# ---- sent_tx_frame_scheduler ----
### Metal 1, sent_tx_frame_scheduler

Scale: 6 px per um. Cells faint in the background.
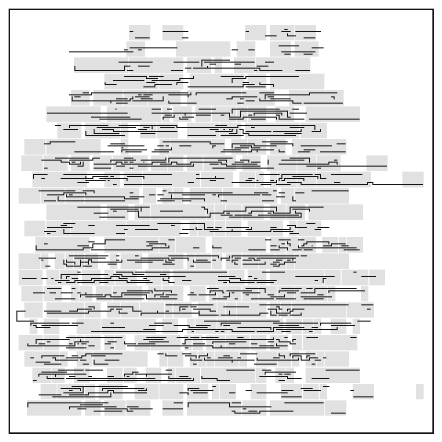

**src/rtl/sent_pkg.sv**
```systemverilog
// SENT TX frame scheduler shared definitions.
// Optional build macro: SENT_PAUSE_EN adds the PAUSE state.
package sent_pkg;

    localparam logic [2:0] SYM_SYNC   = 3'd0;
    localparam logic [2:0] SYM_STATUS = 3'd1;
    localparam logic [2:0] SYM_DATA   = 3'd2;
    localparam logic [2:0] SYM_CRC    = 3'd3;
    localparam logic [2:0] SYM_PAUSE  = 3'd4;

    localparam int CMD_TX_EN = 0;
    localparam int CMD_MODE  = 1;
    localparam int CMD_ST_LO = 4;
    localparam int CMD_ST_HI = 5;

    // Entry i lives at bits [4*i+3 : 4*i].
    localparam logic [63:0] CRC4_TABLE = {
        4'd5,  4'd8,  4'd2,  4'd15,
        4'd11, 4'd6,  4'd12, 4'd1,
        4'd4,  4'd9,  4'd3,  4'd14,
        4'd10, 4'd7,  4'd13, 4'd0
    };

    typedef enum logic [3:0] {
        ST_IDLE   = 4'd0,
        ST_POP1   = 4'd1,
        ST_LAT1   = 4'd2,
        ST_POP2   = 4'd3,
        ST_LAT2   = 4'd4,
        ST_SYNC   = 4'd5,
        ST_STATUS = 4'd6,
        ST_DATA   = 4'd7,
`ifdef SENT_PAUSE_EN
        ST_CRC    = 4'd8,
        ST_PAUSE  = 4'd9
`else
        ST_CRC    = 4'd8
`endif
    } state_t;

    function automatic logic [3:0] crc4_lookup(input logic [3:0] c);
        return CRC4_TABLE[{c, 2'b00} +: 4];
    endfunction

endpackage

```
**src/rtl/sent_crc4.sv**
```systemverilog
// One CRC4 step of the SENT fast channel checksum.
// c_out = n XOR T[c_in].
module sent_crc4
    import sent_pkg::*;
(
    input  logic [3:0] c_in,
    input  logic [3:0] n,
    output logic [3:0] c_out
);

    assign c_out = n ^ crc4_lookup(c_in);

endmodule

```
**src/rtl/sent_tx_frame_scheduler.sv**
```systemverilog
// SENT TX frame scheduler: FIFO words -> SYNC/STATUS/D1..D6/CRC stream.
// Optional build macro: SENT_PAUSE_EN appends a PAUSE symbol per frame.
module sent_tx_frame_scheduler
    import sent_pkg::*;
#(
    parameter int         DATAWIDTH = 12,
    parameter logic [3:0] CRC_SEED  = 4'h5
) (
    input  logic                 PCLK,
    input  logic                 PRESETn,
    input  logic [7:0]           reg_command,
    input  logic                 fifo_empty,
    input  logic [DATAWIDTH-1:0] fifo_rdata,
    output logic                 fifo_rd_en,
    output logic [2:0]           sym_type,
    output logic [3:0]           sym_val,
    output logic                 sym_valid,
    input  logic                 sym_ready,
    output logic                 busy,
    output logic                 frame_done,
    output logic [3:0]           crc_out
);

    state_t                 r_state;
    state_t                 w_nxt;
    logic [DATAWIDTH-1:0]   r_w1;
    logic [DATAWIDTH-1:0]   r_w2;
    logic                   r_mode;
    logic [1:0]             r_status;
    logic [2:0]             r_cnt;
    logic [3:0]             r_crc;
    logic [3:0]             r_crc_out;
    logic [3:0]             w_nib;
    logic [3:0]             w_crc_n;
    logic [3:0]             w_crc_c;
    logic                   w_tx_en;
    logic                   w_next_pop;
    logic                   w_unused_cmd;

    assign w_tx_en      = reg_command[CMD_TX_EN];
    assign w_next_pop   = w_tx_en & ~fifo_empty;
    assign w_unused_cmd = ^{reg_command[7:6], reg_command[3:2]};
    assign busy         = (r_state != ST_IDLE);
    assign crc_out      = r_crc_out;
    assign w_crc_n      = (r_state == ST_DATA) ? w_nib : 4'h0;

    sent_crc4 u_crc (
        .c_in  (r_crc),
        .n     (w_crc_n),
        .c_out (w_crc_c)
    );

    // Select the current data nibble, most significant nibble of w1 first.
    always_comb begin
        w_nib = 4'h0;
        case (r_cnt)
            3'd0:    w_nib = r_w1[DATAWIDTH-1 -: 4];
            3'd1:    w_nib = r_w1[DATAWIDTH-5 -: 4];
            3'd2:    w_nib = r_w1[DATAWIDTH-9 -: 4];
            3'd3:    w_nib = r_w2[DATAWIDTH-1 -: 4];
            3'd4:    w_nib = r_w2[DATAWIDTH-5 -: 4];
            3'd5:    w_nib = r_w2[DATAWIDTH-9 -: 4];
            default: w_nib = 4'h0;
        endcase
    end

    // State register.
    always_ff @(posedge PCLK or negedge PRESETn) begin
        if (!PRESETn) r_state <= ST_IDLE;
        else          r_state <= w_nxt;
    end

    // Next-state decode and symbol/strobe outputs.
    always_comb begin
        w_nxt      = r_state;
        fifo_rd_en = 1'b0;
        sym_valid  = 1'b0;
        sym_type   = SYM_SYNC;
        sym_val    = 4'h0;
        frame_done = 1'b0;
        case (r_state)
            ST_IDLE: begin
                if (w_next_pop) w_nxt = ST_POP1;
            end
            ST_POP1: begin
                fifo_rd_en = 1'b1;
                w_nxt      = ST_LAT1;
            end
            ST_LAT1: begin
                w_nxt = r_mode ? ST_SYNC : ST_POP2;
            end
            ST_POP2: begin
                if (!w_tx_en) begin
                    w_nxt = ST_IDLE;
                end else if (!fifo_empty) begin
                    fifo_rd_en = 1'b1;
                    w_nxt      = ST_LAT2;
                end
            end
            ST_LAT2: begin
                w_nxt = ST_SYNC;
            end
            ST_SYNC: begin
                sym_valid = 1'b1;
                sym_type  = SYM_SYNC;
                if (sym_ready) w_nxt = ST_STATUS;
            end
            ST_STATUS: begin
                sym_valid = 1'b1;
                sym_type  = SYM_STATUS;
                sym_val   = {2'b00, r_status};
                if (sym_ready) w_nxt = ST_DATA;
            end
            ST_DATA: begin
                sym_valid = 1'b1;
                sym_type  = SYM_DATA;
                sym_val   = w_nib;
                if (sym_ready && r_cnt == 3'd5) w_nxt = ST_CRC;
            end
            ST_CRC: begin
                sym_valid = 1'b1;
                sym_type  = SYM_CRC;
                sym_val   = w_crc_c;
`ifdef SENT_PAUSE_EN
                if (sym_ready) w_nxt = ST_PAUSE;
            end
            ST_PAUSE: begin
                sym_valid = 1'b1;
                sym_type  = SYM_PAUSE;
`endif
                if (sym_ready) begin
                    frame_done = 1'b1;
                    w_nxt      = w_next_pop ? ST_POP1 : ST_IDLE;
                end
            end
            default: w_nxt = ST_IDLE;
        endcase
    end

    // Frame context: words, held command fields, nibble counter and CRC.
    always_ff @(posedge PCLK or negedge PRESETn) begin
        if (!PRESETn) begin
            r_w1      <= '0;
            r_w2      <= '0;
            r_mode    <= 1'b0;
            r_status  <= 2'b00;
            r_cnt     <= 3'd0;
            r_crc     <= 4'h0;
            r_crc_out <= 4'h0;
        end else begin
            case (r_state)
                ST_POP1: begin
                    r_mode   <= reg_command[CMD_MODE];
                    r_status <= reg_command[CMD_ST_HI:CMD_ST_LO];
                    r_cnt    <= 3'd0;
                    r_crc    <= CRC_SEED;
                end
                ST_LAT1: begin
                    r_w1 <= fifo_rdata;
                    if (r_mode) r_w2 <= '0;
                end
                ST_LAT2: begin
                    r_w2 <= fifo_rdata;
                end
                ST_DATA: begin
                    if (sym_ready) begin
                        r_crc <= w_crc_c;
                        r_cnt <= r_cnt + 3'd1;
                    end
                end
                ST_CRC: begin
                    if (sym_ready) r_crc_out <= w_crc_c;
                end
                default: ;
            endcase
        end
    end

endmodule

```
**config.mk**
```make
export PLATFORM = sky130hd
export DESIGN_NAME = sent_tx_frame_scheduler
export DESIGN_NICKNAME = d
export VERILOG_FILES = /design/src/rtl/sent_pkg.sv /design/src/rtl/sent_crc4.sv /design/src/rtl/sent_tx_frame_scheduler.sv
export SDC_FILE = /design/constraint.sdc
export NUM_CORES = 1
export LEC_CHECK = 0
export CORE_UTILIZATION = 47
export CTS_CLUSTER_DIAMETER = 200
export DETAILED_ROUTE_END_ITERATION = 8
export PLACE_DENSITY = 0.86
export SLEW_MARGIN = 20
export SYNTH_ARGS = -nofsm -noshare
export SYNTH_HDL_FRONTEND = slang
export SYNTH_SLANG_ARGS = --single-unit
```
**constraint.sdc**
```tcl
create_clock -name PCLK -period 1.95 [get_ports PCLK]
set_input_delay 0.39 -clock PCLK [delete_from_list [all_inputs] [get_ports PCLK]]
set_output_delay 0.39 -clock PCLK [all_outputs]
set_load 0.03 [all_outputs]
```
# ---- pe_seq_ctrl ----
**src/rtl/pe_seq_ctrl.sv**
```systemverilog
`timescale 1ns/1ps
// pe_seq_ctrl
// Sequencer for the 8-lane pipelined multiply/adder-tree PE. Runs one neuron
// per job: streams num_chunks chunk reads from the synchronous-read input and
// weight buffers into the PE, follows the in-flight chunks with a tag pipe,
// sums the PE partial sums onto the bias and hands the result over a
// valid/ready handshake.
//
// Optional build macro: PE_SEQ_CTRL_RELU_EN
//   defined   : result is ReLU(acc) (hidden layers)
//   undefined : result is the raw accumulator (latent mean/log-variance layers)
//
// Ports
//   clk, rst_n            clock (rising edge), async active-low reset
//   start                 job request, sampled only in IDLE
//   num_chunks, bias      job length in chunks and accumulator seed, latched on start
//   busy                  high in FEED or DRAIN
//   chunk_rd, chunk_addr  buffer read strobe and chunk index
//   pe_en, pe_clr         PE global enable and clear
//   pe_out                PE output
//   result, result_valid, result_ready   result handshake
//
// state  | meaning
// -------+------------------------------------------------------------
// IDLE   | waiting for start; result holds last value
// FEED   | one chunk read per cycle, addresses 0..N-1
// DRAIN  | PE pipeline emptying, in-flight chunks still being summed
// DONE   | result_valid high until result_ready
module pe_seq_ctrl #(
   parameter int ADDR_W = 7,
   parameter int DATA_W = 16,
   parameter int PE_LAT = 5,
   parameter int RD_LAT = 1
) (
   input  logic              clk,
   input  logic              rst_n,
   input  logic              start,
   input  logic [ADDR_W-1:0] num_chunks,
   input  logic [DATA_W-1:0] bias,
   output logic              busy,
   output logic              chunk_rd,
   output logic [ADDR_W-1:0] chunk_addr,
   output logic              pe_en,
   output logic              pe_clr,
   input  logic [DATA_W-1:0] pe_out,
   output logic [DATA_W-1:0] result,
   output logic              result_valid,
   input  logic              result_ready
);

   localparam int TAG_W = RD_LAT + PE_LAT;
   localparam logic [ADDR_W-1:0] ADDR_ONE = {{(ADDR_W-1){1'b0}}, 1'b1};

   typedef enum logic [1:0] {
      S_IDLE  = 2'd0,
      S_FEED  = 2'd1,
      S_DRAIN = 2'd2,
      S_DONE  = 2'd3
   } state_t;

   state_t            state_q;
   logic [ADDR_W-1:0] n_q;
   logic [ADDR_W-1:0] addr_q;
   logic [DATA_W-1:0] acc_q;
   logic [DATA_W-1:0] acc_d;
   logic [DATA_W-1:0] result_q;
   logic [TAG_W-1:0]  tag_q;
   logic              busy_q;
   logic              rd_q;
   logic              en_q;
   logic              valid_q;
   logic              tag_out;
   logic              last_chunk;
   logic              drain_done;

   function automatic logic [DATA_W-1:0] post_proc(input logic [DATA_W-1:0] v);
`ifdef PE_SEQ_CTRL_RELU_EN
      post_proc = v[DATA_W-1] ? '0 : v;
`else
      post_proc = v;
`endif
   endfunction

   // Tag leaving the pipe marks the cycle pe_out belongs to a real chunk.
   assign tag_out    = tag_q[TAG_W-1];
   assign acc_d      = tag_out ? (acc_q + pe_out) : acc_q;
   assign last_chunk = (addr_q == (n_q - ADDR_ONE));
   // Pipe empties after this cycle's shift: only the outgoing bit may be set.
   assign drain_done = (tag_q[TAG_W-2:0] == '0);

   always_ff @(posedge clk or negedge rst_n) begin
      if (!rst_n) begin
         state_q  <= S_IDLE;
         n_q      <= '0;
         addr_q   <= '0;
         acc_q    <= '0;
         result_q <= '0;
         tag_q    <= '0;
         busy_q   <= 1'b0;
         rd_q     <= 1'b0;
         en_q     <= 1'b0;
         valid_q  <= 1'b0;
      end else begin
         acc_q <= acc_d;
         if (en_q) begin
            tag_q <= {tag_q[TAG_W-2:0], rd_q};
         end
         unique case (state_q)
            S_IDLE: begin
               if (start) begin
                  n_q   <= num_chunks;
                  acc_q <= bias;
                  if (num_chunks == '0) begin
                     state_q  <= S_DONE;
                     valid_q  <= 1'b1;
                     result_q <= post_proc(bias);
                  end else begin
                     state_q <= S_FEED;
                     busy_q  <= 1'b1;
                     en_q    <= 1'b1;
                     rd_q    <= 1'b1;
                     addr_q  <= '0;
                  end
               end
            end
            S_FEED: begin
               if (last_chunk) begin
                  state_q <= S_DRAIN;
                  rd_q    <= 1'b0;
               end else begin
                  addr_q <= addr_q + ADDR_ONE;
               end
            end
            S_DRAIN: begin
               if (drain_done) begin
                  state_q  <= S_DONE;
                  busy_q   <= 1'b0;
                  en_q     <= 1'b0;
                  valid_q  <= 1'b1;
                  result_q <= post_proc(acc_d);
               end
            end
            S_DONE: begin
               if (result_ready) begin
                  state_q <= S_IDLE;
                  valid_q <= 1'b0;
                  addr_q  <= '0;
               end
            end
            default: state_q <= S_IDLE;
         endcase
      end
   end

   // Clear must coincide with the accepted start so the PE is flushed before
   // the first chunk enters; gated by reset so it stays low while aborted.
   assign pe_clr       = rst_n & start & (state_q == S_IDLE);
   assign busy         = busy_q;
   assign chunk_rd     = rd_q;
   assign chunk_addr   = addr_q;
   assign pe_en        = en_q;
   assign result       = result_q;
   assign result_valid = valid_q;

endmodule

```
**config.mk**
```make
export PLATFORM = sky130hd
export DESIGN_NAME = pe_seq_ctrl
export DESIGN_NICKNAME = d
export VERILOG_FILES = /design/src/rtl/pe_seq_ctrl.sv
export SDC_FILE = /design/constraint.sdc
export NUM_CORES = 1
export LEC_CHECK = 0
export CAP_MARGIN = 20
export CORE_ASPECT_RATIO = 0.5
export CORE_MARGIN = 8
export CORE_UTILIZATION = 40
export DETAILED_ROUTE_END_ITERATION = 10
export SYNTH_ARGS = -nofsm -noshare
export SYNTH_HDL_FRONTEND = slang
export SYNTH_SLANG_ARGS = --single-unit
```
**constraint.sdc**
```tcl
create_clock -name clk -period 4.4 [get_ports clk]
set_input_delay 0.44 -clock clk [delete_from_list [all_inputs] [get_ports clk]]
set_output_delay 0.44 -clock clk [all_outputs]
set_load 0.02 [all_outputs]
```
# ---- can_wb_master_flat ----
==> src/rtl/can_wb_pkg.sv <==
// can_wb_master shared types.
// Command/response bundles and FSM states.
`timescale 1ns/1ps
package can_wb_pkg;

  typedef struct packed {
    logic       we;
    logic [7:0] adr;
    logic [7:0] dat;
  } cmd_t;

  typedef struct packed {
    logic [7:0] dat;
    logic       err;
  } rsp_t;

  typedef enum logic [1:0] {
    S_IDLE,
    S_BUS,
    S_RESP,
    S_GAP
  } state_e;

endpackage

==> src/rtl/can_wb_if.sv <==
// Wishbone classic bus between the initiator
// and the CAN controller register port.
`timescale 1ns/1ps
interface can_wb_if;

  logic       wb_cyc_o;
  logic       wb_stb_o;
  logic       wb_we_o;
  logic [7:0] wb_adr_o;
  logic [7:0] wb_dat_o;
  logic [7:0] wb_dat_i;
  logic       wb_ack_i;

  modport master (
    output wb_cyc_o, wb_stb_o, wb_we_o,
    output wb_adr_o, wb_dat_o,
    input  wb_dat_i, wb_ack_i
  );

  modport slave (
    input  wb_cyc_o, wb_stb_o, wb_we_o,
    input  wb_adr_o, wb_dat_o,
    output wb_dat_i, wb_ack_i
  );

endinterface

==> src/rtl/can_wb_cmd_fifo.sv <==
// Command FIFO: wrap-bit pointers,
// combinational head on dout.
`timescale 1ns/1ps
module can_wb_cmd_fifo
  import can_wb_pkg::*;
#(
  parameter int DEPTH = 4
) (
  input  logic clk_i,
  input  logic wb_rst_i,
  input  logic push,
  input  logic pop,
  input  cmd_t din,
  output cmd_t dout,
  output logic full,
  output logic empty
);

  localparam int AW = $clog2(DEPTH);

  cmd_t        mem_q [DEPTH];
  logic [AW:0] wp_q;
  logic [AW:0] rp_q;

  assign empty = (wp_q == rp_q);
  assign full  = (wp_q[AW] != rp_q[AW]) &&
                 (wp_q[AW-1:0] == rp_q[AW-1:0]);
  assign dout  = mem_q[rp_q[AW-1:0]];

  always_ff @(posedge clk_i or posedge wb_rst_i) begin
    if (wb_rst_i) begin
      wp_q <= '0;
      rp_q <= '0;
    end else begin
      if (push && !full)  wp_q <= wp_q + 1'b1;
      if (pop  && !empty) rp_q <= rp_q + 1'b1;
    end
  end

  always_ff @(posedge clk_i) begin
    if (push && !full) mem_q[wp_q[AW-1:0]] <= din;
  end

endmodule

==> src/rtl/can_wb_master.sv <==
// Wishbone initiator for the CAN register port:
// one queued command at a time, ack timeout, idle gap.
`timescale 1ns/1ps
module can_wb_master
  import can_wb_pkg::*;
#(
  parameter int CMD_DEPTH = 4,
  parameter int TIMEOUT   = 64,
  parameter int GAP       = 2
) (
  input  logic       clk_i,
  input  logic       wb_rst_i,
  input  logic       cmd_valid_i,
  output logic       cmd_ready_o,
  input  logic       cmd_we_i,
  input  logic [7:0] cmd_adr_i,
  input  logic [7:0] cmd_dat_i,
  output logic       rsp_valid_o,
  input  logic       rsp_ready_i,
  output logic [7:0] rsp_dat_o,
  output logic       rsp_err_o,
  can_wb_if.master   wb,
  output logic       busy_o
);

  localparam int TW = $clog2(TIMEOUT);
  localparam int GW = $clog2(GAP + 1);
  localparam logic [TW-1:0] TO_LAST  = TW'(TIMEOUT - 1);
  localparam logic [GW-1:0] GAP_LAST = GW'(GAP - 1);

  state_e        state_q, state_d;
  logic [TW-1:0] cnt_q, cnt_d;
  logic [GW-1:0] gap_q, gap_d;
  logic          cyc_q, cyc_d;
  cmd_t          bus_q, bus_d;
  rsp_t          rsp_q, rsp_d;
  logic          rvld_q, rvld_d;

  cmd_t head;
  logic full, empty, pop, gap_done;

  can_wb_cmd_fifo #(.DEPTH(CMD_DEPTH)) u_fifo (
    .clk_i    (clk_i),
    .wb_rst_i (wb_rst_i),
    .push     (cmd_valid_i && !full),
    .pop      (pop),
    .din      ('{we: cmd_we_i, adr: cmd_adr_i, dat: cmd_dat_i}),
    .dout     (head),
    .full     (full),
    .empty    (empty)
  );

  // gap_q counts idle cycles completed since cyc fell
  assign gap_done = (gap_q >= GAP_LAST);

  always_comb begin
    state_d = state_q;
    cnt_d   = cnt_q;
    gap_d   = gap_q;
    cyc_d   = cyc_q;
    bus_d   = bus_q;
    rsp_d   = rsp_q;
    rvld_d  = rvld_q;
    pop     = 1'b0;
    if (!gap_done) gap_d = gap_q + 1'b1;
    unique case (state_q)
      S_IDLE: begin
        if (!empty) begin
          pop     = 1'b1;
          cyc_d   = 1'b1;
          bus_d   = head;
          cnt_d   = '0;
          state_d = S_BUS;
        end
      end
      S_BUS: begin
        if (wb.wb_ack_i) begin
          cyc_d     = 1'b0;
          rsp_d.dat = bus_q.we ? 8'h00 : wb.wb_dat_i;
          rsp_d.err = 1'b0;
          rvld_d    = 1'b1;
          gap_d     = '0;
          state_d   = S_RESP;
        end else if (cnt_q == TO_LAST) begin
          cyc_d     = 1'b0;
          rsp_d.dat = 8'h00;
          rsp_d.err = 1'b1;
          rvld_d    = 1'b1;
          gap_d     = '0;
          state_d   = S_RESP;
        end else begin
          cnt_d = cnt_q + 1'b1;
        end
      end
      S_RESP: begin
        if (rsp_ready_i) begin
          rvld_d  = 1'b0;
          state_d = gap_done ? S_IDLE : S_GAP;
        end
      end
      S_GAP: begin
        if (gap_done) state_d = S_IDLE;
      end
      default: state_d = S_IDLE;
    endcase
  end

  always_ff @(posedge clk_i or posedge wb_rst_i) begin
    if (wb_rst_i) begin
      state_q <= S_IDLE;
      cnt_q   <= '0;
      gap_q   <= GAP_LAST;
      cyc_q   <= 1'b0;
      bus_q   <= '0;
      rsp_q   <= '0;
      rvld_q  <= 1'b0;
    end else begin
      state_q <= state_d;
      cnt_q   <= cnt_d;
      gap_q   <= gap_d;
      cyc_q   <= cyc_d;
      bus_q   <= bus_d;
      rsp_q   <= rsp_d;
      rvld_q  <= rvld_d;
    end
  end

  assign wb.wb_cyc_o = cyc_q;
  assign wb.wb_stb_o = cyc_q;
  assign wb.wb_we_o  = bus_q.we;
  assign wb.wb_adr_o = bus_q.adr;
  assign wb.wb_dat_o = bus_q.dat;

  assign cmd_ready_o = !full;
  assign rsp_valid_o = rvld_q;
  assign rsp_dat_o   = rsp_q.dat;
  assign rsp_err_o   = rsp_q.err;
  assign busy_o      = !empty || (state_q != S_IDLE);

endmodule

==> src/flat_wrapper.sv <==
// flat-port wrapper written by rule: the top's interface ports become plain ports
module can_wb_master_flat import can_wb_pkg::*;
#(
  parameter int CMD_DEPTH = 4,
  parameter int TIMEOUT   = 64,
  parameter int GAP       = 2
)
  (clk_i, wb_rst_i, cmd_valid_i, cmd_ready_o, cmd_we_i, cmd_adr_i, cmd_dat_i, rsp_valid_o, rsp_ready_i, rsp_dat_o, rsp_err_o, busy_o, wb_wb_cyc_o, wb_wb_stb_o, wb_wb_we_o, wb_wb_adr_o, wb_wb_dat_o, wb_wb_dat_i, wb_wb_ack_i);
  can_wb_if wb_i ();
  input  logic clk_i;
  input  logic wb_rst_i;
  input  logic cmd_valid_i;
  output logic cmd_ready_o;
  input  logic cmd_we_i;
  input  logic [7:0] cmd_adr_i;
  input  logic [7:0] cmd_dat_i;
  output logic rsp_valid_o;
  input  logic rsp_ready_i;
  output logic [7:0] rsp_dat_o;
  output logic rsp_err_o;
  output logic busy_o;
  output wire logic [$bits(wb_i.wb_cyc_o)-1:0] wb_wb_cyc_o;
  output wire logic [$bits(wb_i.wb_stb_o)-1:0] wb_wb_stb_o;
  output wire logic [$bits(wb_i.wb_we_o)-1:0] wb_wb_we_o;
  output wire logic [$bits(wb_i.wb_adr_o)-1:0] wb_wb_adr_o;
  output wire logic [$bits(wb_i.wb_dat_o)-1:0] wb_wb_dat_o;
  input wire logic [$bits(wb_i.wb_dat_i)-1:0] wb_wb_dat_i;
  input wire logic [$bits(wb_i.wb_ack_i)-1:0] wb_wb_ack_i;
  assign wb_wb_cyc_o = wb_i.wb_cyc_o;
  assign wb_wb_stb_o = wb_i.wb_stb_o;
  assign wb_wb_we_o = wb_i.wb_we_o;
  assign wb_wb_adr_o = wb_i.wb_adr_o;
  assign wb_wb_dat_o = wb_i.wb_dat_o;
  assign wb_i.wb_dat_i = wb_wb_dat_i;
  assign wb_i.wb_ack_i = wb_wb_ack_i;
  can_wb_master #(.CMD_DEPTH(CMD_DEPTH), .TIMEOUT(TIMEOUT), .GAP(GAP)) u_core (.clk_i(clk_i), .wb_rst_i(wb_rst_i), .cmd_valid_i(cmd_valid_i), .cmd_ready_o(cmd_ready_o), .cmd_we_i(cmd_we_i), .cmd_adr_i(cmd_adr_i), .cmd_dat_i(cmd_dat_i), .rsp_valid_o(rsp_valid_o), .rsp_ready_i(rsp_ready_i), .rsp_dat_o(rsp_dat_o), .rsp_err_o(rsp_err_o), .wb(wb_i), .busy_o(busy_o));
endmodule
==> config.mk <==
export PLATFORM = sky130hd
export DESIGN_NAME = can_wb_master_flat
export DESIGN_NICKNAME = d
export VERILOG_FILES = /design/src/rtl/can_wb_pkg.sv /design/src/rtl/can_wb_if.sv /design/src/rtl/can_wb_cmd_fifo.sv /design/src/rtl/can_wb_master.sv /design/src/flat_wrapper.sv
export SDC_FILE = /design/constraint.sdc
export NUM_CORES = 1
export LEC_CHECK = 0
export ABC_AREA = 1
export CORE_MARGIN = 2
export CORE_UTILIZATION = 45
export DETAILED_ROUTE_END_ITERATION = 16
export HOLD_SLACK_MARGIN = 0.03
export PLACE_DENSITY = 0.67
export SLEW_MARGIN = 20
export SYNTH_ARGS = -nofsm -noshare
export SYNTH_HDL_FRONTEND = slang
export SYNTH_SLANG_ARGS = --single-unit
==> constraint.sdc <==
create_clock -name clk_i -period 2.31 [get_ports clk_i]
set_input_delay 0.462 -clock clk_i [delete_from_list [all_inputs] [get_ports clk_i]]
set_output_delay 0.462 -clock clk_i [all_outputs]
set_load 0.05 [all_outputs]
### M2 wires, sent_tx_frame_scheduler

Scale: 6 px per um.
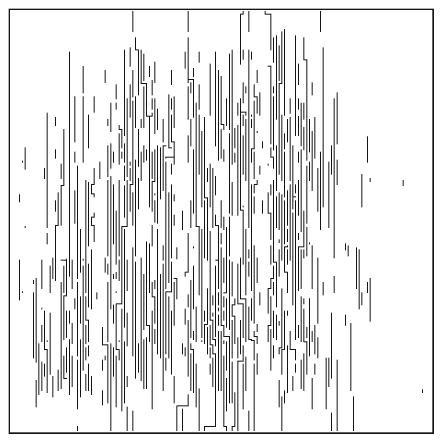
wire length on this layer = 3090 um
nets with wire on the layer = 285
longest straight run = 37.4 um
share of all routed wire = 53%
detailed-route via count: 1965
total wire length: 5880 um
met2 usage: 43.3%

### Routing congestion map, sent_tx_frame_scheduler

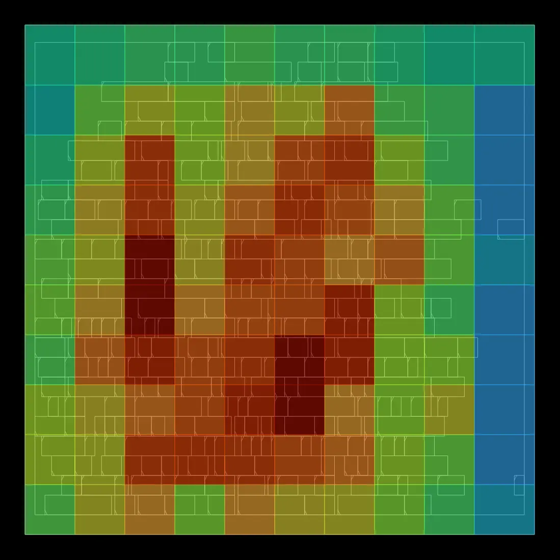
M3 GR Usage: 3.46%
Most Crowded Layer GR: met2

About 'Metal 1' of sent_tx_frame_scheduler:
longest straight run = 19.3 um
main direction = horizontal
nets with wire on the layer = 274
wire length on this layer = 2340 um

==> out/qor.yml, sent_tx_frame_scheduler <==
outcome:
  status: "finished, violations left"
  violations: "setup timing"
synth:
  top_cell: "dfrtp_1"
  common_cells: "dfrtp_1, nand2_1, o21ai_0"
  yosys-stat-cells: 211
  edf_count: 0
  ys.flop_type: "dfrtp_1"
  syn_area_um2: 2200
  yosysTopAreaCell: "dfrtp_1"
  ys_sh_xor_pct: 2.79
grt:
  grt_util_met1_pct: 29.8
  grt.total_usage_pct: 25.1
  overflow: 0
  grt_pass1_wl_um: 9560
clocking:
  cts_setup_buffers: 7
  ctsResizeCount: 40
  cts_tree: "built"
  clock_latency_ps: 300
  ctsRootBufferMaster: "clkbuf_8"
  clk_pin_slew_ps: 80
worst_setup_path:
  crit_slowest_cell: "dfrtp_1"
  crit_buf_inv: 2
  cp_cell_sequence: "inv_2, ha_2, a222oi_1, o211ai_1, a221o_2, buf_6"
flow_run:
  tool_warnings: 37
floorplan:
  fp-utilization_pct: 49.8
  num_rows: 24
  die_y_um: 70.4
sta:
  tightest_slew_ps: 602
  setup_ws_ps: -408
  finClkSkew_ps: 4.34
  final-setup-viol-count: 8
  period_used_pct: 121
  rsz0062_at_grt: "true"
  fin_tns_setup_ps: -1710
  relSlewSlack_pct: 59.9
layout:
  syn_to_final_growth_pct: 38.1
  diodes: 0
  comb_cells: 144
  instances_no_fill: 332
  buffers: 75
  sh_comb_area_pct: 37.5
  reg.largest.list: "r_w1 (12), r_w2 (12)"
placed_design:
  placed_area_um2: 2760
  dp_cells: 317
  io_buffers: 33
detailed_routing:
  drt.antenna.violating_nets: 0
power:
  p_per_area_nw_per_um2: 1550
-- sent_tx_frame_scheduler: worst paths after layout --
path	startpoint	end	slack, ps	depth (start not counted)
min	PRESETn	r_state[0]	140	2
min reg2reg	crc_out[1]	crc_out[1]	490	2
max reg2reg	r_cnt[0]	r_crc[2]	-100	10
min in group PCLK	crc_out[1]	crc_out[1]	490	2
max	r_cnt[1]	sym_val[1]	-410	6
max in group asynchronous	PRESETn	r_cnt[0]	1420	2
-- sent_tx_frame_scheduler: power by group --
part	leakage (nW)	internal, mW	switching, mW
clock	0.0452	0.253	0.313
sequential	0.524	1.24	0.267
combinational	0.806	1.28	1.37
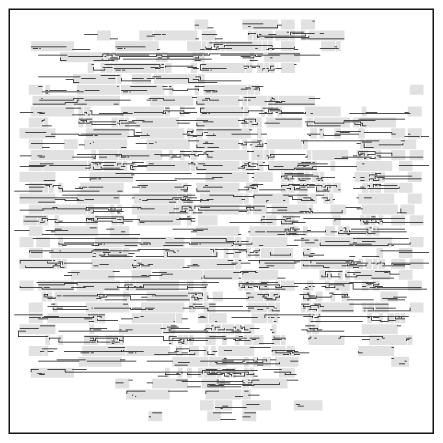
*Metal 1, can_wb_master_flat*
Scale: 4 px per um. Cells faint in the background.
nets with wire on the layer = 462
main direction = horizontal
longest straight run = 45.5 um
wire length on this layer = 4080 um

==> out/qor.yml, can_wb_master_flat <==
synth:
  synth_cells: 423
  top_cell_area_share_pct: 43.9
  common_cells: "nand2_1, edfxtp_1, nor2_1"
  ys_ff: 112
  syn_nets: 461
  adder_share_pct: 2.15
  synth.distinct_cells: 28
  postSynthSeqShare_pct: 67.6
layout:
  seq_area_share_pct: 56.3
  buffers: 69
  sh_comb_area_pct: 23.3
  inverters: 20
  final_cell_mix: "nand2_1, edfxtp_1, nor2_1"
  fin_area_um2: 5590
  final_common_cell: "nand2_1"
worst_setup_path:
  crit_fanout: 7
  r2r-end: "u_core.u_fifo.mem_q[0][7]"
  crit_slowest_cell: "dfrtp_1"
  crit_arrival_ps: 1670
  rr_startpoint: "u_core.u_fifo.wp_q[0]"
  r2r_slack_ps: 490
  cp_data_required_time_ps: 1850
sta:
  timing.fmax_ghz: 0.469
  hold_slack_ps: 392
  tightest_slew_ps: 567
  hold_viol: 0
  min_period_ps: 2130
  rsz0062_at_grt: "false"
  fin_tns_setup_ps: 0
floorplan:
  die_y_um: 106
  fp-utilization_pct: 45.6
  chipArea_um2: 11200
detailed_routing:
  met3WireLength_um: 392
  highest_layer: "met4"
  vias_per_cell: 4.90
  routed-wl-met2_um: 4280
  drt_iter0_drc: 215
power:
  largestPowerGroup: "combinational logic"
  p_leak_nw: 2.26
  vdd.ir_drop.worst_mv: 0.673
  powerClk_mw: 1.18
  power_mw: 7.74
grt:
  grt_pass1_wl_um: 14600
  grt.total_usage_pct: 16.8
clocking:
  cts_hold_buf: 0
  numCtsBuffers: 9
outcome:
  status: "complete, no violations"
placed_design:
  dp_hpwl_um: 5580
can_wb_master_flat: state kept, by name (all words and copies together) (netlist names), 2 cells and up:
register,flops
u_core.rsp_dat_o,8
u_core.state_q,2
u_core.cnt_q,6
u_core.u_fifo.wp_q,3
u_core.wb.wb_adr_o,8
u_core.u_fifo.rp_q,3
u_core.u_fifo.mem_q,68
u_core.wb.wb_dat_o,8
u_core.gap_q,2
can_wb_master_flat: critical path: cells and delay by family, from the launching register on:
kind	cells	cell delay [ps]
DFF	1	480
buffers and inverters	1	250
and+or+nand+nor	2	580
### Met3 routing, pe_seq_ctrl

Scale: 2 px per um. Cells faint in the background.
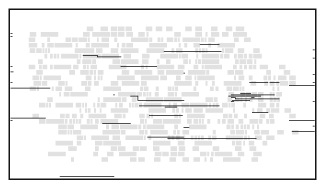
wire length on this layer = 456 um
share of all routed wire = 4.7%
main direction = horizontal
nets with wire on the layer = 36
longest straight run = 44.2 um
M3 GR Usage: 2.82%
total wire length: 9750 um
detailed-route via count: 3213

### M2 wires, pe_seq_ctrl

Scale: 4 px per um.
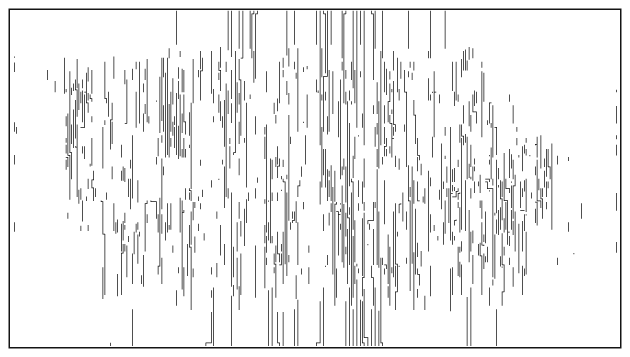
main direction = vertical
nets with wire on the layer = 436
share of all routed wire = 45%
wire length on this layer = 4410 um
longest straight run = 33.5 um
met2 usage: 24.6%

==> out/qor.yml, pe_seq_ctrl <==
synth:
  synth.distinct_cells: 57
  ys_area_um2: 3730
  ys_ff: 57
  syn_nets: 476
  async_flop_share_pct: 100
  ys.flop_type: "dfrtp_1"
  common_cells: "dfrtp_1, a21oi_1, nand2_1, nor2_1, o21ai_0"
  synthSimpleGateAreaFrac_pct: 16.5
  yosysTopAreaCell: "dfrtp_1"
  edf_count: 0
  top_cell_area_share_pct: 38.3
  compound_area_share_pct: 21.1
  top_cell: "dfrtp_1"
  synth_cells: 411
floorplan:
  chipArea_um2: 12900
  ioPinCount: 71
  fp-utilization_pct: 40.3
  num_rows: 25
  die_y_um: 84.3
  die_w_um: 153
  taps: 121
grt:
  overflow: 0
  grt_util_met1_pct: 21.8
  grt_pass1_vias: 3163
  grt_start_max_net_pins: 58
sta:
  relSlewSlack_pct: 40.6
  fin_tns_setup_ps: 0
  setup_ws_ps: 1660
  final-setup-viol-count: 0
  finClkSkew_ps: 6.75
  slew_violations: 0
detailed_routing:
  routedWlPerCell_um: 16.2
  vias_per_cell: 5.35
  drt.antenna.violating_nets: 0
  met3WireLength_um: 455
  drtPass1Iterations: 4
  m1WireLength_um: 4790
worst_setup_path:
  cp_cell_sequence: "clkdlybuf4s50_1, ha_1, fa_1, a21oi_1, o22ai_1, o211ai_1, nand2_1, a2111oi_0, nor4_1, o21ai_0"
  cp_data_required_time_ps: 4640
  crit_arrival_ps: 2980
  start_kind: "primary input"
  crit_slowest_cell: "a2111oi_0"
placed_design:
  dp_cells: 586
  io_buffers: 70
clocking:
  htree_levels: 3
  cts_buffer_depth: 2
  clock_latency_ps: 320
layout:
  fillers: 893
  fin_util_pct: 51.9
  seq_area_share_pct: 29.7
  clk_share_pct: 5.86
  seq_cells: 57
  final_common_cell: "clkdlybuf4s50_1"
  layout-drive-gt1-share_pct: 9.17
  buffers: 74
  instances_no_fill: 601
power:
  p_leak_nw: 2.09
hold_path:
  hold_class: "primary input to async pin"
outcome:
  status: "complete, no violations"
pe_seq_ctrl: path summary, 6_finish.rpt:
path / slack [ps] / start / depth (start not counted) / to
max: 1660 / pe_out[0] / 10 / result[12]
min: 280 / rst_n / 2 / state_q[1]
max reg2reg: 1710 / n_q[0] / 9 / chunk_addr[6]
min reg2reg: 490 / result[6] / 1 / result[6]
max in group asynchronous: 3650 / rst_n / 2 / result[15]
min in group clk: 490 / result[6] / 1 / result[6]
pe_seq_ctrl: power breakdown:
part,switching [mW],leakage (nW),internal (mW)
combinational,1.08,1.28,0.874
clock,0.224,0.144,0.420
sequential,0.226,0.671,0.751

# ---- edge_frame_writer ----
### Metal 1, edge_frame_writer

Scale: 4 px per um. Cells faint in the background.
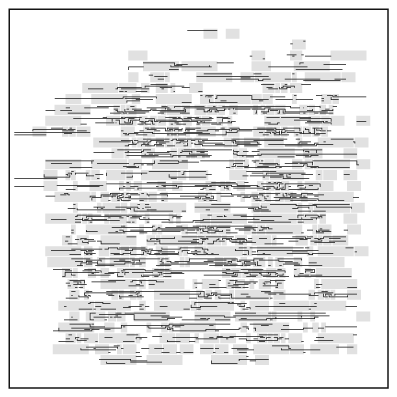

$ cat src/rtl/edge_frame_writer.sv
// Edge-map sink: packs a raster stream of binary edge pixels eight per byte (LSB first),
// writes the bytes to the frame RAM, and reports frame completion, framing errors and edge count.
module edge_frame_writer #(
    parameter int IMG_W  = 64,
    parameter int IMG_H  = 64,
    parameter int ADDR_W = 9,
    parameter int CNT_W  = 13
) (
    input  logic              clk,
    input  logic              reset,
    input  logic              in_valid,
    output logic              in_ready,
    input  logic              in_edge,
    input  logic              in_sof,
    input  logic              in_eol,
    output logic              mem_we,
    output logic [ADDR_W-1:0] mem_addr,
    output logic [7:0]        mem_wdata,
    output logic              frame_done,
    output logic              frame_err,
    output logic [CNT_W-1:0]  edge_count,
    output logic [1:0]        dbg_state
);

    localparam int COL_W = $clog2(IMG_W);
    localparam int ROW_W = $clog2(IMG_H);

    typedef enum logic [1:0] {
        ST_IDLE = 2'd0,
        ST_RUN  = 2'd1,
        ST_DONE = 2'd2
    } state_t;

    state_t             r_state;
    state_t             w_next;
    logic               r_ready;
    logic [COL_W-1:0]   r_col;
    logic [ROW_W-1:0]   r_row;
    logic [ADDR_W-1:0]  r_addr;
    logic [7:0]         r_shift;
    logic               r_mem_we;
    logic [ADDR_W-1:0]  r_mem_addr;
    logic [7:0]         r_mem_wdata;
    logic               r_frame_done;
    logic               r_frame_err;
    logic [CNT_W-1:0]   r_edge_count;

    logic               w_hs;
    logic               w_pix;
    logic [COL_W-1:0]   w_col;
    logic [ROW_W-1:0]   w_row;
    logic [ADDR_W-1:0]  w_addr;
    logic [7:0]         w_shift;
    logic               w_last_col;
    logic               w_last_pix;
    logic               w_byte_end;
    logic               w_err_base;

    // A pixel with in_sof is always position (0,0), whether it opens a frame or restarts one.
    always_comb begin
        w_hs       = in_valid & r_ready;
        w_pix      = w_hs & ((r_state == ST_RUN) | in_sof);
        w_col      = in_sof ? '0 : r_col;
        w_row      = in_sof ? '0 : r_row;
        w_addr     = in_sof ? '0 : r_addr;
        w_shift    = (in_sof ? 8'd0 : r_shift) | (8'(in_edge) << w_col[2:0]);
        w_last_col = (w_col == COL_W'(IMG_W - 1));
        w_last_pix = w_last_col & (w_row == ROW_W'(IMG_H - 1));
        w_byte_end = (w_col[2:0] == 3'd7);
        w_err_base = (r_state == ST_IDLE) ? 1'b0 : (r_frame_err | in_sof);
    end

    always_comb begin
        w_next = r_state;
        case (r_state)
            ST_IDLE, ST_RUN: begin
                if (w_pix && w_last_pix) w_next = ST_DONE;
                else if (w_pix)          w_next = ST_RUN;
            end
            ST_DONE: w_next = ST_IDLE;
            default: w_next = ST_IDLE;
        endcase
    end

    always_ff @(posedge clk or negedge reset) begin
        if (!reset) r_state <= ST_IDLE;
        else        r_state <= w_next;
    end

    always_ff @(posedge clk or negedge reset) begin
        if (!reset) begin
            r_ready      <= 1'b0;
            r_col        <= '0;
            r_row        <= '0;
            r_addr       <= '0;
            r_shift      <= 8'd0;
            r_mem_we     <= 1'b0;
            r_mem_addr   <= '0;
            r_mem_wdata  <= 8'd0;
            r_frame_done <= 1'b0;
            r_frame_err  <= 1'b0;
            r_edge_count <= '0;
        end else begin
            r_ready      <= (w_next != ST_DONE);
            r_frame_done <= (w_next == ST_DONE);
            r_mem_we     <= 1'b0;
            if (w_pix) begin
                r_col        <= w_last_col ? '0 : w_col + 1'b1;
                r_row        <= w_last_pix ? '0 : (w_last_col ? w_row + 1'b1 : w_row);
                r_edge_count <= (in_sof ? '0 : r_edge_count) + CNT_W'(in_edge);
                // Position comes from the counters only; a misplaced eol is flagged, never realigned.
                r_frame_err  <= w_err_base | (in_eol != w_last_col);
                if (w_byte_end) begin
                    r_mem_we    <= 1'b1;
                    r_mem_addr  <= w_addr;
                    r_mem_wdata <= w_shift;
                    r_addr      <= w_addr + 1'b1;
                    r_shift     <= 8'd0;
                end else begin
                    r_addr      <= w_addr;
                    r_shift     <= w_shift;
                end
            end
        end
    end

    assign in_ready   = r_ready;
    assign mem_we     = r_mem_we;
    assign mem_addr   = r_mem_addr;
    assign mem_wdata  = r_mem_wdata;
    assign frame_done = r_frame_done;
    assign frame_err  = r_frame_err;
    assign edge_count = r_edge_count;
    assign dbg_state  = r_state;

endmodule

$ cat config.mk
export PLATFORM = sky130hd
export DESIGN_NAME = edge_frame_writer
export DESIGN_NICKNAME = d
export VERILOG_FILES = /design/src/rtl/edge_frame_writer.sv
export SDC_FILE = /design/constraint.sdc
export NUM_CORES = 1
export LEC_CHECK = 0
export CORE_MARGIN = 4
export CORE_UTILIZATION = 45
export DETAILED_ROUTE_END_ITERATION = 8
export GPL_ROUTABILITY_DRIVEN = 0
export GPL_TIMING_DRIVEN = 0
export MAX_ROUTING_LAYER = met4
export PLACE_DENSITY = 0.75
export SLEW_MARGIN = 20
export SYNTH_ARGS = -nofsm -noshare
export SYNTH_HDL_FRONTEND = slang
export SYNTH_SLANG_ARGS = --single-unit
export TNS_END_PERCENT = 5
$ cat constraint.sdc
create_clock -name clk -period 5.8 [get_ports clk]
set_input_delay 1.16 -clock clk [delete_from_list [all_inputs] [get_ports clk]]
set_output_delay 1.16 -clock clk [all_outputs]
set_load 0.02 [all_outputs]
# ---- ext_irq_ctrl_flat ----
File: src/rtl/ext_irq_ctrl_if.sv
// Processor-facing interrupt bundle: source levels and enable writes in, request/id/pending out.
// The controller binds to the slave modport; whoever drives the sources binds to master.
interface ext_irq_ctrl_if #(
    parameter int NSRC = 8,
    parameter int IDW  = $clog2(NSRC)
);
    logic [NSRC-1:0] irq_src;
    logic            en_we;
    logic [NSRC-1:0] en_wdata;
    logic            ExtIAck;
    logic            ExtIRQ;
    logic [IDW-1:0]  irq_id;
    logic [NSRC-1:0] pending;

    modport master (
        output irq_src, en_we, en_wdata, ExtIAck,
        input  ExtIRQ, irq_id, pending
    );

    modport slave (
        input  irq_src, en_we, en_wdata, ExtIAck,
        output ExtIRQ, irq_id, pending
    );
endinterface

File: src/rtl/ext_irq_ctrl.sv
// Edge-triggered interrupt controller: lowest enabled pending source is presented until ExtIAck. Source-to-ExtIRQ
// latency 2 edges (4 with EXT_IRQ_SYNC_EN). No backpressure on sources; a request is held until acknowledged.
module ext_irq_ctrl #(
    parameter int              NSRC     = 8,
    parameter int              IDW      = $clog2(NSRC),
    parameter logic [NSRC-1:0] EN_RESET = '1
) (
    input  logic         CLOCK_50,
    input  logic         reset,
    ext_irq_ctrl_if.slave bus
);
    typedef enum logic [1:0] {
        IDLE   = 2'd0,
        ASSERT = 2'd1,
        ACKED  = 2'd2
    } state_t;

    state_t          state_q;
    logic            ext_irq_q;
    logic [IDW-1:0]  irq_id_q;
    logic [NSRC-1:0] pending_q, pending_d;
    logic [NSRC-1:0] en_q;
    logic [NSRC-1:0] irq_prev_q;
    logic [NSRC-1:0] src_s;
    logic [NSRC-1:0] rise;
    logic [NSRC-1:0] clr;
    logic [NSRC-1:0] sel;
    logic [IDW-1:0]  sel_id;
    logic            sel_any;

`ifdef EXT_IRQ_SYNC_EN
    logic [NSRC-1:0] sync1_q, sync2_q;

    always_ff @(posedge CLOCK_50 or negedge reset) begin
        if (!reset) begin
            sync1_q <= '0;
            sync2_q <= '0;
        end else begin
            sync1_q <= bus.irq_src;
            sync2_q <= sync1_q;
        end
    end

    assign src_s = sync2_q;
`else
    assign src_s = bus.irq_src;
`endif

    assign rise = src_s & ~irq_prev_q;
    assign sel  = pending_q & en_q;

    always_comb begin
        clr = '0;
        if (state_q == ASSERT && bus.ExtIAck) begin
            clr[irq_id_q] = 1'b1;
        end
    end

    // A fresh edge on the source being acknowledged must survive the clear.
    assign pending_d = (pending_q & ~clr) | rise;

    // Scan from the top so the lowest set index is the one left standing.
    always_comb begin
        sel_id  = '0;
        sel_any = 1'b0;
        for (int i = NSRC - 1; i >= 0; i--) begin
            if (sel[i]) begin
                sel_id  = IDW'(i);
                sel_any = 1'b1;
            end
        end
    end

    always_ff @(posedge CLOCK_50 or negedge reset) begin
        if (!reset) begin
            state_q    <= IDLE;
            ext_irq_q  <= 1'b0;
            irq_id_q   <= '0;
            pending_q  <= '0;
            irq_prev_q <= '0;
            en_q       <= EN_RESET;
        end else begin
            irq_prev_q <= src_s;
            pending_q  <= pending_d;
            if (bus.en_we) begin
                en_q <= bus.en_wdata;
            end
            case (state_q)
                IDLE: begin
                    if (sel_any) begin
                        state_q   <= ASSERT;
                        ext_irq_q <= 1'b1;
                        irq_id_q  <= sel_id;
                    end
                end
                ASSERT: begin
                    if (bus.ExtIAck) begin
                        state_q   <= ACKED;
                        ext_irq_q <= 1'b0;
                    end
                end
                ACKED: begin
                    if (!bus.ExtIAck) begin
                        state_q <= IDLE;
                    end
                end
                default: begin
                    state_q   <= IDLE;
                    ext_irq_q <= 1'b0;
                end
            endcase
        end
    end

    assign bus.ExtIRQ  = ext_irq_q;
    assign bus.irq_id  = irq_id_q;
    assign bus.pending = pending_q;
endmodule

File: src/flat_wrapper.sv
// flat-port wrapper written by rule: the top's interface ports become plain ports
module ext_irq_ctrl_flat 
#(
    parameter int              NSRC     = 8,
    parameter int              IDW      = $clog2(NSRC),
    parameter logic [NSRC-1:0] EN_RESET = '1
)
  (CLOCK_50, reset, bus_irq_src, bus_en_we, bus_en_wdata, bus_ExtIAck, bus_ExtIRQ, bus_irq_id, bus_pending);
  ext_irq_ctrl_if #(.NSRC(NSRC), .IDW(IDW)) bus_i ();
  input  logic CLOCK_50;
  input  logic reset;
  input wire logic [$bits(bus_i.irq_src)-1:0] bus_irq_src;
  input wire logic [$bits(bus_i.en_we)-1:0] bus_en_we;
  input wire logic [$bits(bus_i.en_wdata)-1:0] bus_en_wdata;
  input wire logic [$bits(bus_i.ExtIAck)-1:0] bus_ExtIAck;
  output wire logic [$bits(bus_i.ExtIRQ)-1:0] bus_ExtIRQ;
  output wire logic [$bits(bus_i.irq_id)-1:0] bus_irq_id;
  output wire logic [$bits(bus_i.pending)-1:0] bus_pending;
  assign bus_i.irq_src = bus_irq_src;
  assign bus_i.en_we = bus_en_we;
  assign bus_i.en_wdata = bus_en_wdata;
  assign bus_i.ExtIAck = bus_ExtIAck;
  assign bus_ExtIRQ = bus_i.ExtIRQ;
  assign bus_irq_id = bus_i.irq_id;
  assign bus_pending = bus_i.pending;
  ext_irq_ctrl #(.NSRC(NSRC), .IDW(IDW), .EN_RESET(EN_RESET)) u_core (.CLOCK_50(CLOCK_50), .reset(reset), .bus(bus_i));
endmodule
File: config.mk
export PLATFORM = sky130hd
export DESIGN_NAME = ext_irq_ctrl_flat
export DESIGN_NICKNAME = d
export VERILOG_FILES = /design/src/rtl/ext_irq_ctrl_if.sv /design/src/rtl/ext_irq_ctrl.sv /design/src/flat_wrapper.sv
export SDC_FILE = /design/constraint.sdc
export NUM_CORES = 1
export LEC_CHECK = 0
export CAP_MARGIN = 5
export CORE_UTILIZATION = 23
export CTS_CLUSTER_DIAMETER = 40
export CTS_CLUSTER_SIZE = 12
export DETAILED_ROUTE_END_ITERATION = 6
export GPL_TIMING_DRIVEN = 0
export PLACE_DENSITY = 0.41
export SLEW_MARGIN = 20
export SYNTH_ARGS = -nofsm -noshare
export SYNTH_HDL_FRONTEND = slang
export SYNTH_SLANG_ARGS = --single-unit
File: constraint.sdc
create_clock -name CLOCK_50 -period 1.64 [get_ports CLOCK_50]
set_input_delay 0.246 -clock CLOCK_50 [delete_from_list [all_inputs] [get_ports CLOCK_50]]
set_output_delay 0.246 -clock CLOCK_50 [all_outputs]
set_load 0.02 [all_outputs]
### M2 wires, edge_frame_writer

Scale: 4 px per um.
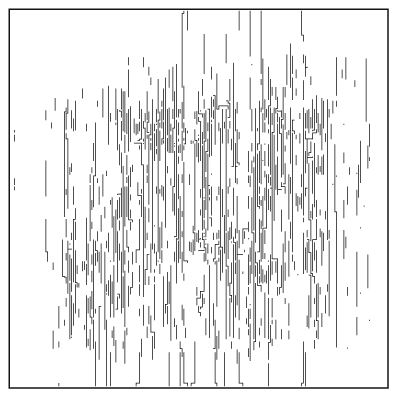
nets with wire on the layer = 361
main direction = vertical
wire length on this layer = 4000 um
total wire length: 8470 um
detailed-route via count: 3017

## Picture notes: 'Metal 1' of edge_frame_writer
nets with wire on the layer = 386
longest straight run = 32.7 um
wire length on this layer = 3680 um
share of all routed wire = 43%
main direction = horizontal

==> out/qor.yml, edge_frame_writer <==
synth:
  postSynthSeqShare_pct: 48.5
  adder_share_pct: 2.24
  edf_count: 0
  async_flop_share_pct: 100
  top_logic_kind: "simple AND/OR/NAND/NOR gates"
  syn_area_per_cell_um2: 9.39
  synth.distinct_cells: 54
  compound_area_share_pct: 16.2
grt:
  overflow: 0
layout:
  clock_buffers: 10
  syn_to_final_growth_pct: 22.3
  fin_util_pct: 56.5
  buffers: 64
  seq_cells: 65
sta:
  period_used_pct: 71.6
  rsz0062_at_grt: "false"
  final-setup-viol-count: 0
  fin_tns_setup_ps: 0
clocking:
  cts_buffer_depth: 2
  ctsResizeCount: 0
  cts_sinks: 65
floorplan:
  taps: 99
  fp-utilization_pct: 46.2
  ioPinCount: 42
  num_rows: 31
  die_w_um: 94.3
hold_path:
  hold_depth: 2
detailed_routing:
  routedWlPerCell_um: 16.5
  vias_per_cell: 5.87
worst_setup_path:
  start_kind: "primary input"
  r2r-end: "r_addr[8]"
  cp_data_required_time_ps: 6060
  worst-path-stages: 11
power:
  power.internal_uw: 722
  switching_share_pct: 28.7
  switching_power_uw: 291
placed_design:
  dp_cells: 498
  placed_area_um2: 3910
outcome:
  status: "complete, no violations"
[edge_frame_writer: metal layers]
metal  part of all wire (%)  GRT usage [%]  routed length, um  vias up
met1                     43           27.1               3680     1469
li1                       -              -                  -     1398
met5                      0              -                  0        -
met3                    6.7           4.89                569       20
met4                    2.6           8.42                218        0
met2                     47           33.6               4000      130
[edge_frame_writer: power groups by stage]
stage               Sequential, mW  Combinational, mW  Clock, mW
global placement             0.501              0.130          0
CTS                          0.494              0.136      0.390
floorplan                    0.505             0.0748          0
detailed placement           0.502              0.136          0
global route                 0.497              0.151      0.414
finish                       0.495              0.136      0.382
### M2 wires, ext_irq_ctrl_flat

Scale: 6 px per um.
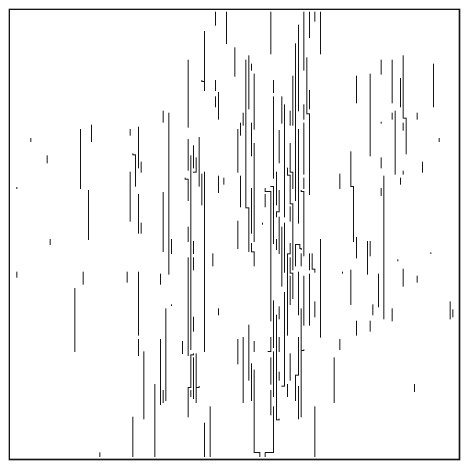
main direction = vertical
share of all routed wire = 46%
nets with wire on the layer = 125
longest straight run = 32.3 um
total wire length: 2670 um
detailed-route via count: 869

==> out/qor.yml, ext_irq_ctrl_flat <==
power:
  p_leak_nw: 0.695
  vdd.ir_drop.worst_mv: 0.325
flow_run:
  drv_cap: 0
  tool_warnings: 26
synth:
  async_flop_share_pct: 100
  edf_count: 0
  topCellsByArea: "dfrtp_1, dfstp_2, mux2_2"
  syn_nets: 121
grt:
  use_met2_pct: 15.2
layout:
  fillers: 532
  seq_cells: 30
  logic_area_um2: 419
  regArea_um2: 762
  final_common_cell: "clkdlybuf4s50_1"
  clock_buffers: 7
  comb_cells: 61
  seq_area_share_pct: 44.9
  area_share_nonclk_buffers_pct: 17.8
  fin_nets: 158
worst_setup_path:
  r2r_slack_ps: 380
sta:
  finClkSkew_ps: 5.23
  setup_ws_ps: 44.6
floorplan:
  ioPinCount: 32
detailed_routing:
  highest_layer: "met4"
  drc_errors: 0
outcome:
  status: "complete, no violations"
==> ext_irq_ctrl_flat: metrics by stage <==
step	cell area [um2]	total power, mW	instances
finish	1700	2.54	209
global route	1700	2.71	209
CTS	1690	2.59	209
detailed placement	1600	1.96	201
global placement	1610	1.95	201
floorplan	1220	1.56	101
==> ext_irq_ctrl_flat: cell families after synthesis <==
logic type             Yosys count  synth area share [%]
AND-OR/OR-AND                   32                  17.5
flip-flops                      30                  62.4
AND/OR/NAND/NOR                 21                  9.55
buffers and inverters           10                  3.18
multiplexers                     8                  7.39

# ---- debounce ----
`src/rtl/debounce_pkg.sv`:
```
`default_nettype none
// +----------------------------------------------------------------------+
// | Module   : debounce_pkg                                              |
// | Brief    : State encoding and default constants for the debouncer.   |
// | Revision : 1.0                                                       |
// +----------------------------------------------------------------------+
package debounce_pkg;

  typedef enum logic [1:0] {
    S_LOW       = 2'd0,
    S_WAIT_HIGH = 2'd1,
    S_HIGH      = 2'd2,
    S_WAIT_LOW  = 2'd3
  } state_e;

  // 5 ms of hold time at a 100 MHz system clock.
  localparam int unsigned DEBOUNCE_CLKS_DEFAULT = 500_000;

endpackage
`default_nettype wire

```
`src/rtl/synchronizer.sv`:
```
`default_nettype none
// +----------------------------------------------------------------------+
// | Module   : synchronizer                                              |
// | Brief    : STAGES-deep flop chain bringing a pad level into clk.     |
// | Revision : 1.0                                                       |
// +----------------------------------------------------------------------+
module synchronizer #(
  parameter int unsigned STAGES = 2
) (
  input  logic clk,
  input  logic rst,
  input  logic async_in,
  output logic sync_out
);

  logic [STAGES-1:0] r_sync;

  always_ff @(posedge clk or negedge rst) begin
    if (!rst) begin
      r_sync <= '0;
    end else begin
      r_sync <= {r_sync[STAGES-2:0], async_in};
    end
  end

  assign sync_out = r_sync[STAGES-1];

endmodule
`default_nettype wire

```
`src/rtl/debounce.sv`:
```
`default_nettype none
// +----------------------------------------------------------------------+
// | Module   : debounce                                                  |
// | Brief    : Synchronizes a bouncing pad level and emits a clean level.|
// | Revision : 1.0                                                       |
// +----------------------------------------------------------------------+
module debounce
  import debounce_pkg::*;
#(
  parameter int unsigned DEBOUNCE_CLKS = DEBOUNCE_CLKS_DEFAULT,
  parameter int unsigned SYNC_STAGES   = 2
) (
  input  logic clk,
  input  logic rst,
  input  logic in,
  output logic out
);

  localparam int unsigned       c_CW   = $clog2(DEBOUNCE_CLKS);
  localparam logic [c_CW-1:0]   c_TERM = c_CW'(DEBOUNCE_CLKS - 1);

  logic            w_sync_in;
  state_e          r_state;
  state_e          w_state_nxt;
  logic [c_CW-1:0] r_count;
  logic [c_CW-1:0] w_count_nxt;
  logic            r_out;
  logic            w_out_nxt;

  synchronizer #(
    .STAGES   (SYNC_STAGES)
  ) u_sync (
    .clk      (clk),
    .rst      (rst),
    .async_in (in),
    .sync_out (w_sync_in)
  );

  // The counter defaults to 0, so every abort or acceptance discards partial credit.
  always_comb begin
    w_state_nxt = r_state;
    w_count_nxt = '0;
    w_out_nxt   = r_out;
    case (r_state)
      S_LOW: begin
        if (w_sync_in) w_state_nxt = S_WAIT_HIGH;
      end
      S_WAIT_HIGH: begin
        if (!w_sync_in) begin
          w_state_nxt = S_LOW;
        end else if (r_count == c_TERM) begin
          w_state_nxt = S_HIGH;
          w_out_nxt   = 1'b1;
        end else begin
          w_count_nxt = r_count + 1'b1;
        end
      end
      S_HIGH: begin
        if (!w_sync_in) w_state_nxt = S_WAIT_LOW;
      end
      S_WAIT_LOW: begin
        if (w_sync_in) begin
          w_state_nxt = S_HIGH;
        end else if (r_count == c_TERM) begin
          w_state_nxt = S_LOW;
          w_out_nxt   = 1'b0;
        end else begin
          w_count_nxt = r_count + 1'b1;
        end
      end
      default: begin
        w_state_nxt = S_LOW;
        w_out_nxt   = 1'b0;
      end
    endcase
  end

  always_ff @(posedge clk or negedge rst) begin
    if (!rst) begin
      r_state <= S_LOW;
      r_count <= '0;
      r_out   <= 1'b0;
    end else begin
      r_state <= w_state_nxt;
      r_count <= w_count_nxt;
      r_out   <= w_out_nxt;
    end
  end

  assign out = r_out;

endmodule
`default_nettype wire

```
`config.mk`:
```
export PLATFORM = sky130hd
export DESIGN_NAME = debounce
export DESIGN_NICKNAME = d
export VERILOG_FILES = /design/src/rtl/debounce_pkg.sv /design/src/rtl/synchronizer.sv /design/src/rtl/debounce.sv
export SDC_FILE = /design/constraint.sdc
export NUM_CORES = 1
export LEC_CHECK = 0
export CORE_MARGIN = 5
export CORE_UTILIZATION = 49
export CTS_BUF_LIST = sky130_fd_sc_hd__clkbuf_4
export DETAILED_ROUTE_END_ITERATION = 6
export GPL_TIMING_DRIVEN = 0
export PLACE_DENSITY = 0.76
export SYNTH_ARGS = -nofsm -noshare
export SYNTH_HDL_FRONTEND = slang
export SYNTH_SLANG_ARGS = --single-unit
export TNS_END_PERCENT = 10
```
`constraint.sdc`:
```
create_clock -name clk -period 3 [get_ports clk]
set_input_delay 0.6 -clock clk [delete_from_list [all_inputs] [get_ports clk]]
set_output_delay 0.6 -clock clk [all_outputs]
set_load 0.005 [all_outputs]
```
# ---- addsub_arbiter ----
`src/rtl/addsub_arbiter.sv`:
```
// Two-requester round-robin arbiter in front of one shared add/subtract datapath.
// Optional signed-overflow flag output res_ovf enabled by defining ADDSUB_ARBITER_OVF_EN.
module addsub_arbiter #(
  parameter int WIDTH = 8
) (
  input  logic             clk,
  input  logic             reset,
  input  logic             req0_valid,
  output logic             req0_ready,
  input  logic [WIDTH-1:0] req0_a,
  input  logic [WIDTH-1:0] req0_b,
  input  logic             req0_add_sub,
  input  logic             req1_valid,
  output logic             req1_ready,
  input  logic [WIDTH-1:0] req1_a,
  input  logic [WIDTH-1:0] req1_b,
  input  logic             req1_add_sub,
  output logic             res_valid,
  input  logic             res_ready,
  output logic [WIDTH-1:0] res_data,
  output logic             res_id
`ifdef ADDSUB_ARBITER_OVF_EN
  ,
  output logic             res_ovf
`endif
);

  typedef enum logic [1:0] {
    IDLE = 2'd0,
    EXEC = 2'd1,
    DONE = 2'd2
  } state_t;

  state_t           state_r;
  state_t           state_next_s;
  logic             ptr_r;
  logic             ptr_next_s;
  logic             grant0_s;
  logic             grant1_s;
  logic [WIDTH-1:0] a_r;
  logic [WIDTH-1:0] b_r;
  logic             add_sub_r;
  logic             id_r;
  logic [WIDTH-1:0] sum_s;
  logic             res_valid_r;
  logic [WIDTH-1:0] res_data_r;
  logic             res_id_r;

  // Modulo-2^WIDTH add or subtract; subtraction wraps on underflow.
  function automatic logic [WIDTH-1:0] addsub_sum(
    input logic [WIDTH-1:0] a,
    input logic [WIDTH-1:0] b,
    input logic             add
  );
    logic [WIDTH-1:0] r;
    if (add) begin
      r = a + b;
    end else begin
      r = a - b;
    end
    return r;
  endfunction

  assign sum_s = addsub_sum(a_r, b_r, add_sub_r);

  // Next-state, grant and pointer logic; grants are only issued from IDLE outside reset.
  always_comb begin
    state_next_s = state_r;
    ptr_next_s   = ptr_r;
    grant0_s     = 1'b0;
    grant1_s     = 1'b0;
    case (state_r)
      IDLE: begin
        if (reset) begin
          state_next_s = IDLE;
        end else if (req0_valid && (!req1_valid || !ptr_r)) begin
          grant0_s     = 1'b1;
          state_next_s = EXEC;
        end else if (req1_valid) begin
          grant1_s     = 1'b1;
          state_next_s = EXEC;
        end else begin
          state_next_s = IDLE;
        end
      end
      EXEC: begin
        state_next_s = DONE;
      end
      DONE: begin
        if (res_valid_r && res_ready) begin
          state_next_s = IDLE;
          ptr_next_s   = ~res_id_r;
        end else begin
          state_next_s = DONE;
        end
      end
      default: begin
        state_next_s = IDLE;
      end
    endcase
  end

  assign req0_ready = grant0_s;
  assign req1_ready = grant1_s;

  // State and round-robin pointer registers.
  always_ff @(posedge clk) begin
    if (reset) begin
      state_r <= IDLE;
      ptr_r   <= 1'b0;
    end else begin
      state_r <= state_next_s;
      ptr_r   <= ptr_next_s;
    end
  end

  // Operand capture, only on the accepting edge of the granted requester.
  always_ff @(posedge clk) begin
    if (reset) begin
      a_r       <= '0;
      b_r       <= '0;
      add_sub_r <= 1'b0;
      id_r      <= 1'b0;
    end else if (grant0_s) begin
      a_r       <= req0_a;
      b_r       <= req0_b;
      add_sub_r <= req0_add_sub;
      id_r      <= 1'b0;
    end else if (grant1_s) begin
      a_r       <= req1_a;
      b_r       <= req1_b;
      add_sub_r <= req1_add_sub;
      id_r      <= 1'b1;
    end else begin
      a_r       <= a_r;
      b_r       <= b_r;
      add_sub_r <= add_sub_r;
      id_r      <= id_r;
    end
  end

  // Result registers: loaded in EXEC, held through DONE until the consumer handshake.
  always_ff @(posedge clk) begin
    if (reset) begin
      res_valid_r <= 1'b0;
      res_data_r  <= '0;
      res_id_r    <= 1'b0;
    end else if (state_r == EXEC) begin
      res_valid_r <= 1'b1;
      res_data_r  <= sum_s;
      res_id_r    <= id_r;
    end else if (res_valid_r && res_ready) begin
      res_valid_r <= 1'b0;
    end else begin
      res_valid_r <= res_valid_r;
    end
  end

  assign res_valid = res_valid_r;
  assign res_data  = res_data_r;
  assign res_id    = res_id_r;

`ifdef ADDSUB_ARBITER_OVF_EN
  logic res_ovf_r;
  logic ovf_s;

  // Two's-complement overflow: operands of (effective) like sign producing a result of the other sign.
  function automatic logic signed_ovf(
    input logic [WIDTH-1:0] a,
    input logic [WIDTH-1:0] b,
    input logic [WIDTH-1:0] r,
    input logic             add
  );
    logic o;
    if (add) begin
      o = (a[WIDTH-1] == b[WIDTH-1]) && (r[WIDTH-1] != a[WIDTH-1]);
    end else begin
      o = (a[WIDTH-1] != b[WIDTH-1]) && (r[WIDTH-1] != a[WIDTH-1]);
    end
    return o;
  endfunction

  assign ovf_s = signed_ovf(a_r, b_r, sum_s, add_sub_r);

  // Overflow flag registered and held alongside res_data.
  always_ff @(posedge clk) begin
    if (reset) begin
      res_ovf_r <= 1'b0;
    end else if (state_r == EXEC) begin
      res_ovf_r <= ovf_s;
    end else begin
      res_ovf_r <= res_ovf_r;
    end
  end

  assign res_ovf = res_ovf_r;
`endif

endmodule
```
`config.mk`:
```
export PLATFORM = sky130hd
export DESIGN_NAME = addsub_arbiter
export DESIGN_NICKNAME = d
export VERILOG_FILES = /design/src/rtl/addsub_arbiter.sv
export SDC_FILE = /design/constraint.sdc
export NUM_CORES = 1
export LEC_CHECK = 0
export CORE_UTILIZATION = 51
export CTS_CLUSTER_SIZE = 16
export DETAILED_ROUTE_END_ITERATION = 6
export PLACE_DENSITY = 0.91
export SETUP_SLACK_MARGIN = 0.1
export SLEW_MARGIN = 20
export SYNTH_ARGS = -nofsm -noshare
export SYNTH_HDL_FRONTEND = slang
export SYNTH_SLANG_ARGS = --single-unit
```
`constraint.sdc`:
```
create_clock -name clk -period 4.8 [get_ports clk]
set_input_delay 0.72 -clock clk [delete_from_list [all_inputs] [get_ports clk]]
set_output_delay 0.72 -clock clk [all_outputs]
set_load 0.005 [all_outputs]
```
# ---- fifo_rr_merger ----
$ cat src/rtl/fifo_rr_merger_pkg.sv
// Shared types and helpers for the round-robin FIFO merger.
package fifo_rr_merger_pkg;

  localparam int MAX_CH = 16;
  localparam int IXW    = 4;

  typedef enum logic {
    IDLE  = 1'b0,
    BURST = 1'b1
  } state_t;

  typedef struct packed {
    logic           found;
    logic [IXW-1:0] idx;
  } pick_t;

  // OR-reduction encoder, no priority chain; input must be one-hot or zero.
  function automatic logic [IXW-1:0] onehot2idx(input logic [MAX_CH-1:0] oh);
    logic [IXW-1:0] r;
    r = '0;
    for (int i = 0; i < MAX_CH; i++)
      if (oh[i]) r = r | IXW'(i);
    return r;
  endfunction

  // First set bit of req searching circularly from last+1 over nch channels.
  // Walks farthest-to-nearest so the nearest hit is the final assignment.
  function automatic pick_t rr_pick(input logic [MAX_CH-1:0] req,
                                    input logic [IXW-1:0]    last,
                                    input int                nch);
    pick_t p;
    int    c;
    p = '0;
    for (int k = MAX_CH; k >= 1; k--) begin
      if (k <= nch) begin
        c = int'(last) + k;
        if (c >= nch) c = c - nch;
        if (req[c[IXW-1:0]]) begin
          p.found = 1'b1;
          p.idx   = c[IXW-1:0];
        end
      end
    end
    return p;
  endfunction

endpackage

$ cat src/rtl/fifo_rr_merger_rr_next_sel.sv
// Combinational circular priority search used to choose the next grant.
module rr_next_sel
  import fifo_rr_merger_pkg::*;
#(
  parameter int NCH = 4
) (
  input  logic [NCH-1:0] req,
  input  logic [IXW-1:0] last,
  output logic           found,
  output logic [NCH-1:0] onehot
);

  logic [MAX_CH-1:0] req_w;
  pick_t             p;

  // Widen the request vector and decode the pick into a one-hot grant.
  always_comb begin
    req_w          = '0;
    req_w[NCH-1:0] = req;
    p              = rr_pick(req_w, last, NCH);
    found          = p.found;
    for (int i = 0; i < NCH; i++)
      onehot[i] = p.found && (p.idx == IXW'(i));
  end

endmodule

$ cat src/rtl/fifo_rr_merger.sv
// Round-robin merger of NCH FWFT FIFOs into one registered FWFT read port.
module fifo_rr_merger
  import fifo_rr_merger_pkg::*;
#(
  parameter int NCH     = 4,
  parameter int DW      = 32,
  parameter int ID_INS  = 0,
  parameter int IDW     = 4,
  parameter int ID_BASE = 1,
  parameter int BLW     = 8
) (
  input  logic              BUS_CLK,
  input  logic              BUS_RST,
  output logic [NCH-1:0]    IN_READ,
  input  logic [NCH-1:0]    IN_EMPTY,
  input  logic [NCH*DW-1:0] IN_DATA,
  input  logic [NCH-1:0]    CH_EN,
  input  logic [BLW-1:0]    BURST_LEN,
  input  logic              READ,
  output logic              EMPTY,
  output logic [DW-1:0]     DATA,
  output logic [NCH-1:0]    GRANT,
  output logic              READ_ERROR
);

  state_t                 state, state_nxt;
  logic [NCH-1:0]         grant_nxt, req, pick_oh;
  logic                   pick_found;
  logic [IXW-1:0]         last, last_nxt, g_idx;
  logic [BLW-1:0]         cnt, cnt_nxt;
  logic                   out_vld, g_req, load, burst_done;
  logic [MAX_CH-1:0]      grant_w;
  logic [NCH-1:0][DW-1:0] in_lane, lane_sel;
  logic [DW-1:0]          mux_out, stamped;

  assign in_lane    = IN_DATA;
  assign req        = ~IN_EMPTY & CH_EN;
  assign g_req      = |(req & GRANT);
  // GRANT is zero outside BURST, so this also gates on state.
  assign load       = (state == BURST) && g_req && (!out_vld || READ);
  assign IN_READ    = load ? GRANT : '0;
  assign EMPTY      = ~out_vld;
  assign burst_done = (BURST_LEN != '0) &&
                      (({1'b0, cnt} + 1'b1) >= {1'b0, BURST_LEN});

  rr_next_sel #(.NCH(NCH)) u_sel (
    .req    (req),
    .last   (last),
    .found  (pick_found),
    .onehot (pick_oh)
  );

  // Per-lane masking by the one-hot grant; the lanes are then OR-merged.
  for (genvar i = 0; i < NCH; i++) begin : g_lane
    assign lane_sel[i] = in_lane[i] & {DW{GRANT[i]}};
  end

  // AND-OR datapath mux plus optional channel-ID stamp.
  always_comb begin
    grant_w          = '0;
    grant_w[NCH-1:0] = GRANT;
    g_idx            = onehot2idx(grant_w);
    mux_out          = '0;
    for (int i = 0; i < NCH; i++)
      mux_out = mux_out | lane_sel[i];
    stamped = mux_out;
    if (ID_INS != 0)
      stamped[DW-1 -: IDW] = IDW'(ID_BASE) + IDW'(g_idx);
  end

  // Next-state: IDLE picks a channel, BURST drains it until limit or no request.
  always_comb begin
    state_nxt = state;
    grant_nxt = GRANT;
    cnt_nxt   = cnt;
    last_nxt  = last;
    case (state)
      IDLE: begin
        if (pick_found) begin
          state_nxt = BURST;
          grant_nxt = pick_oh;
          cnt_nxt   = '0;
        end
      end
      BURST: begin
        if (!g_req || (load && burst_done)) begin
          state_nxt = IDLE;
          grant_nxt = '0;
          last_nxt  = g_idx;
        end else if (load) begin
          cnt_nxt = (&cnt) ? cnt : cnt + 1'b1;
        end
      end
      default: state_nxt = IDLE;
    endcase
  end

  // Arbiter state registers; channel 0 wins first after reset.
  always_ff @(posedge BUS_CLK or posedge BUS_RST) begin
    if (BUS_RST) begin
      state <= IDLE;
      GRANT <= '0;
      cnt   <= '0;
      last  <= IXW'(NCH - 1);
    end else begin
      state <= state_nxt;
      GRANT <= grant_nxt;
      cnt   <= cnt_nxt;
      last  <= last_nxt;
    end
  end

  // Output holding register: load beats drain, a stall holds the word.
  always_ff @(posedge BUS_CLK or posedge BUS_RST) begin
    if (BUS_RST) begin
      out_vld <= 1'b0;
      DATA    <= '0;
    end else if (load) begin
      out_vld <= 1'b1;
      DATA    <= stamped;
    end else if (READ) begin
      out_vld <= 1'b0;
    end
  end

  // Sticky underflow flag, cleared only by reset.
  always_ff @(posedge BUS_CLK or posedge BUS_RST) begin
    if (BUS_RST)
      READ_ERROR <= 1'b0;
    else if (READ && !out_vld)
      READ_ERROR <= 1'b1;
  end

endmodule

$ cat config.mk
export PLATFORM = sky130hd
export DESIGN_NAME = fifo_rr_merger
export DESIGN_NICKNAME = d
export VERILOG_FILES = /design/src/rtl/fifo_rr_merger_pkg.sv /design/src/rtl/fifo_rr_merger_rr_next_sel.sv /design/src/rtl/fifo_rr_merger.sv
export SDC_FILE = /design/constraint.sdc
export NUM_CORES = 1
export LEC_CHECK = 0
export CAP_MARGIN = 20
export CORE_ASPECT_RATIO = 0.5
export CORE_MARGIN = 5
export CORE_UTILIZATION = 42
export CTS_CLUSTER_DIAMETER = 40
export DETAILED_ROUTE_END_ITERATION = 16
export GPL_TIMING_DRIVEN = 0
export PLACE_DENSITY = 0.84
export SETUP_SLACK_MARGIN = 0.15
export SYNTH_ARGS = -nofsm -noshare
export SYNTH_HDL_FRONTEND = slang
export SYNTH_SLANG_ARGS = --single-unit
$ cat constraint.sdc
create_clock -name BUS_CLK -period 6 [get_ports BUS_CLK]
set_input_delay 1.2 -clock BUS_CLK [delete_from_list [all_inputs] [get_ports BUS_CLK]]
set_output_delay 1.2 -clock BUS_CLK [all_outputs]
set_load 0.01 [all_outputs]

==> screenshots <==
Metal 1.
shot_01.png
Scale: 6 px per um. Cells faint in the background.
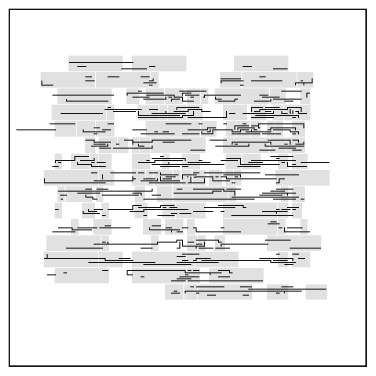
shot_02.png
Scale: 6 px per um. Cells faint in the background.
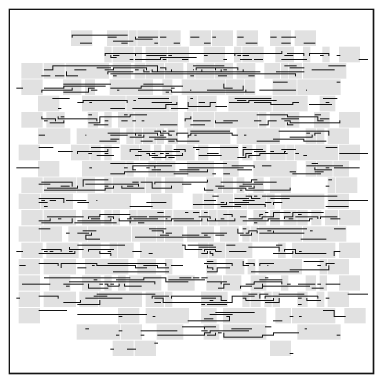
shot_03.png
Scale: 4 px per um. Cells faint in the background.
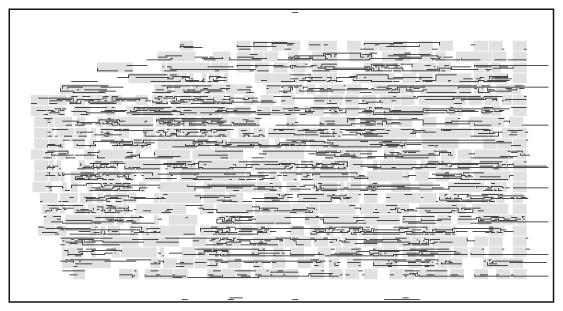
shot_03.png -> fifo_rr_merger
shot_01.png -> debounce
shot_02.png -> addsub_arbiter
Of these, largest die: shot_03.png

### Met3 routing, fifo_rr_merger

Scale: 3 px per um. Cells faint in the background.
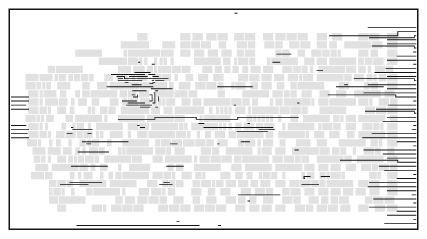
main direction = horizontal
longest straight run = 40.7 um

### M2 wires, fifo_rr_merger

Scale: 4 px per um.
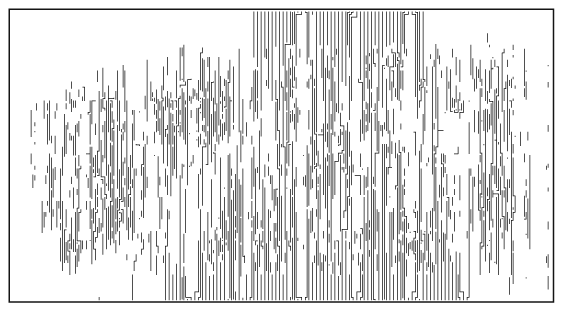
wire length on this layer = 6580 um
main direction = vertical
share of all routed wire = 51%
longest straight run = 46.8 um
nets with wire on the layer = 632

==> out/qor.yml, fifo_rr_merger <==
layout:
  syn_to_final_growth_pct: 66.6
  sh_comb_area_pct: 34.4
  final_cell_mix: "clkdlybuf4s50_1, a22oi_1, dfrtp_1"
  comb_cells: 270
  seq_cells: 49
  reg.largest.list: "DATA (32), cnt (8), GRANT (4)"
  diodes: 0
  logic_area_um2: 1900
  instances_no_fill: 669
  fin_area_um2: 5530
  clock_buffers: 7
worst_setup_path:
  path_delay_family: "buffers and inverters"
  crit_end: "IN_READ[3]"
  cp_data_required_time_ps: 4800
  crit_fanout: 10
  r2r-end: "cnt[5]"
  worst-path-stages: 7
  worstSetupStartpoint: "IN_EMPTY[0]"
  crit_arrival_ps: 3570
  cpMostUsedCell: "clkdlybuf4s50_1"
synth:
  ys_ff: 49
  postSynthSeqShare_pct: 37.0
  ys.flop_type: "dfrtp_1"
  async_flop_share_pct: 100
  top_cell_area_share_pct: 35.5
  ys.warnings.count: 0
  syn_area_um2: 3320
  yosys-stat-cells: 364
  syn_area_per_cell_um2: 9.11
  top_cell: "a22oi_1"
clocking:
  clk_pin_slew_ps: 70
  ctsResizeCount: 0
  clock_latency_ps: 290
power:
  largestPowerGroup: "combinational logic"
  p_seq_uw: 572
  switching_share_pct: 41.0
  combPwrFrac_pct: 59.2
  p_per_area_nw_per_um2: 403
  power.internal_mw: 1.31
outcome:
  status: "complete, no violations"
floorplan:
  num_rows: 22
  chipArea_um2: 9880
  die_y_um: 72.8
  die_w_um: 136
grt:
  antenna_found_initial: 0
  grt_pass1_vias: 3840
  grt_pass1_wl_um: 19900
  grt.total_usage_pct: 25.5
sta:
  fin_tns_setup_ps: 0
  period_used_pct: 79.6
  timing.fmax_ghz: 0.209
placed_design:
  post-place-ws_ps: 1260
  place.gp.congestion: 0.867
  dp_hpwl_um: 10000
  io_buffers: 188
flow_run:
  drv_cap: 0
hold_path:
  hold_depth: 1
[fifo_rr_merger: kinds of logic (layout without fill, tap and decap cells)]
kind of cell,Yosys count,after routing,synth area share [%]
AND-OR/OR-AND,144,144,33.8
AND/OR/NAND/NOR,104,104,16.1
flip-flops,49,49,37.0
buffers and inverters,45,242,5.70
adder cells (fa/ha/maj),12,12,4.53
XOR/XNOR,6,6,1.58
multiplexers,4,4,1.24
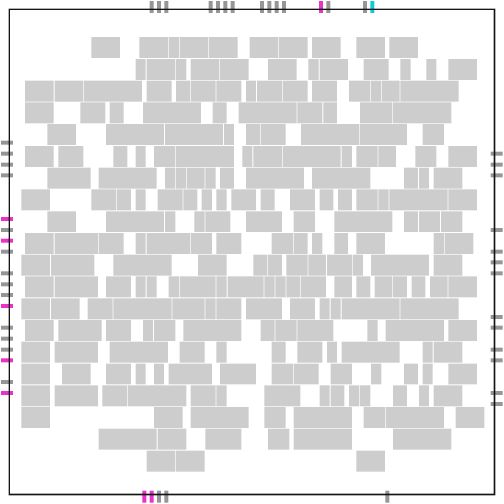
*I/O pins on the die edge, addsub_arbiter*
Scale: 8 px per um. Pins as bars across the die edge, other pins in grey.
magenta -> `req1_a`  # pins 8, direction input, edge 5 west, 2 south, 1 north
cyan -> `req1_valid`  # pins 1, direction input, edge north
all pins by edge = 18 west, 15 north, 13 east, 5 south
Port Buffer Count: 50
die extent in y: 60.5 um
die width: 60.5 um

==> out/qor.yml, addsub_arbiter <==
layout:
  final_common_cell: "clkdlybuf4s50_1"
  fin_nets: 286
  layout-drive-gt1-share_pct: 12.7
  fin_util_pct: 71.9
grt:
  grt.total_usage_pct: 22.6
  grt_pass1_wl_um: 6020
  grt_start_max_net_pins: 32
detailed_routing:
  drt_iter0_drc: 93
  drc_errors: 0
  highest_layer: "met4"
synth:
  yosysTopAreaCell: "dfxtp_1"
  synthSimpleGateAreaFrac_pct: 15.7
  mux_area_share_pct: 1.22
  top_logic_kind: "AND-OR/OR-AND gates"
  compound_area_share_pct: 28.9
worst_setup_path:
  path_class: "primary input to output port"
  crit_end: "req1_ready"
  start_kind: "primary input"
  cp-end-kind: "output port"
clocking:
  clk_pin_slew_ps: 80
  ctsResizeCount: 0
power:
  comb_cell_power_uw: 194
  powerClk_uw: 130
placed_design:
  post-place-ws_ps: 1400
outcome:
  status: "complete, no violations"
floorplan:
  chipArea_um2: 3660
sta:
  hold_viol: 0
-- addsub_arbiter: worst max-delay path, stage by stage --
cell	delay [ps]
clkdlybuf4s50_1	510
nand2_1	90
nand2_1	540
and3_1	300
clkdlybuf4s50_1	500
-- addsub_arbiter: cell type report --
type | instances | area [um2] | share of cell area (%)
Clock buffer | 6 | 41.3 | 1.82
Sequential cell | 31 | 621 | 27.4
Timing Repair Buffer | 51 | 508 | 22.4
Multi-Input combinational cell | 144 | 1020 | 45.1
Inverter | 5 | 18.8 | 0.828
Tap cell | 44 | 55.1 | 2.43
### M2 wires, debounce

Scale: 8 px per um.
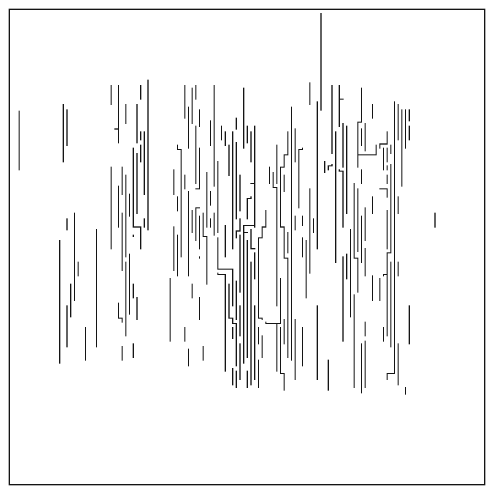
wire length on this layer = 1090 um
main direction = vertical
total wire length: 2200 um
detailed-route via count: 871
met2 usage: 23.7%

==> out/qor.yml, debounce <==
synth:
  async_flop_share_pct: 100
  syn_area_um2: 1190
  top_cell_area_share_pct: 50.5
worst_setup_path:
  cp-end-kind: "flop"
  worstSetupStartpoint: "r_count[0]"
  cp_data_required_time_ps: 3240
  path_delay_family: "simple AND/OR/NAND/NOR gates"
  r2r_slack_ps: 1000
layout:
  seq_area_share_pct: 46.9
  final_common_cell: "dfrtp_1"
  fillers: 199
  regArea_um2: 601
  inverters: 6
floorplan:
  die_y_um: 59.3
clocking:
  cts_buffer_depth: 2
outcome:
  status: "complete, no violations"
power:
  comb_cell_power_uw: 21.9
  p_leak_nw: 0.533
  power.internal_uw: 384
grt:
  grt.total_usage_pct: 14.5
sta:
  period_used_pct: 66.6
[debounce: registers in the layout (all words and copies together) (netlist names), named ones only]
register and count:
out 1, r_count 19, r_state 1, u_sync.r_sync 2
[debounce: kinds of logic after synthesis]
kind of cell,count (synthesis),share of synthesized area (%)
AOI/OAI and AO/OA,17,8.95
DFF,24,50.5
and+or+nand+nor,50,24.6
muxes,1,0.842
buffers and inverters,10,5.89
adders and majority gates,1,1.05
xor gates and xnor gates,11,8.11
[debounce: layer usage]
layer  vias up  track usage, %
met4         0            4.53
met2        11            23.7
met3         2            4.58
met1       435            18.2
met5         -               0
li1        423               -

# ---- philo_ring ----
### I/O pins on the die edge, philo_ring

Scale: 6 px per um. Pins as bars across the die edge, other pins in grey.
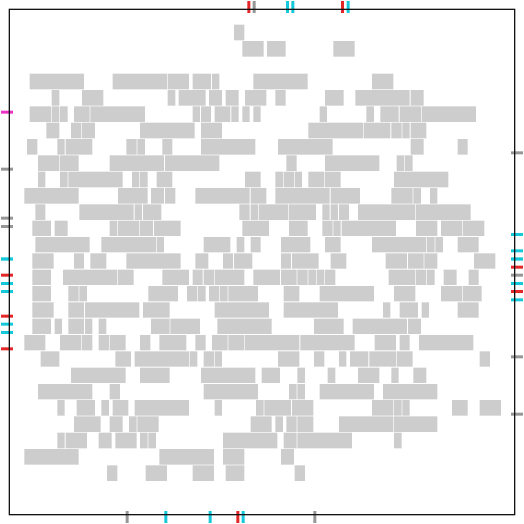

$ cat config.mk
export PLATFORM = sky130hd
export DESIGN_NAME = philo_ring
export DESIGN_NICKNAME = d
export VERILOG_FILES = /design/src/rtl/philo_ring.sv
export SDC_FILE = /design/constraint.sdc
export NUM_CORES = 1
export LEC_CHECK = 0
export CAP_MARGIN = 20
export CORE_MARGIN = 2
export CORE_UTILIZATION = 39
export DETAILED_ROUTE_END_ITERATION = 8
export GPL_TIMING_DRIVEN = 0
export PLACE_DENSITY = 0.69
export SETUP_SLACK_MARGIN = 0.1
export SLEW_MARGIN = 40
export SYNTH_ARGS = -nofsm -noshare
export SYNTH_HDL_FRONTEND = slang
export SYNTH_SLANG_ARGS = --single-unit
$ cat constraint.sdc
create_clock -name clock -period 1.9 [get_ports clock]
set_input_delay 0.38 -clock clock [delete_from_list [all_inputs] [get_ports clock]]
set_output_delay 0.38 -clock clock [all_outputs]
set_load 0.05 [all_outputs]
$ cat src/rtl/philo_ring.sv
// Parametrised dining-philosopher ring with starvation counters, optional fair grants and a sticky mutex checker.
// Every state updates one cycle after the sampling edge. There is no backpressure: coin is sampled on every edge.
module philo_ring #(
  parameter int N           = 8,
  parameter int INIT_READER = 0,
  parameter int WAIT_W      = 4,
  parameter int MAX_WAIT    = 12,
  parameter int FAIR_MODE   = 0
) (
  input  logic           clock,
  input  logic           reset_n,
  input  logic [N-1:0]   coin,
  output logic [2*N-1:0] state,
  output logic [N-1:0]   starving,
  output logic           mutex_err
);

  typedef enum logic [1:0] {
    THINKING = 2'd0,
    READING  = 2'd1,
    EATING   = 2'd2,
    HUNGRY   = 2'd3
  } phil_e;

  localparam logic [WAIT_W-1:0] MAX_W = WAIT_W'(MAX_WAIT);
  localparam logic [WAIT_W-1:0] SAT_W = '1;
  localparam logic [WAIT_W-1:0] ONE_W = {{(WAIT_W-1){1'b0}}, 1'b1};

  logic [N-1:0] eat, hun, thk, rdg, elig, grant, adj;
  logic         mutex_q, mutex_d;

  for (genvar g = 0; g < N; g++) begin : g_ph
    localparam int    L      = (g + 1) % N;
    localparam int    R      = (g + N - 1) % N;
    localparam bit    L_LO   = (L < g);
    localparam bit    R_LO   = (R < g);
    localparam phil_e RST_ST = (g == INIT_READER) ? READING : THINKING;

    phil_e             st_q, st_d;
    logic [WAIT_W-1:0] wait_q, wait_d;
    logic              base;

    assign eat[g]      = (st_q == EATING);
    assign hun[g]      = (st_q == HUNGRY);
    assign thk[g]      = (st_q == THINKING);
    assign rdg[g]      = (st_q == READING);
    assign starving[g] = (wait_q >= MAX_W);
    assign elig[g]     = hun[g] & starving[g] & ~eat[L] & ~eat[R];
    assign base        = ~eat[L] & ~eat[R] & ~hun[R];
    assign adj[g]      = eat[g] & eat[L];
    assign state[2*g +: 2] = st_q;

    // A starving philosopher competes only against eligible lower-index neighbours;
    // others yield to an eligible left neighbour.
    if (FAIR_MODE != 0) begin : g_fair
      assign grant[g] = starving[g]
                      ? (elig[g] & ~(elig[L] & L_LO) & ~(elig[R] & R_LO))
                      : (base & ~elig[L]);
    end else begin : g_base
      assign grant[g] = base;
    end

    always_comb begin
      st_d = st_q;
      unique case (st_q)
        READING:  if (thk[L]) st_d = THINKING;
        THINKING: begin
          if (coin[g] && rdg[R]) st_d = READING;
          else if (!coin[g])     st_d = HUNGRY;
        end
        EATING:   if (coin[g]) st_d = THINKING;
        HUNGRY:   if (grant[g]) st_d = EATING;
        default:  st_d = st_q;
      endcase
      wait_d = '0;
      if (st_q == HUNGRY && st_d == HUNGRY)
        wait_d = (wait_q == SAT_W) ? wait_q : wait_q + ONE_W;
    end

    always_ff @(posedge clock or negedge reset_n) begin
      if (!reset_n) begin
        st_q   <= RST_ST;
        wait_q <= '0;
      end else begin
        st_q   <= st_d;
        wait_q <= wait_d;
      end
    end
  end

  assign mutex_d   = mutex_q | (|adj);
  assign mutex_err = mutex_q;

  always_ff @(posedge clock or negedge reset_n) begin
    if (!reset_n) mutex_q <= 1'b0;
    else          mutex_q <= mutex_d;
  end

endmodule

# ---- jbuf_rr_arbiter ----
$ cat config.mk
export PLATFORM = sky130hd
export DESIGN_NAME = jbuf_rr_arbiter
export DESIGN_NICKNAME = d
export VERILOG_FILES = /design/src/rtl/jbuf_rr_arbiter.sv
export SDC_FILE = /design/constraint.sdc
export NUM_CORES = 1
export LEC_CHECK = 0
export CAP_MARGIN = 20
export CORE_MARGIN = 1
export CORE_UTILIZATION = 30
export DETAILED_ROUTE_END_ITERATION = 8
export SLEW_MARGIN = 20
export SYNTH_ARGS = -nofsm -noshare
export SYNTH_HDL_FRONTEND = slang
export SYNTH_SLANG_ARGS = --single-unit
$ cat constraint.sdc
create_clock -name clk -period 2.15 [get_ports clk]
set_input_delay 0.3225 -clock clk [delete_from_list [all_inputs] [get_ports clk]]
set_output_delay 0.3225 -clock clk [all_outputs]
set_load 0.01 [all_outputs]
$ cat src/rtl/jbuf_rr_arbiter.sv
`default_nettype none
// ============================================================================
// Module   : jbuf_rr_arbiter
// Purpose  : Round-robin arbiter with a one-word output buffer. In IDLE it
//            picks one active requester, starting the search just above the
//            last granted index and wrapping around. It pulses that
//            requester's grant bit for one cycle and captures its data word.
//            The word is held in HOLD until the consumer accepts it, after
//            which the arbiter returns to IDLE and samples req again.
// Ports    : clk        - single clock, rising edge
//            rst_n      - asynchronous active-low reset
//            req        - per-requester request, bit i = requester i
//            din        - packed data, requester i at [i*DW +: DW]
//            gnt        - registered one-hot grant pulse
//            dout       - buffered data of the granted requester
//            dout_valid - dout holds an unconsumed word
//            dout_ready - consumer accepts dout when high with dout_valid
//            busy       - high while the buffer is occupied (HOLD)
// Revision : 1.0 - initial release
// ============================================================================
module jbuf_rr_arbiter #(
    parameter int NREQ = 4,
    parameter int DW   = 8
) (
    input  logic               clk,
    input  logic               rst_n,
    input  logic [NREQ-1:0]    req,
    input  logic [NREQ*DW-1:0] din,
    output logic [NREQ-1:0]    gnt,
    output logic [DW-1:0]      dout,
    output logic               dout_valid,
    input  logic               dout_ready,
    output logic               busy
);

    localparam int LW = $clog2(NREQ);

    typedef enum logic [0:0] {
        IDLE = 1'b0,
        HOLD = 1'b1
    } state_t;

    state_t         r_state;
    logic [LW-1:0]  r_last;

    logic [DW-1:0]  w_din_arr [NREQ];
    logic [NREQ-1:0] w_upper_mask;
    logic [NREQ-1:0] w_req_upper;
    logic [LW-1:0]  w_sel;

    for (genvar i = 0; i < NREQ; i++) begin : g_unpack
        assign w_din_arr[i] = din[i*DW +: DW];
    end

    // Lowest set bit of a vector; returns 0 when the vector is empty.
    function automatic logic [LW-1:0] lowest_set(input logic [NREQ-1:0] v);
        logic [LW-1:0] s;
        s = '0;
        for (int i = NREQ - 1; i >= 0; i--) begin
            if (v[i]) s = LW'(i);
        end
        return s;
    endfunction

    // Round-robin search is split into two passes: requesters strictly
    // above the last grant win first; if none of those are active the
    // search wraps and the lowest active requester wins. The last-granted
    // requester therefore always has the lowest priority.
    always_comb begin
        w_upper_mask = '0;
        for (int i = 0; i < NREQ; i++) begin
            w_upper_mask[i] = (LW'(i) > r_last);
        end
        w_req_upper = req & w_upper_mask;
        if (w_req_upper != '0) begin
            w_sel = lowest_set(w_req_upper);
        end else begin
            w_sel = lowest_set(req);
        end
    end

    always_ff @(posedge clk or negedge rst_n) begin
        if (!rst_n) begin
            r_state    <= IDLE;
            r_last     <= LW'(NREQ - 1);
            gnt        <= '0;
            dout       <= '0;
            dout_valid <= 1'b0;
        end else begin
            gnt <= '0;
            case (r_state)
                IDLE: begin
                    if (req != '0) begin
                        gnt        <= NREQ'(1) << w_sel;
                        dout       <= w_din_arr[w_sel];
                        dout_valid <= 1'b1;
                        r_last     <= w_sel;
                        r_state    <= HOLD;
                    end
                end
                HOLD: begin
                    // req and din are ignored here so dout stays stable
                    // until the consumer takes it.
                    if (dout_ready) begin
                        dout_valid <= 1'b0;
                        r_state    <= IDLE;
                    end
                end
                default: begin
                    r_state <= IDLE;
                end
            endcase
        end
    end

    assign busy = (r_state == HOLD);

endmodule
`default_nettype wire
# ---- boreal_vec_seq ----
==> src/rtl/boreal_vec_pkg.sv <==
// Shared definitions for the boreal vector lane and its issuing sequencer.
//   OP_*      : lane opcodes carried on lane_op
//   seq_st_t  : sequencer state encoding
//   seq_cfg_t : command fields held for the lifetime of one command
package boreal_vec_pkg;

  localparam logic [2:0] OP_NOP      = 3'd0;
  localparam logic [2:0] OP_MAC      = 3'd1;
  localparam logic [2:0] OP_SCALE    = 3'd2;
  localparam logic [2:0] OP_CLAMP    = 3'd3;
  localparam logic [2:0] OP_LOAD_ACC = 3'd4;
  localparam logic [2:0] OP_ZERO_ACC = 3'd5;

  typedef enum logic [2:0] {
    ST_IDLE   = 3'd0,
    ST_ZERO   = 3'd1,
    ST_MAC    = 3'd2,
    ST_SCALE  = 3'd3,
    ST_CLAMP  = 3'd4,
    ST_DRAIN  = 3'd5,
    ST_RESULT = 3'd6
  } seq_st_t;

  typedef struct packed {
    logic        do_scale;
    logic        do_clamp;
    logic [15:0] scale;
    logic [15:0] zero_pt;
    logic [31:0] cmin;
    logic [31:0] cmax;
  } seq_cfg_t;

endpackage

==> src/rtl/boreal_vec_seq.sv <==
// Issuing sequencer for one boreal vector lane.
// Takes a dot-product command, then streams int8 (a,b) pairs into the lane as
// ZERO_ACC, len x MAC, optional SCALE, optional CLAMP. The lane accumulator is
// captured one cycle after the last enabled lane op and returned on a
// valid/ready result port.
// Ports:
//   clk, rst_n (async, active low), abort (sync, drops the current command)
//   cmd_*   : command handshake and fields (latched on accept)
//   op_*    : operand stream, consumed only in MAC
//   lane_*  : lane control out, lane_acc/lane_done in
//   res_*   : result handshake; res_data holds the captured accumulator
//   busy    : not idle
//   err     : sticky, lane_done missing in DRAIN; cleared on next cmd accept
module boreal_vec_seq
  import boreal_vec_pkg::*;
#(
  parameter int LEN_W = 16
) (
  input  logic             clk,
  input  logic             rst_n,
  input  logic             abort,
  input  logic             cmd_valid,
  output logic             cmd_ready,
  input  logic [LEN_W-1:0] cmd_len,
  input  logic             cmd_do_scale,
  input  logic             cmd_do_clamp,
  input  logic [15:0]      cmd_scale,
  input  logic [15:0]      cmd_zero_pt,
  input  logic [31:0]      cmd_cmin,
  input  logic [31:0]      cmd_cmax,
  input  logic             op_valid,
  output logic             op_ready,
  input  logic [7:0]       op_a,
  input  logic [7:0]       op_b,
  output logic             lane_en,
  output logic [2:0]       lane_op,
  output logic [7:0]       lane_a,
  output logic [7:0]       lane_b,
  output logic [15:0]      lane_scale,
  output logic [15:0]      lane_zero_pt,
  output logic [31:0]      lane_cmin,
  output logic [31:0]      lane_cmax,
  input  logic [31:0]      lane_acc,
  input  logic             lane_done,
  output logic             res_valid,
  input  logic             res_ready,
  output logic [31:0]      res_data,
  output logic             busy,
  output logic             err
);

  seq_st_t          state, state_nxt;
  seq_cfg_t         cfg;
  logic [LEN_W-1:0] remain;
  logic             cmd_acc;
  logic             op_hs;
  seq_st_t          post_mac;

  // abort masks every handshake in its cycle, including in IDLE
  assign cmd_acc = (state == ST_IDLE) && cmd_valid && !abort;
  assign op_hs   = (state == ST_MAC) && op_valid && !abort;

  // first enabled post-MAC step; cfg is already latched by the ZERO cycle
  assign post_mac = cfg.do_scale ? ST_SCALE :
                    cfg.do_clamp ? ST_CLAMP : ST_DRAIN;

  // state register
  always_ff @(posedge clk or negedge rst_n) begin
    if (!rst_n) state <= ST_IDLE;
    else        state <= state_nxt;
  end

  // next state
  always_comb begin
    state_nxt = state;
    if (abort && state != ST_IDLE) begin
      state_nxt = ST_IDLE;
    end else begin
      case (state)
        ST_IDLE:   if (cmd_acc) state_nxt = ST_ZERO;
        ST_ZERO:   state_nxt = (remain != '0) ? ST_MAC : post_mac;
        ST_MAC:    if (op_hs && remain == LEN_W'(1)) state_nxt = post_mac;
        ST_SCALE:  state_nxt = cfg.do_clamp ? ST_CLAMP : ST_DRAIN;
        ST_CLAMP:  state_nxt = ST_DRAIN;
        ST_DRAIN:  state_nxt = ST_RESULT;
        ST_RESULT: if (res_ready) state_nxt = ST_IDLE;
        default:   state_nxt = ST_IDLE;
      endcase
    end
  end

  // outputs
  always_comb begin
    cmd_ready = (state == ST_IDLE) && !abort;
    op_ready  = (state == ST_MAC) && !abort;
    res_valid = (state == ST_RESULT) && !abort;
    lane_en   = 1'b0;
    lane_op   = OP_NOP;
    lane_a    = '0;
    lane_b    = '0;
    if (!abort) begin
      case (state)
        ST_ZERO: begin
          lane_en = 1'b1;
          lane_op = OP_ZERO_ACC;
        end
        ST_MAC: begin
          // operands pass straight through; a gap on op_valid idles the lane
          lane_en = op_valid;
          lane_op = OP_MAC;
          lane_a  = op_a;
          lane_b  = op_b;
        end
        ST_SCALE: begin
          lane_en = 1'b1;
          lane_op = OP_SCALE;
        end
        ST_CLAMP: begin
          lane_en = 1'b1;
          lane_op = OP_CLAMP;
        end
        default: ;
      endcase
    end
  end

  assign busy         = (state != ST_IDLE);
  assign lane_scale   = cfg.scale;
  assign lane_zero_pt = cfg.zero_pt;
  assign lane_cmin    = cfg.cmin;
  assign lane_cmax    = cfg.cmax;

  // command capture, element countdown, result capture
  always_ff @(posedge clk or negedge rst_n) begin
    if (!rst_n) begin
      cfg      <= '0;
      remain   <= '0;
      res_data <= '0;
      err      <= 1'b0;
    end else begin
      if (cmd_acc) begin
        cfg <= '{do_scale: cmd_do_scale, do_clamp: cmd_do_clamp,
                 scale: cmd_scale, zero_pt: cmd_zero_pt,
                 cmin: cmd_cmin, cmax: cmd_cmax};
        remain <= cmd_len;
        err    <= 1'b0;
      end
      if (op_hs) remain <= remain - LEN_W'(1);
      // DRAIN follows the last enabled lane cycle, so lane_done must be up
      if (state == ST_DRAIN && !abort) begin
        res_data <= lane_acc;
        if (!lane_done) err <= 1'b1;
      end
    end
  end

endmodule

==> config.mk <==
export PLATFORM = sky130hd
export DESIGN_NAME = boreal_vec_seq
export DESIGN_NICKNAME = d
export VERILOG_FILES = /design/src/rtl/boreal_vec_pkg.sv /design/src/rtl/boreal_vec_seq.sv
export SDC_FILE = /design/constraint.sdc
export NUM_CORES = 1
export LEC_CHECK = 0
export CORE_ASPECT_RATIO = 0.7
export CORE_MARGIN = 3
export CORE_UTILIZATION = 42
export CTS_CLUSTER_SIZE = 28
export DETAILED_ROUTE_END_ITERATION = 6
export PLACE_DENSITY = 0.81
export SLEW_MARGIN = 5
export SYNTH_ARGS = -nofsm -noshare
export SYNTH_HDL_FRONTEND = slang
export SYNTH_SLANG_ARGS = --single-unit
==> constraint.sdc <==
create_clock -name clk -period 2.55 [get_ports clk]
set_input_delay 0.51 -clock clk [delete_from_list [all_inputs] [get_ports clk]]
set_output_delay 0.51 -clock clk [all_outputs]
set_load 0.02 [all_outputs]
# ---- parking_gate_arbiter ----
**config.mk**
```make
export PLATFORM = sky130hd
export DESIGN_NAME = parking_gate_arbiter
export DESIGN_NICKNAME = d
export VERILOG_FILES = /design/src/rtl/parking_gate_arbiter.sv
export SDC_FILE = /design/constraint.sdc
export NUM_CORES = 1
export LEC_CHECK = 0
export CORE_ASPECT_RATIO = 1.1
export CORE_MARGIN = 5
export CORE_UTILIZATION = 47
export CTS_CLUSTER_SIZE = 30
export DETAILED_ROUTE_END_ITERATION = 6
export HOLD_SLACK_MARGIN = 0.15
export PLACE_DENSITY = 0.88
export SKIP_LAST_GASP = 1
export SLEW_MARGIN = 40
export SYNTH_ARGS = -nofsm -noshare
export SYNTH_HDL_FRONTEND = slang
export SYNTH_SLANG_ARGS = --single-unit
```
**constraint.sdc**
```tcl
create_clock -name clk -period 3.51 [get_ports clk]
set_clock_uncertainty 0.05 [all_clocks]
set_input_delay 1.053 -clock clk [delete_from_list [all_inputs] [get_ports clk]]
set_output_delay 1.053 -clock clk [all_outputs]
set_load 0.01 [all_outputs]
```
**src/rtl/parking_gate_arbiter.sv**
```systemverilog
// Arbitrates gate entry/exit requests onto a single allocation-core command port,
// then acknowledges the winning gate and holds its door open for a fixed time.
module parking_gate_arbiter #(
  parameter int N_GATES     = 4,
  parameter int SLOT_W      = 2,
  parameter int DOOR_CYCLES = 8,
  parameter int TIMEOUT     = 16
) (
  input  logic                        clk,
  input  logic                        reset,
  input  logic [N_GATES-1:0]          req,
  input  logic [N_GATES-1:0]          req_exit,
  input  logic [N_GATES*SLOT_W-1:0]   req_slot,
  output logic                        cmd_valid,
  output logic                        cmd_exit,
  output logic [SLOT_W-1:0]           cmd_slot,
  input  logic                        cmd_done,
  input  logic                        cmd_ok,
  input  logic [SLOT_W-1:0]           cmd_slot_rsp,
  output logic [N_GATES-1:0]          ack,
  output logic                        ack_ok,
  output logic [SLOT_W-1:0]           ack_slot,
  output logic [N_GATES-1:0]          door_open,
  output logic                        busy
);

  localparam int IDX_W   = $clog2(N_GATES);
  localparam int CNT_MAX = (TIMEOUT > DOOR_CYCLES) ? TIMEOUT : DOOR_CYCLES;
  localparam int CNT_W   = $clog2(CNT_MAX + 1);

  typedef enum logic [1:0] {IDLE, ISSUE, ACK, DOOR} state_t;

  state_t              state, state_nx;
  logic [IDX_W-1:0]    rr_ptr, gnt_idx, pick_idx;
  logic                pick_found;
  logic [N_GATES-1:0]  cand;
  logic [SLOT_W-1:0]   pick_slot;
  logic [CNT_W-1:0]    cnt;
  logic                exit_q, ok_q;
  logic [SLOT_W-1:0]   slot_q, rsp_q;
  logic [N_GATES-1:0]  gate_oh;
  logic                timeout_hit, door_last;

  assign timeout_hit = (cnt == CNT_W'(TIMEOUT - 1));
  assign door_last   = (cnt == CNT_W'(DOOR_CYCLES - 2));

  // Exit requesters mask out entries; then a two-pass scan gives round-robin
  // order starting at rr_ptr without any modulo arithmetic.
  always_comb begin
    // NOTE: every always_comb output gets a default first so no latch is inferred.
    cand       = (|(req & req_exit)) ? (req & req_exit) : req;
    pick_found = 1'b0;
    pick_idx   = '0;
    pick_slot  = '0;
    for (int g = 0; g < N_GATES; g++) begin
      if (!pick_found && cand[g] && (IDX_W'(g) >= rr_ptr)) begin
        pick_found = 1'b1;
        pick_idx   = IDX_W'(g);
      end
    end
    for (int g = 0; g < N_GATES; g++) begin
      if (!pick_found && cand[g]) begin
        pick_found = 1'b1;
        pick_idx   = IDX_W'(g);
      end
    end
    for (int g = 0; g < N_GATES; g++) begin
      if (IDX_W'(g) == pick_idx) pick_slot = req_slot[g*SLOT_W +: SLOT_W];
    end
  end

  always_comb begin
    state_nx = state;
    case (state)
      IDLE:    if (|req) state_nx = ISSUE;
      ISSUE:   if (cmd_done || timeout_hit) state_nx = ACK;
      ACK:     state_nx = (ok_q && DOOR_CYCLES > 1) ? DOOR : IDLE;
      DOOR:    if (door_last) state_nx = IDLE;
      default: state_nx = IDLE;
    endcase
  end

  // NOTE: sequential state uses non-blocking assignments so all registers
  // update together on the edge regardless of statement order.
  always_ff @(posedge clk) begin
    if (reset) state <= IDLE;
    else       state <= state_nx;
  end

  always_ff @(posedge clk) begin
    if (reset) begin
      rr_ptr  <= '0;
      gnt_idx <= '0;
      exit_q  <= 1'b0;
      slot_q  <= '0;
      ok_q    <= 1'b0;
      rsp_q   <= '0;
      cnt     <= '0;
    end else begin
      case (state)
        IDLE: begin
          cnt <= '0;
          if (|req) begin
            gnt_idx <= pick_idx;
            exit_q  <= req_exit[pick_idx];
            slot_q  <= req_exit[pick_idx] ? pick_slot : '0;
            rr_ptr  <= (pick_idx == IDX_W'(N_GATES - 1)) ? '0 : pick_idx + 1'b1;
          end
        end
        ISSUE: begin
          // A response in the timeout cycle still counts as a real answer.
          if (cmd_done) begin
            ok_q  <= cmd_ok;
            rsp_q <= cmd_ok ? cmd_slot_rsp : '0;
          end else if (timeout_hit) begin
            ok_q  <= 1'b0;
            rsp_q <= '0;
          end else begin
            cnt <= cnt + 1'b1;
          end
        end
        ACK:     cnt <= '0;
        DOOR:    cnt <= cnt + 1'b1;
        default: cnt <= '0;
      endcase
    end
  end

  // Outputs decode only registered state, so no input reaches an output combinationally.
  assign gate_oh   = N_GATES'(1) << gnt_idx;
  assign cmd_valid = (state == ISSUE);
  assign cmd_exit  = exit_q;
  assign cmd_slot  = slot_q;
  assign busy      = (state != IDLE);
  assign ack       = (state == ACK) ? gate_oh : '0;
  assign ack_ok    = (state == ACK) && ok_q;
  assign ack_slot  = (state == ACK) ? rsp_q : '0;
  assign door_open = (((state == ACK) && ok_q) || (state == DOOR)) ? gate_oh : '0;

endmodule

```

==> layout pictures side by side <==
M2 wires.
(a)
Scale: 6 px per um.
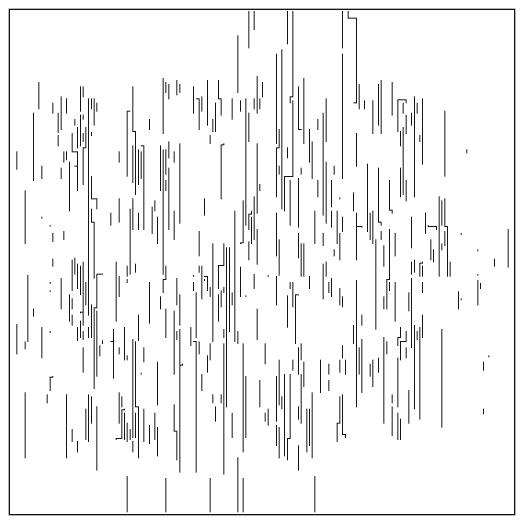
(b)
Scale: 8 px per um.
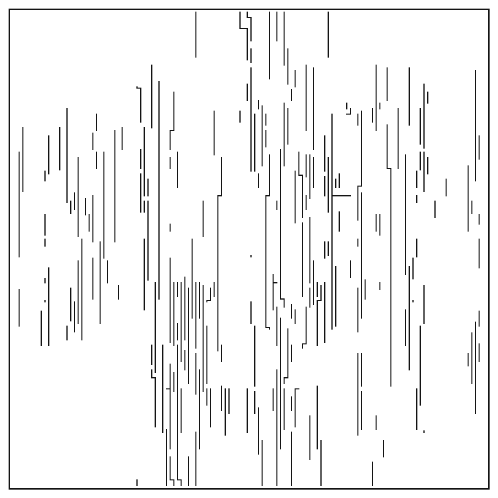
(c)
Scale: 3 px per um.
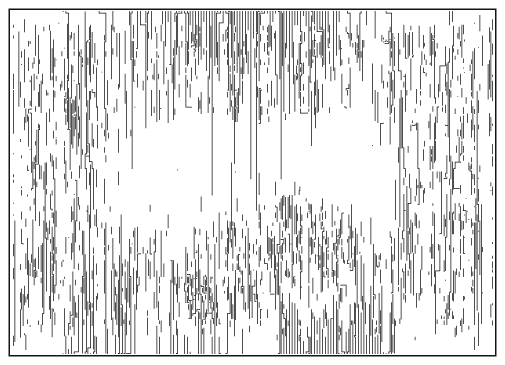
(d)
Scale: 8 px per um.
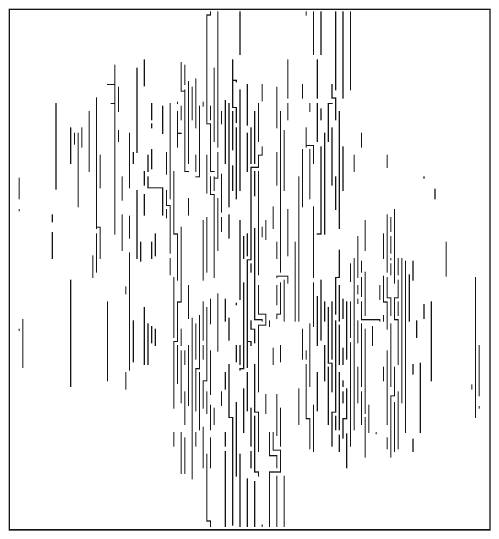
| picture | from |
|---|---|
| (c) | boreal_vec_seq |
| (d) | parking_gate_arbiter |
| (b) | jbuf_rr_arbiter |
| (a) | philo_ring |
The one with the largest die is (c).

Key to (d):
wire length on this layer = 1700 um
main direction = vertical
nets with wire on the layer = 217

### Met3 routing, philo_ring

Scale: 3 px per um. Cells faint in the background.
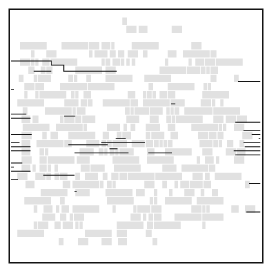
share of all routed wire = 4.7%
main direction = horizontal

About 'I/O pins on the die edge' of philo_ring:
cyan -> `state`  # pins 16, direction output, edge 5 east, 5 west, 3 north, 3 south
magenta -> `clock`  # pins 1, direction input, edge west
red -> `coin`  # pins 8, direction input, edge 3 west, 2 east, 2 north, 1 south
die width: 84 um
Port Buffer Count: 34

==> out/qor.yml, philo_ring <==
outcome:
  status: "complete, no violations"
sta:
  setup_ws_ps: 72.6
  finClkSkew_ps: 6.60
  rsz0062_at_grt: "true"
  fin_tns_setup_ps: 0
  period_used_pct: 96.2
  hold_viol: 0
  min_period_ps: 1830
floorplan:
  num_rows: 29
power:
  power.internal_mw: 1.32
  switching_share_pct: 21.9
  switching_power_uw: 371
hold_path:
  min_from: "mutex_err"
synth:
  yosys-stat-cells: 239
  top_cell: "dfrtp_1"
  ys_ff: 49
  top_cell_area_share_pct: 48.1
  common_cells: "dfrtp_1, nor2_1, nand2_1, nor3b_1, nor3_2"
  syn_area_um2: 2500
worst_setup_path:
  path_delay_family: "flip-flops"
  worst_r2r_path_depth: 4
  crit_fanout: 6
  max_stage_delay_ps: 620
clocking:
  clk_pin_slew_ps: 90
  cts_setup_buffers: 0
  ctsResizeCount: 29
  ctsRootBufferMaster: "clkbuf_8"
grt:
  grt.total_usage_pct: 14.8
  grt_pass1_vias: 1819
  antenna_found_initial: 0
layout:
  fin_nets: 300
  instances_no_fill: 360
  top_register: "g_ph.wait_q"
detailed_routing:
  m1WireLength_um: 2340
placed_design:
  post-place-ws_ps: 97.0
[philo_ring: layer usage]
metal,GRT usage (%),vias to the layer above
li1,-,934
met1,20.6,877
met2,23.1,40
met3,3.26,7
met4,4.84,0
met5,0,-
[philo_ring: area by class of cell]
type	count	area [um2]
clock buffers	6	72.6
clock inverters	2	10.0
fillers	616	3290
inverters	8	30.0
multi-input cells	182	1240
flip-flops and latches	49	1230
well taps	77	96.3
repair buffers	36	312
[philo_ring: worst reg2reg max path: stages, from the launching register on]
cell	delay, ps
dfstp_2	620
nor2b_4	70
o21ai_1	150
nand4_1	120
or2_1	220
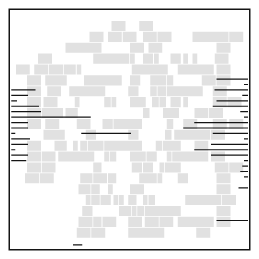
*Met3 routing, jbuf_rr_arbiter*
Scale: 4 px per um. Cells faint in the background.
share of all routed wire = 8.2%
main direction = horizontal
wire length on this layer = 202 um
longest straight run = 19.6 um
nets with wire on the layer = 36
total wire length: 2480 um
detailed-route via count: 928
M3 GR Usage: 2.81%

==> out/qor.yml, jbuf_rr_arbiter <==
synth:
  synth.distinct_cells: 32
  synthSimpleGateAreaFrac_pct: 18.5
  ys_ff: 16
  top_cell: "dfrtp_1"
  synth_cells: 97
grt:
  grt_pass1_vias: 936
  antenna_found_initial: 0
  grt_util_met1_pct: 17.2
layout:
  fin_area_um2: 1580
  logic_area_um2: 533
  clock_buffers: 3
clocking:
  cts_hold_buf: 0
  clk_pin_slew_ps: 90
detailed_routing:
  drtPass1Iterations: 4
  drt.antenna.violating_nets: 0
sta:
  relSlewSlack_pct: 52.4
  setup_ws_ps: 270
outcome:
  status: "complete, no violations"
==> jbuf_rr_arbiter: final timing paths <==
| check | startpoint | end | slack (ps) |
|---|---|---|---|
| max in group asynchronous | rst_n | dout[7] | 1230 |
| min in group clk | dout[7] | dout[7] | 490 |
| worst max-delay path | req[3] | dout[0] | 270 |
| worst min-delay path | rst_n | gnt[3] | 460 |
| worst min register to register | dout[7] | dout[7] | 490 |
| worst max register to register | r_last[0] | dout[0] | 350 |
==> jbuf_rr_arbiter: state kept, by name, indices dropped and copies added (netlist names) <==
name,cells
busy,1
dout,8
dout_valid,1
gnt,4
r_last,2
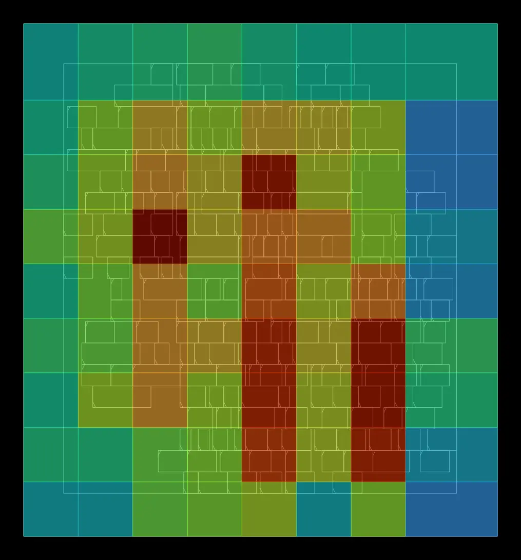
*Routing congestion map, parking_gate_arbiter*
Core Util, Final: 67.8%
M3 GR Usage: 3.39%
met2 usage: 33.1%
DR WL/cell: 14.0 um

==> out/qor.yml, parking_gate_arbiter <==
synth:
  syn_nets: 190
  topCellsByArea: "dfxtp_1, ha_1, nor2_1"
  top_logic_kind: "simple AND/OR/NAND/NOR gates"
  yosysTopAreaCell: "dfxtp_1"
  ys_sh_xor_pct: 1.36
  ys_area_um2: 1290
  syn_area_um2: 1290
  edf_count: 0
  top_cell: "nor2_1"
worst_setup_path:
  r2r-end: "cmd_slot[0]"
  cp-end-kind: "flop"
  crit_fanout: 5
  r2r_slack_ps: 1070
  path_class: "primary input to flop"
  crit_end: "cmd_slot[0]"
  crit_buf_inv: 2
  cp_data_required_time_ps: 3700
  crit_slowest_cell: "clkdlybuf4s50_1"
layout:
  syn_to_final_growth_pct: 42.3
  buffers: 54
  layout-drive-gt1-share_pct: 15.3
  seq_cells: 17
  dominant_cells: "multi-input combinational cells"
  seq_area_share_pct: 18.6
clocking:
  htree_levels: 1
  clk_pin_slew_ps: 90
  cts_buffer_depth: 2
  cts_sinks: 17
floorplan:
  taps: 33
grt:
  antenna_found_initial: 0
  grt_pass1_vias: 1460
  overflow: 0
  grt_start_max_net_pins: 18
placed_design:
  post-place-ws_ps: -188
power:
  switching_power_uw: 202
  p_leak_nw: 0.745
sta:
  hold_viol: 0
  tightest_slew_ps: 585
detailed_routing:
  wirelength_um: 3480
  vias: 1400
outcome:
  status: "complete, no violations"
flow_run:
  tool_warnings: 30
==> parking_gate_arbiter: layer usage <==
metal  GRT usage, %  share of wire [%]  vias to the layer above
met5              0                  0                        -
met4           8.31                2.2                        0
met3           3.39                5.4                        9
met2           33.1                 49                       44
met1           22.9                 44                      641
li1               -                  -                      706
==> parking_gate_arbiter: per-stage QoR <==
stage               cell area (um2)  cells  total power, mW  setup TNS, ps
CTS                            1830    248            0.581              0
global placement               1800    244            0.465          -89.1
detailed placement             1800    244            0.475           -293
global route                   1830    248            0.615              0
finish                         1830    248            0.578              0
floorplan                      1290    161            0.367              0
### Routing congestion map, boreal_vec_seq

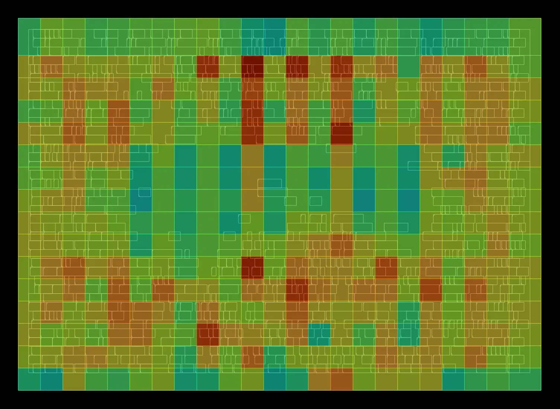
Most Crowded Layer GR: met2
met1 usage: 24.7%
met2 usage: 33.7%
Core Util, Final: 64.2%

==> out/qor.yml, boreal_vec_seq <==
layout:
  seq_cells: 150
  fillers: 1326
  regArea_um2: 3760
  sh_comb_area_pct: 23.3
  fin_nets: 1163
  instances_no_fill: 1229
  layout-drive-gt1-share_pct: 10.2
  fin_area_um2: 10600
  final_common_cell: "nand2_1"
  inverters: 10
  clk_share_pct: 5.44
power:
  p_seq_mw: 4.28
  combPwrFrac_pct: 47.5
  switching_share_pct: 38.6
synth:
  synth_cells: 763
  mux_area_share_pct: 5.34
  async_flop_share_pct: 100
  ys_area_um2: 7130
  top_cell_area_share_pct: 52.7
  compound_area_share_pct: 5.00
  edf_count: 0
  top_logic_kind: "simple AND/OR/NAND/NOR gates"
  synthSimpleGateAreaFrac_pct: 23.4
detailed_routing:
  vias: 5872
  m1WireLength_um: 7940
  drt.antenna.violating_nets: 0
  drt_iter0_drc: 388
  drc_errors: 0
  highest_layer: "met5"
sta:
  slew_violations: 0
  finClkSkew_ps: 9.36
  setup_ws_ps: 105
  hold_slack_ps: 46.5
  relSlewSlack_pct: 64.4
  final-setup-viol-count: 0
grt:
  antenna_found_initial: 1
  grt_pass1_wl_um: 30400
  grt_pass1_vias: 5742
worst_setup_path:
  crit_fanout: 18
  crit_arrival_ps: 1930
  r2r_slack_ps: 380
  worstSetupStartpoint: "abort"
  crit_slowest_cell: "clkdlybuf4s50_1"
  cp-end-kind: "output port"
  r2r-end: "state[0]"
clocking:
  clk_pin_slew_ps: 60
  cts_tree: "built"
  cts_buffer_depth: 2
  ctsRootBufferMaster: "clkbuf_16"
  clock_latency_ps: 410
placed_design:
  io_buffers: 321
  dp_cells: 1197
  dp_hpwl_um: 14600
floorplan:
  fp-utilization_pct: 43.3
  die_y_um: 115
  die_w_um: 162
outcome:
  status: "complete, no violations"
boreal_vec_seq: layer usage:
layer,track usage (%),vias to the layer above
li1,-,2818
met5,0,-
met4,5.00,2
met3,10.4,16
met1,24.7,2795
met2,33.7,241
boreal_vec_seq: state kept, by name (all words and copies together), names as in the netlist:
name and count:
remain 16, lane_zero_pt 16, lane_cmin 32, cfg 2, lane_scale 16, state 3, lane_cmax 32, res_data 32
err 1

# ---- nibble_cmp_seq ----
### src/rtl/nibble_cmp_seq.sv
// Compares two WIDTH-bit operands through one shared 4-bit cascadable comparator slice,
// one nibble per clock, MSB first, stopping at the first unequal nibble.
module nibble_cmp_seq #(
    parameter int unsigned WIDTH = 16
) (
    input  logic             clk,
    input  logic             rst_n,
    input  logic             start,
    input  logic [WIDTH-1:0] a,
    input  logic [WIDTH-1:0] b,
    output logic             busy,
    output logic             done,
    output logic             eq,
    output logic             gt,
    output logic             lt,
    output logic             err,
    output logic [3:0]       cmp_a,
    output logic [3:0]       cmp_b,
    output logic             cmp_eq_in,
    output logic             cmp_gt_in,
    output logic             cmp_lt_in,
    input  logic             cmp_e,
    input  logic             cmp_g,
    input  logic             cmp_l
);

    localparam int unsigned NIB  = WIDTH / 4;
    localparam int unsigned IDXW = (NIB > 1) ? $clog2(NIB) : 1;

    typedef enum logic [1:0] {StIdle, StRun, StDone} state_t;

    state_t           state;
    logic [IDXW-1:0]  idx;
    logic [WIDTH-1:0] ra;
    logic [WIDTH-1:0] rb;

    assign cmp_eq_in = 1'b1;
    assign cmp_gt_in = 1'b0;
    assign cmp_lt_in = 1'b0;

    // idx is cleared on entering DONE, so IDLE/DONE present nibble 0
    always_comb begin
        cmp_a = ra[3:0];
        cmp_b = rb[3:0];
        for (int i = 0; i < NIB; i++) begin
            if (idx == IDXW'(i)) begin
                cmp_a = ra[4*i +: 4];
                cmp_b = rb[4*i +: 4];
            end
        end
    end

    always_ff @(posedge clk or negedge rst_n) begin
        if (!rst_n) begin
            state <= StIdle;
            idx   <= '0;
            ra    <= '0;
            rb    <= '0;
            busy  <= 1'b0;
            done  <= 1'b0;
            eq    <= 1'b0;
            gt    <= 1'b0;
            lt    <= 1'b0;
            err   <= 1'b0;
        end else begin
            done <= 1'b0;
            unique case (state)
                StIdle: begin
                    if (start) begin
                        ra    <= a;
                        rb    <= b;
                        idx   <= IDXW'(NIB - 1);
                        busy  <= 1'b1;
                        state <= StRun;
                    end
                end
                StRun: begin
                    case ({cmp_e, cmp_g, cmp_l})
                        3'b010, 3'b001: begin
                            eq    <= 1'b0;
                            gt    <= cmp_g;
                            lt    <= cmp_l;
                            err   <= 1'b0;
                            idx   <= '0;
                            done  <= 1'b1;
                            state <= StDone;
                        end
                        3'b100: begin
                            if (idx == '0) begin
                                eq    <= 1'b1;
                                gt    <= 1'b0;
                                lt    <= 1'b0;
                                err   <= 1'b0;
                                done  <= 1'b1;
                                state <= StDone;
                            end else begin
                                idx <= idx - IDXW'(1);
                            end
                        end
                        default: begin
                            // slice output was not one-hot
                            eq    <= 1'b0;
                            gt    <= 1'b0;
                            lt    <= 1'b0;
                            err   <= 1'b1;
                            idx   <= '0;
                            done  <= 1'b1;
                            state <= StDone;
                        end
                    endcase
                end
                StDone: begin
                    busy  <= 1'b0;
                    state <= StIdle;
                end
                default: begin
                    busy  <= 1'b0;
                    state <= StIdle;
                end
            endcase
        end
    end

endmodule

### config.mk
export PLATFORM = sky130hd
export DESIGN_NAME = nibble_cmp_seq
export DESIGN_NICKNAME = d
export VERILOG_FILES = /design/src/rtl/nibble_cmp_seq.sv
export SDC_FILE = /design/constraint.sdc
export NUM_CORES = 1
export LEC_CHECK = 0
export CAP_MARGIN = 20
export CORE_MARGIN = 5
export CORE_UTILIZATION = 36
export DETAILED_ROUTE_END_ITERATION = 12
export HOLD_SLACK_MARGIN = 0.12
export PLACE_DENSITY_LB_ADDON = 0.05
export SLEW_MARGIN = 20
export SYNTH_ARGS = -nofsm -noshare
export SYNTH_HDL_FRONTEND = slang
export SYNTH_SLANG_ARGS = --single-unit
export TNS_END_PERCENT = 30
### constraint.sdc
create_clock -name clk -period 1.7 [get_ports clk]
set_input_delay 0.255 -clock clk [delete_from_list [all_inputs] [get_ports clk]]
set_output_delay 0.255 -clock clk [all_outputs]
set_load 0.01 [all_outputs]
### Metal 1, nibble_cmp_seq

Scale: 4 px per um. Cells faint in the background.
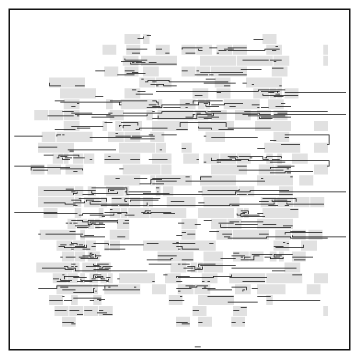
main direction = horizontal
longest straight run = 27.1 um
wire length on this layer = 1880 um

### M2 wires, nibble_cmp_seq

Scale: 6 px per um.
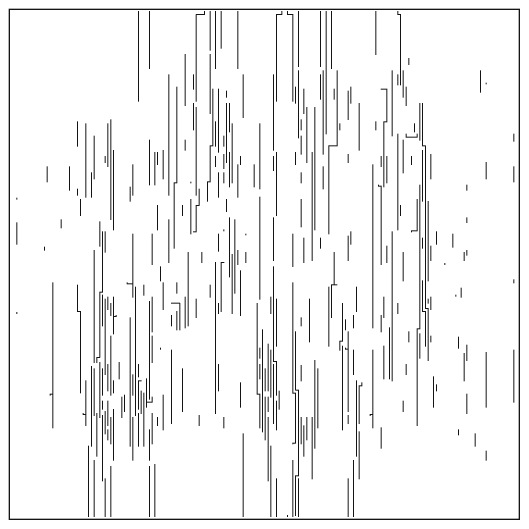
nets with wire on the layer = 229
longest straight run = 27.2 um
met2 usage: 20.8%
detailed-route via count: 1402
total wire length: 4280 um

==> out/qor.yml <==
synth:
  yosys-stat-cells: 162
  common_cells: "dfrtp_1, mux2_1, mux2_2"
  ys_ff: 42
  edf_count: 0
  async_flop_share_pct: 100
  top_cell_area_share_pct: 52.2
  adder_share_pct: 2.49
  yosysTopAreaCell: "dfrtp_1"
  syn_area_um2: 2010
sta:
  final-setup-viol-count: 8
  setup_ws_ps: -255
  min_period_ps: 1960
worst_setup_path:
  worstSetupStartpoint: "idx[1]"
  max_stage_delay_ps: 390
  cp-end-kind: "output port"
power:
  power_frac_seq_pct: 35.9
  p_per_area_nw_per_um2: 1620
  vdd.ir_drop.worst_mv: 0.790
  clock_power_share_pct: 14.4
  largestPowerGroup: "combinational logic"
  power.internal_mw: 3.07
  combPwrFrac_pct: 49.7
  power_mw: 4.57
grt:
  grt.total_usage_pct: 12.6
detailed_routing:
  drt.antenna.violating_nets: 0
  routedWlPerCell_um: 14.4
  met3WireLength_um: 231
  m1WireLength_um: 1880
  highest_layer: "met4"
clocking:
  cts_setup_buffers: 0
  clk_pin_slew_ps: 80
  cts_sinks: 42
  clock_latency_ps: 290
floorplan:
  fp-utilization_pct: 36.8
  core_area_um2: 5470
placed_design:
  placed_area_um2: 2680
  dp_hpwl_um: 3200
  dp_cells: 287
  post-place-ws_ps: -353
outcome:
  violations: "setup timing"
  status: "finished, violations left"
layout:
  fin_area_um2: 2830
  seq_area_share_pct: 37.2
hold_path:
  hold_class: "primary input to async pin"
-- cell families (layout without fill, tap and decap cells) --
kind of cell,count (synthesis),in the layout
other,2,3
buffers and inverters,18,80
muxes,48,48
DFF,42,42
adders and majority gates,4,4
and+or+nand+nor,27,27
AOI/OAI and AO/OA,21,21
-- how the worst min path moves through the flow --
stage / to / slack (ps) / depth (start not counted)
6_report: rb[0] / 460 / 2
3_3_place_gp: rb[4] / 230 / 1
4_1_cts: rb[13] / 480 / 2
5_1_grt: ra[0] / 510 / 1
3_5_place_dp: rb[13] / 240 / 1
2_1_floorplan: busy / -40 / 0


## Gallery

Met3 routing.
Plate I
Scale: 4 px per um. Cells faint in the background.
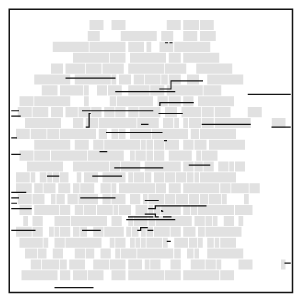
Plate II
Scale: 4 px per um. Cells faint in the background.
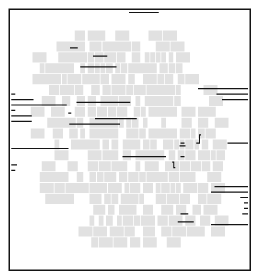
Plate III
Scale: 1.5 px per um. Cells faint in the background.
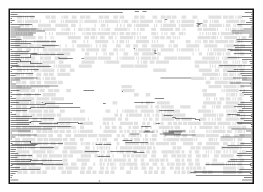
Plate IV
Scale: 4 px per um. Cells faint in the background.
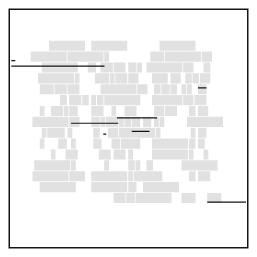
Plate V
Scale: 4 px per um. Cells faint in the background.
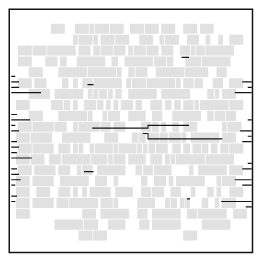
Plate VI
Scale: 3 px per um. Cells faint in the background.
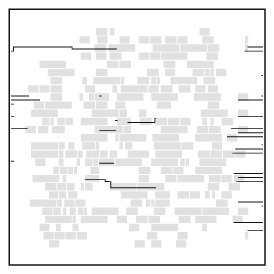
- nibble_cmp_seq = Plate VI
- sent_tx_frame_scheduler = Plate I
- debounce = Plate IV
- parking_gate_arbiter = Plate II
- addsub_arbiter = Plate V
- boreal_vec_seq = Plate III
- largest die: Plate III


==> notes/layouts.md <==
Pictures saved along the way, in no particular order.

Signal wires on met4.
picture 1
Scale: 1.5 px per um. Cells faint in the background.
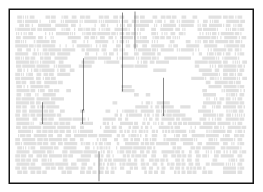
picture 2
Scale: 3 px per um. Cells faint in the background.
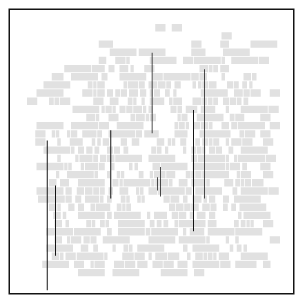
picture 3
Scale: 4 px per um. Cells faint in the background.
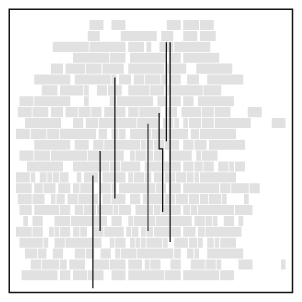
picture 4
Scale: 3 px per um. Cells faint in the background.
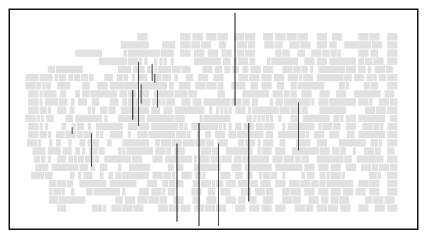
Picture 3 is sent_tx_frame_scheduler.
Picture 1 is boreal_vec_seq.
Picture 2 is edge_frame_writer.
Picture 4 is fifo_rr_merger.
The one with the smallest die is picture 3.
The one with the largest die is picture 1.

Power is estimated from default activity; no workload was simulated.
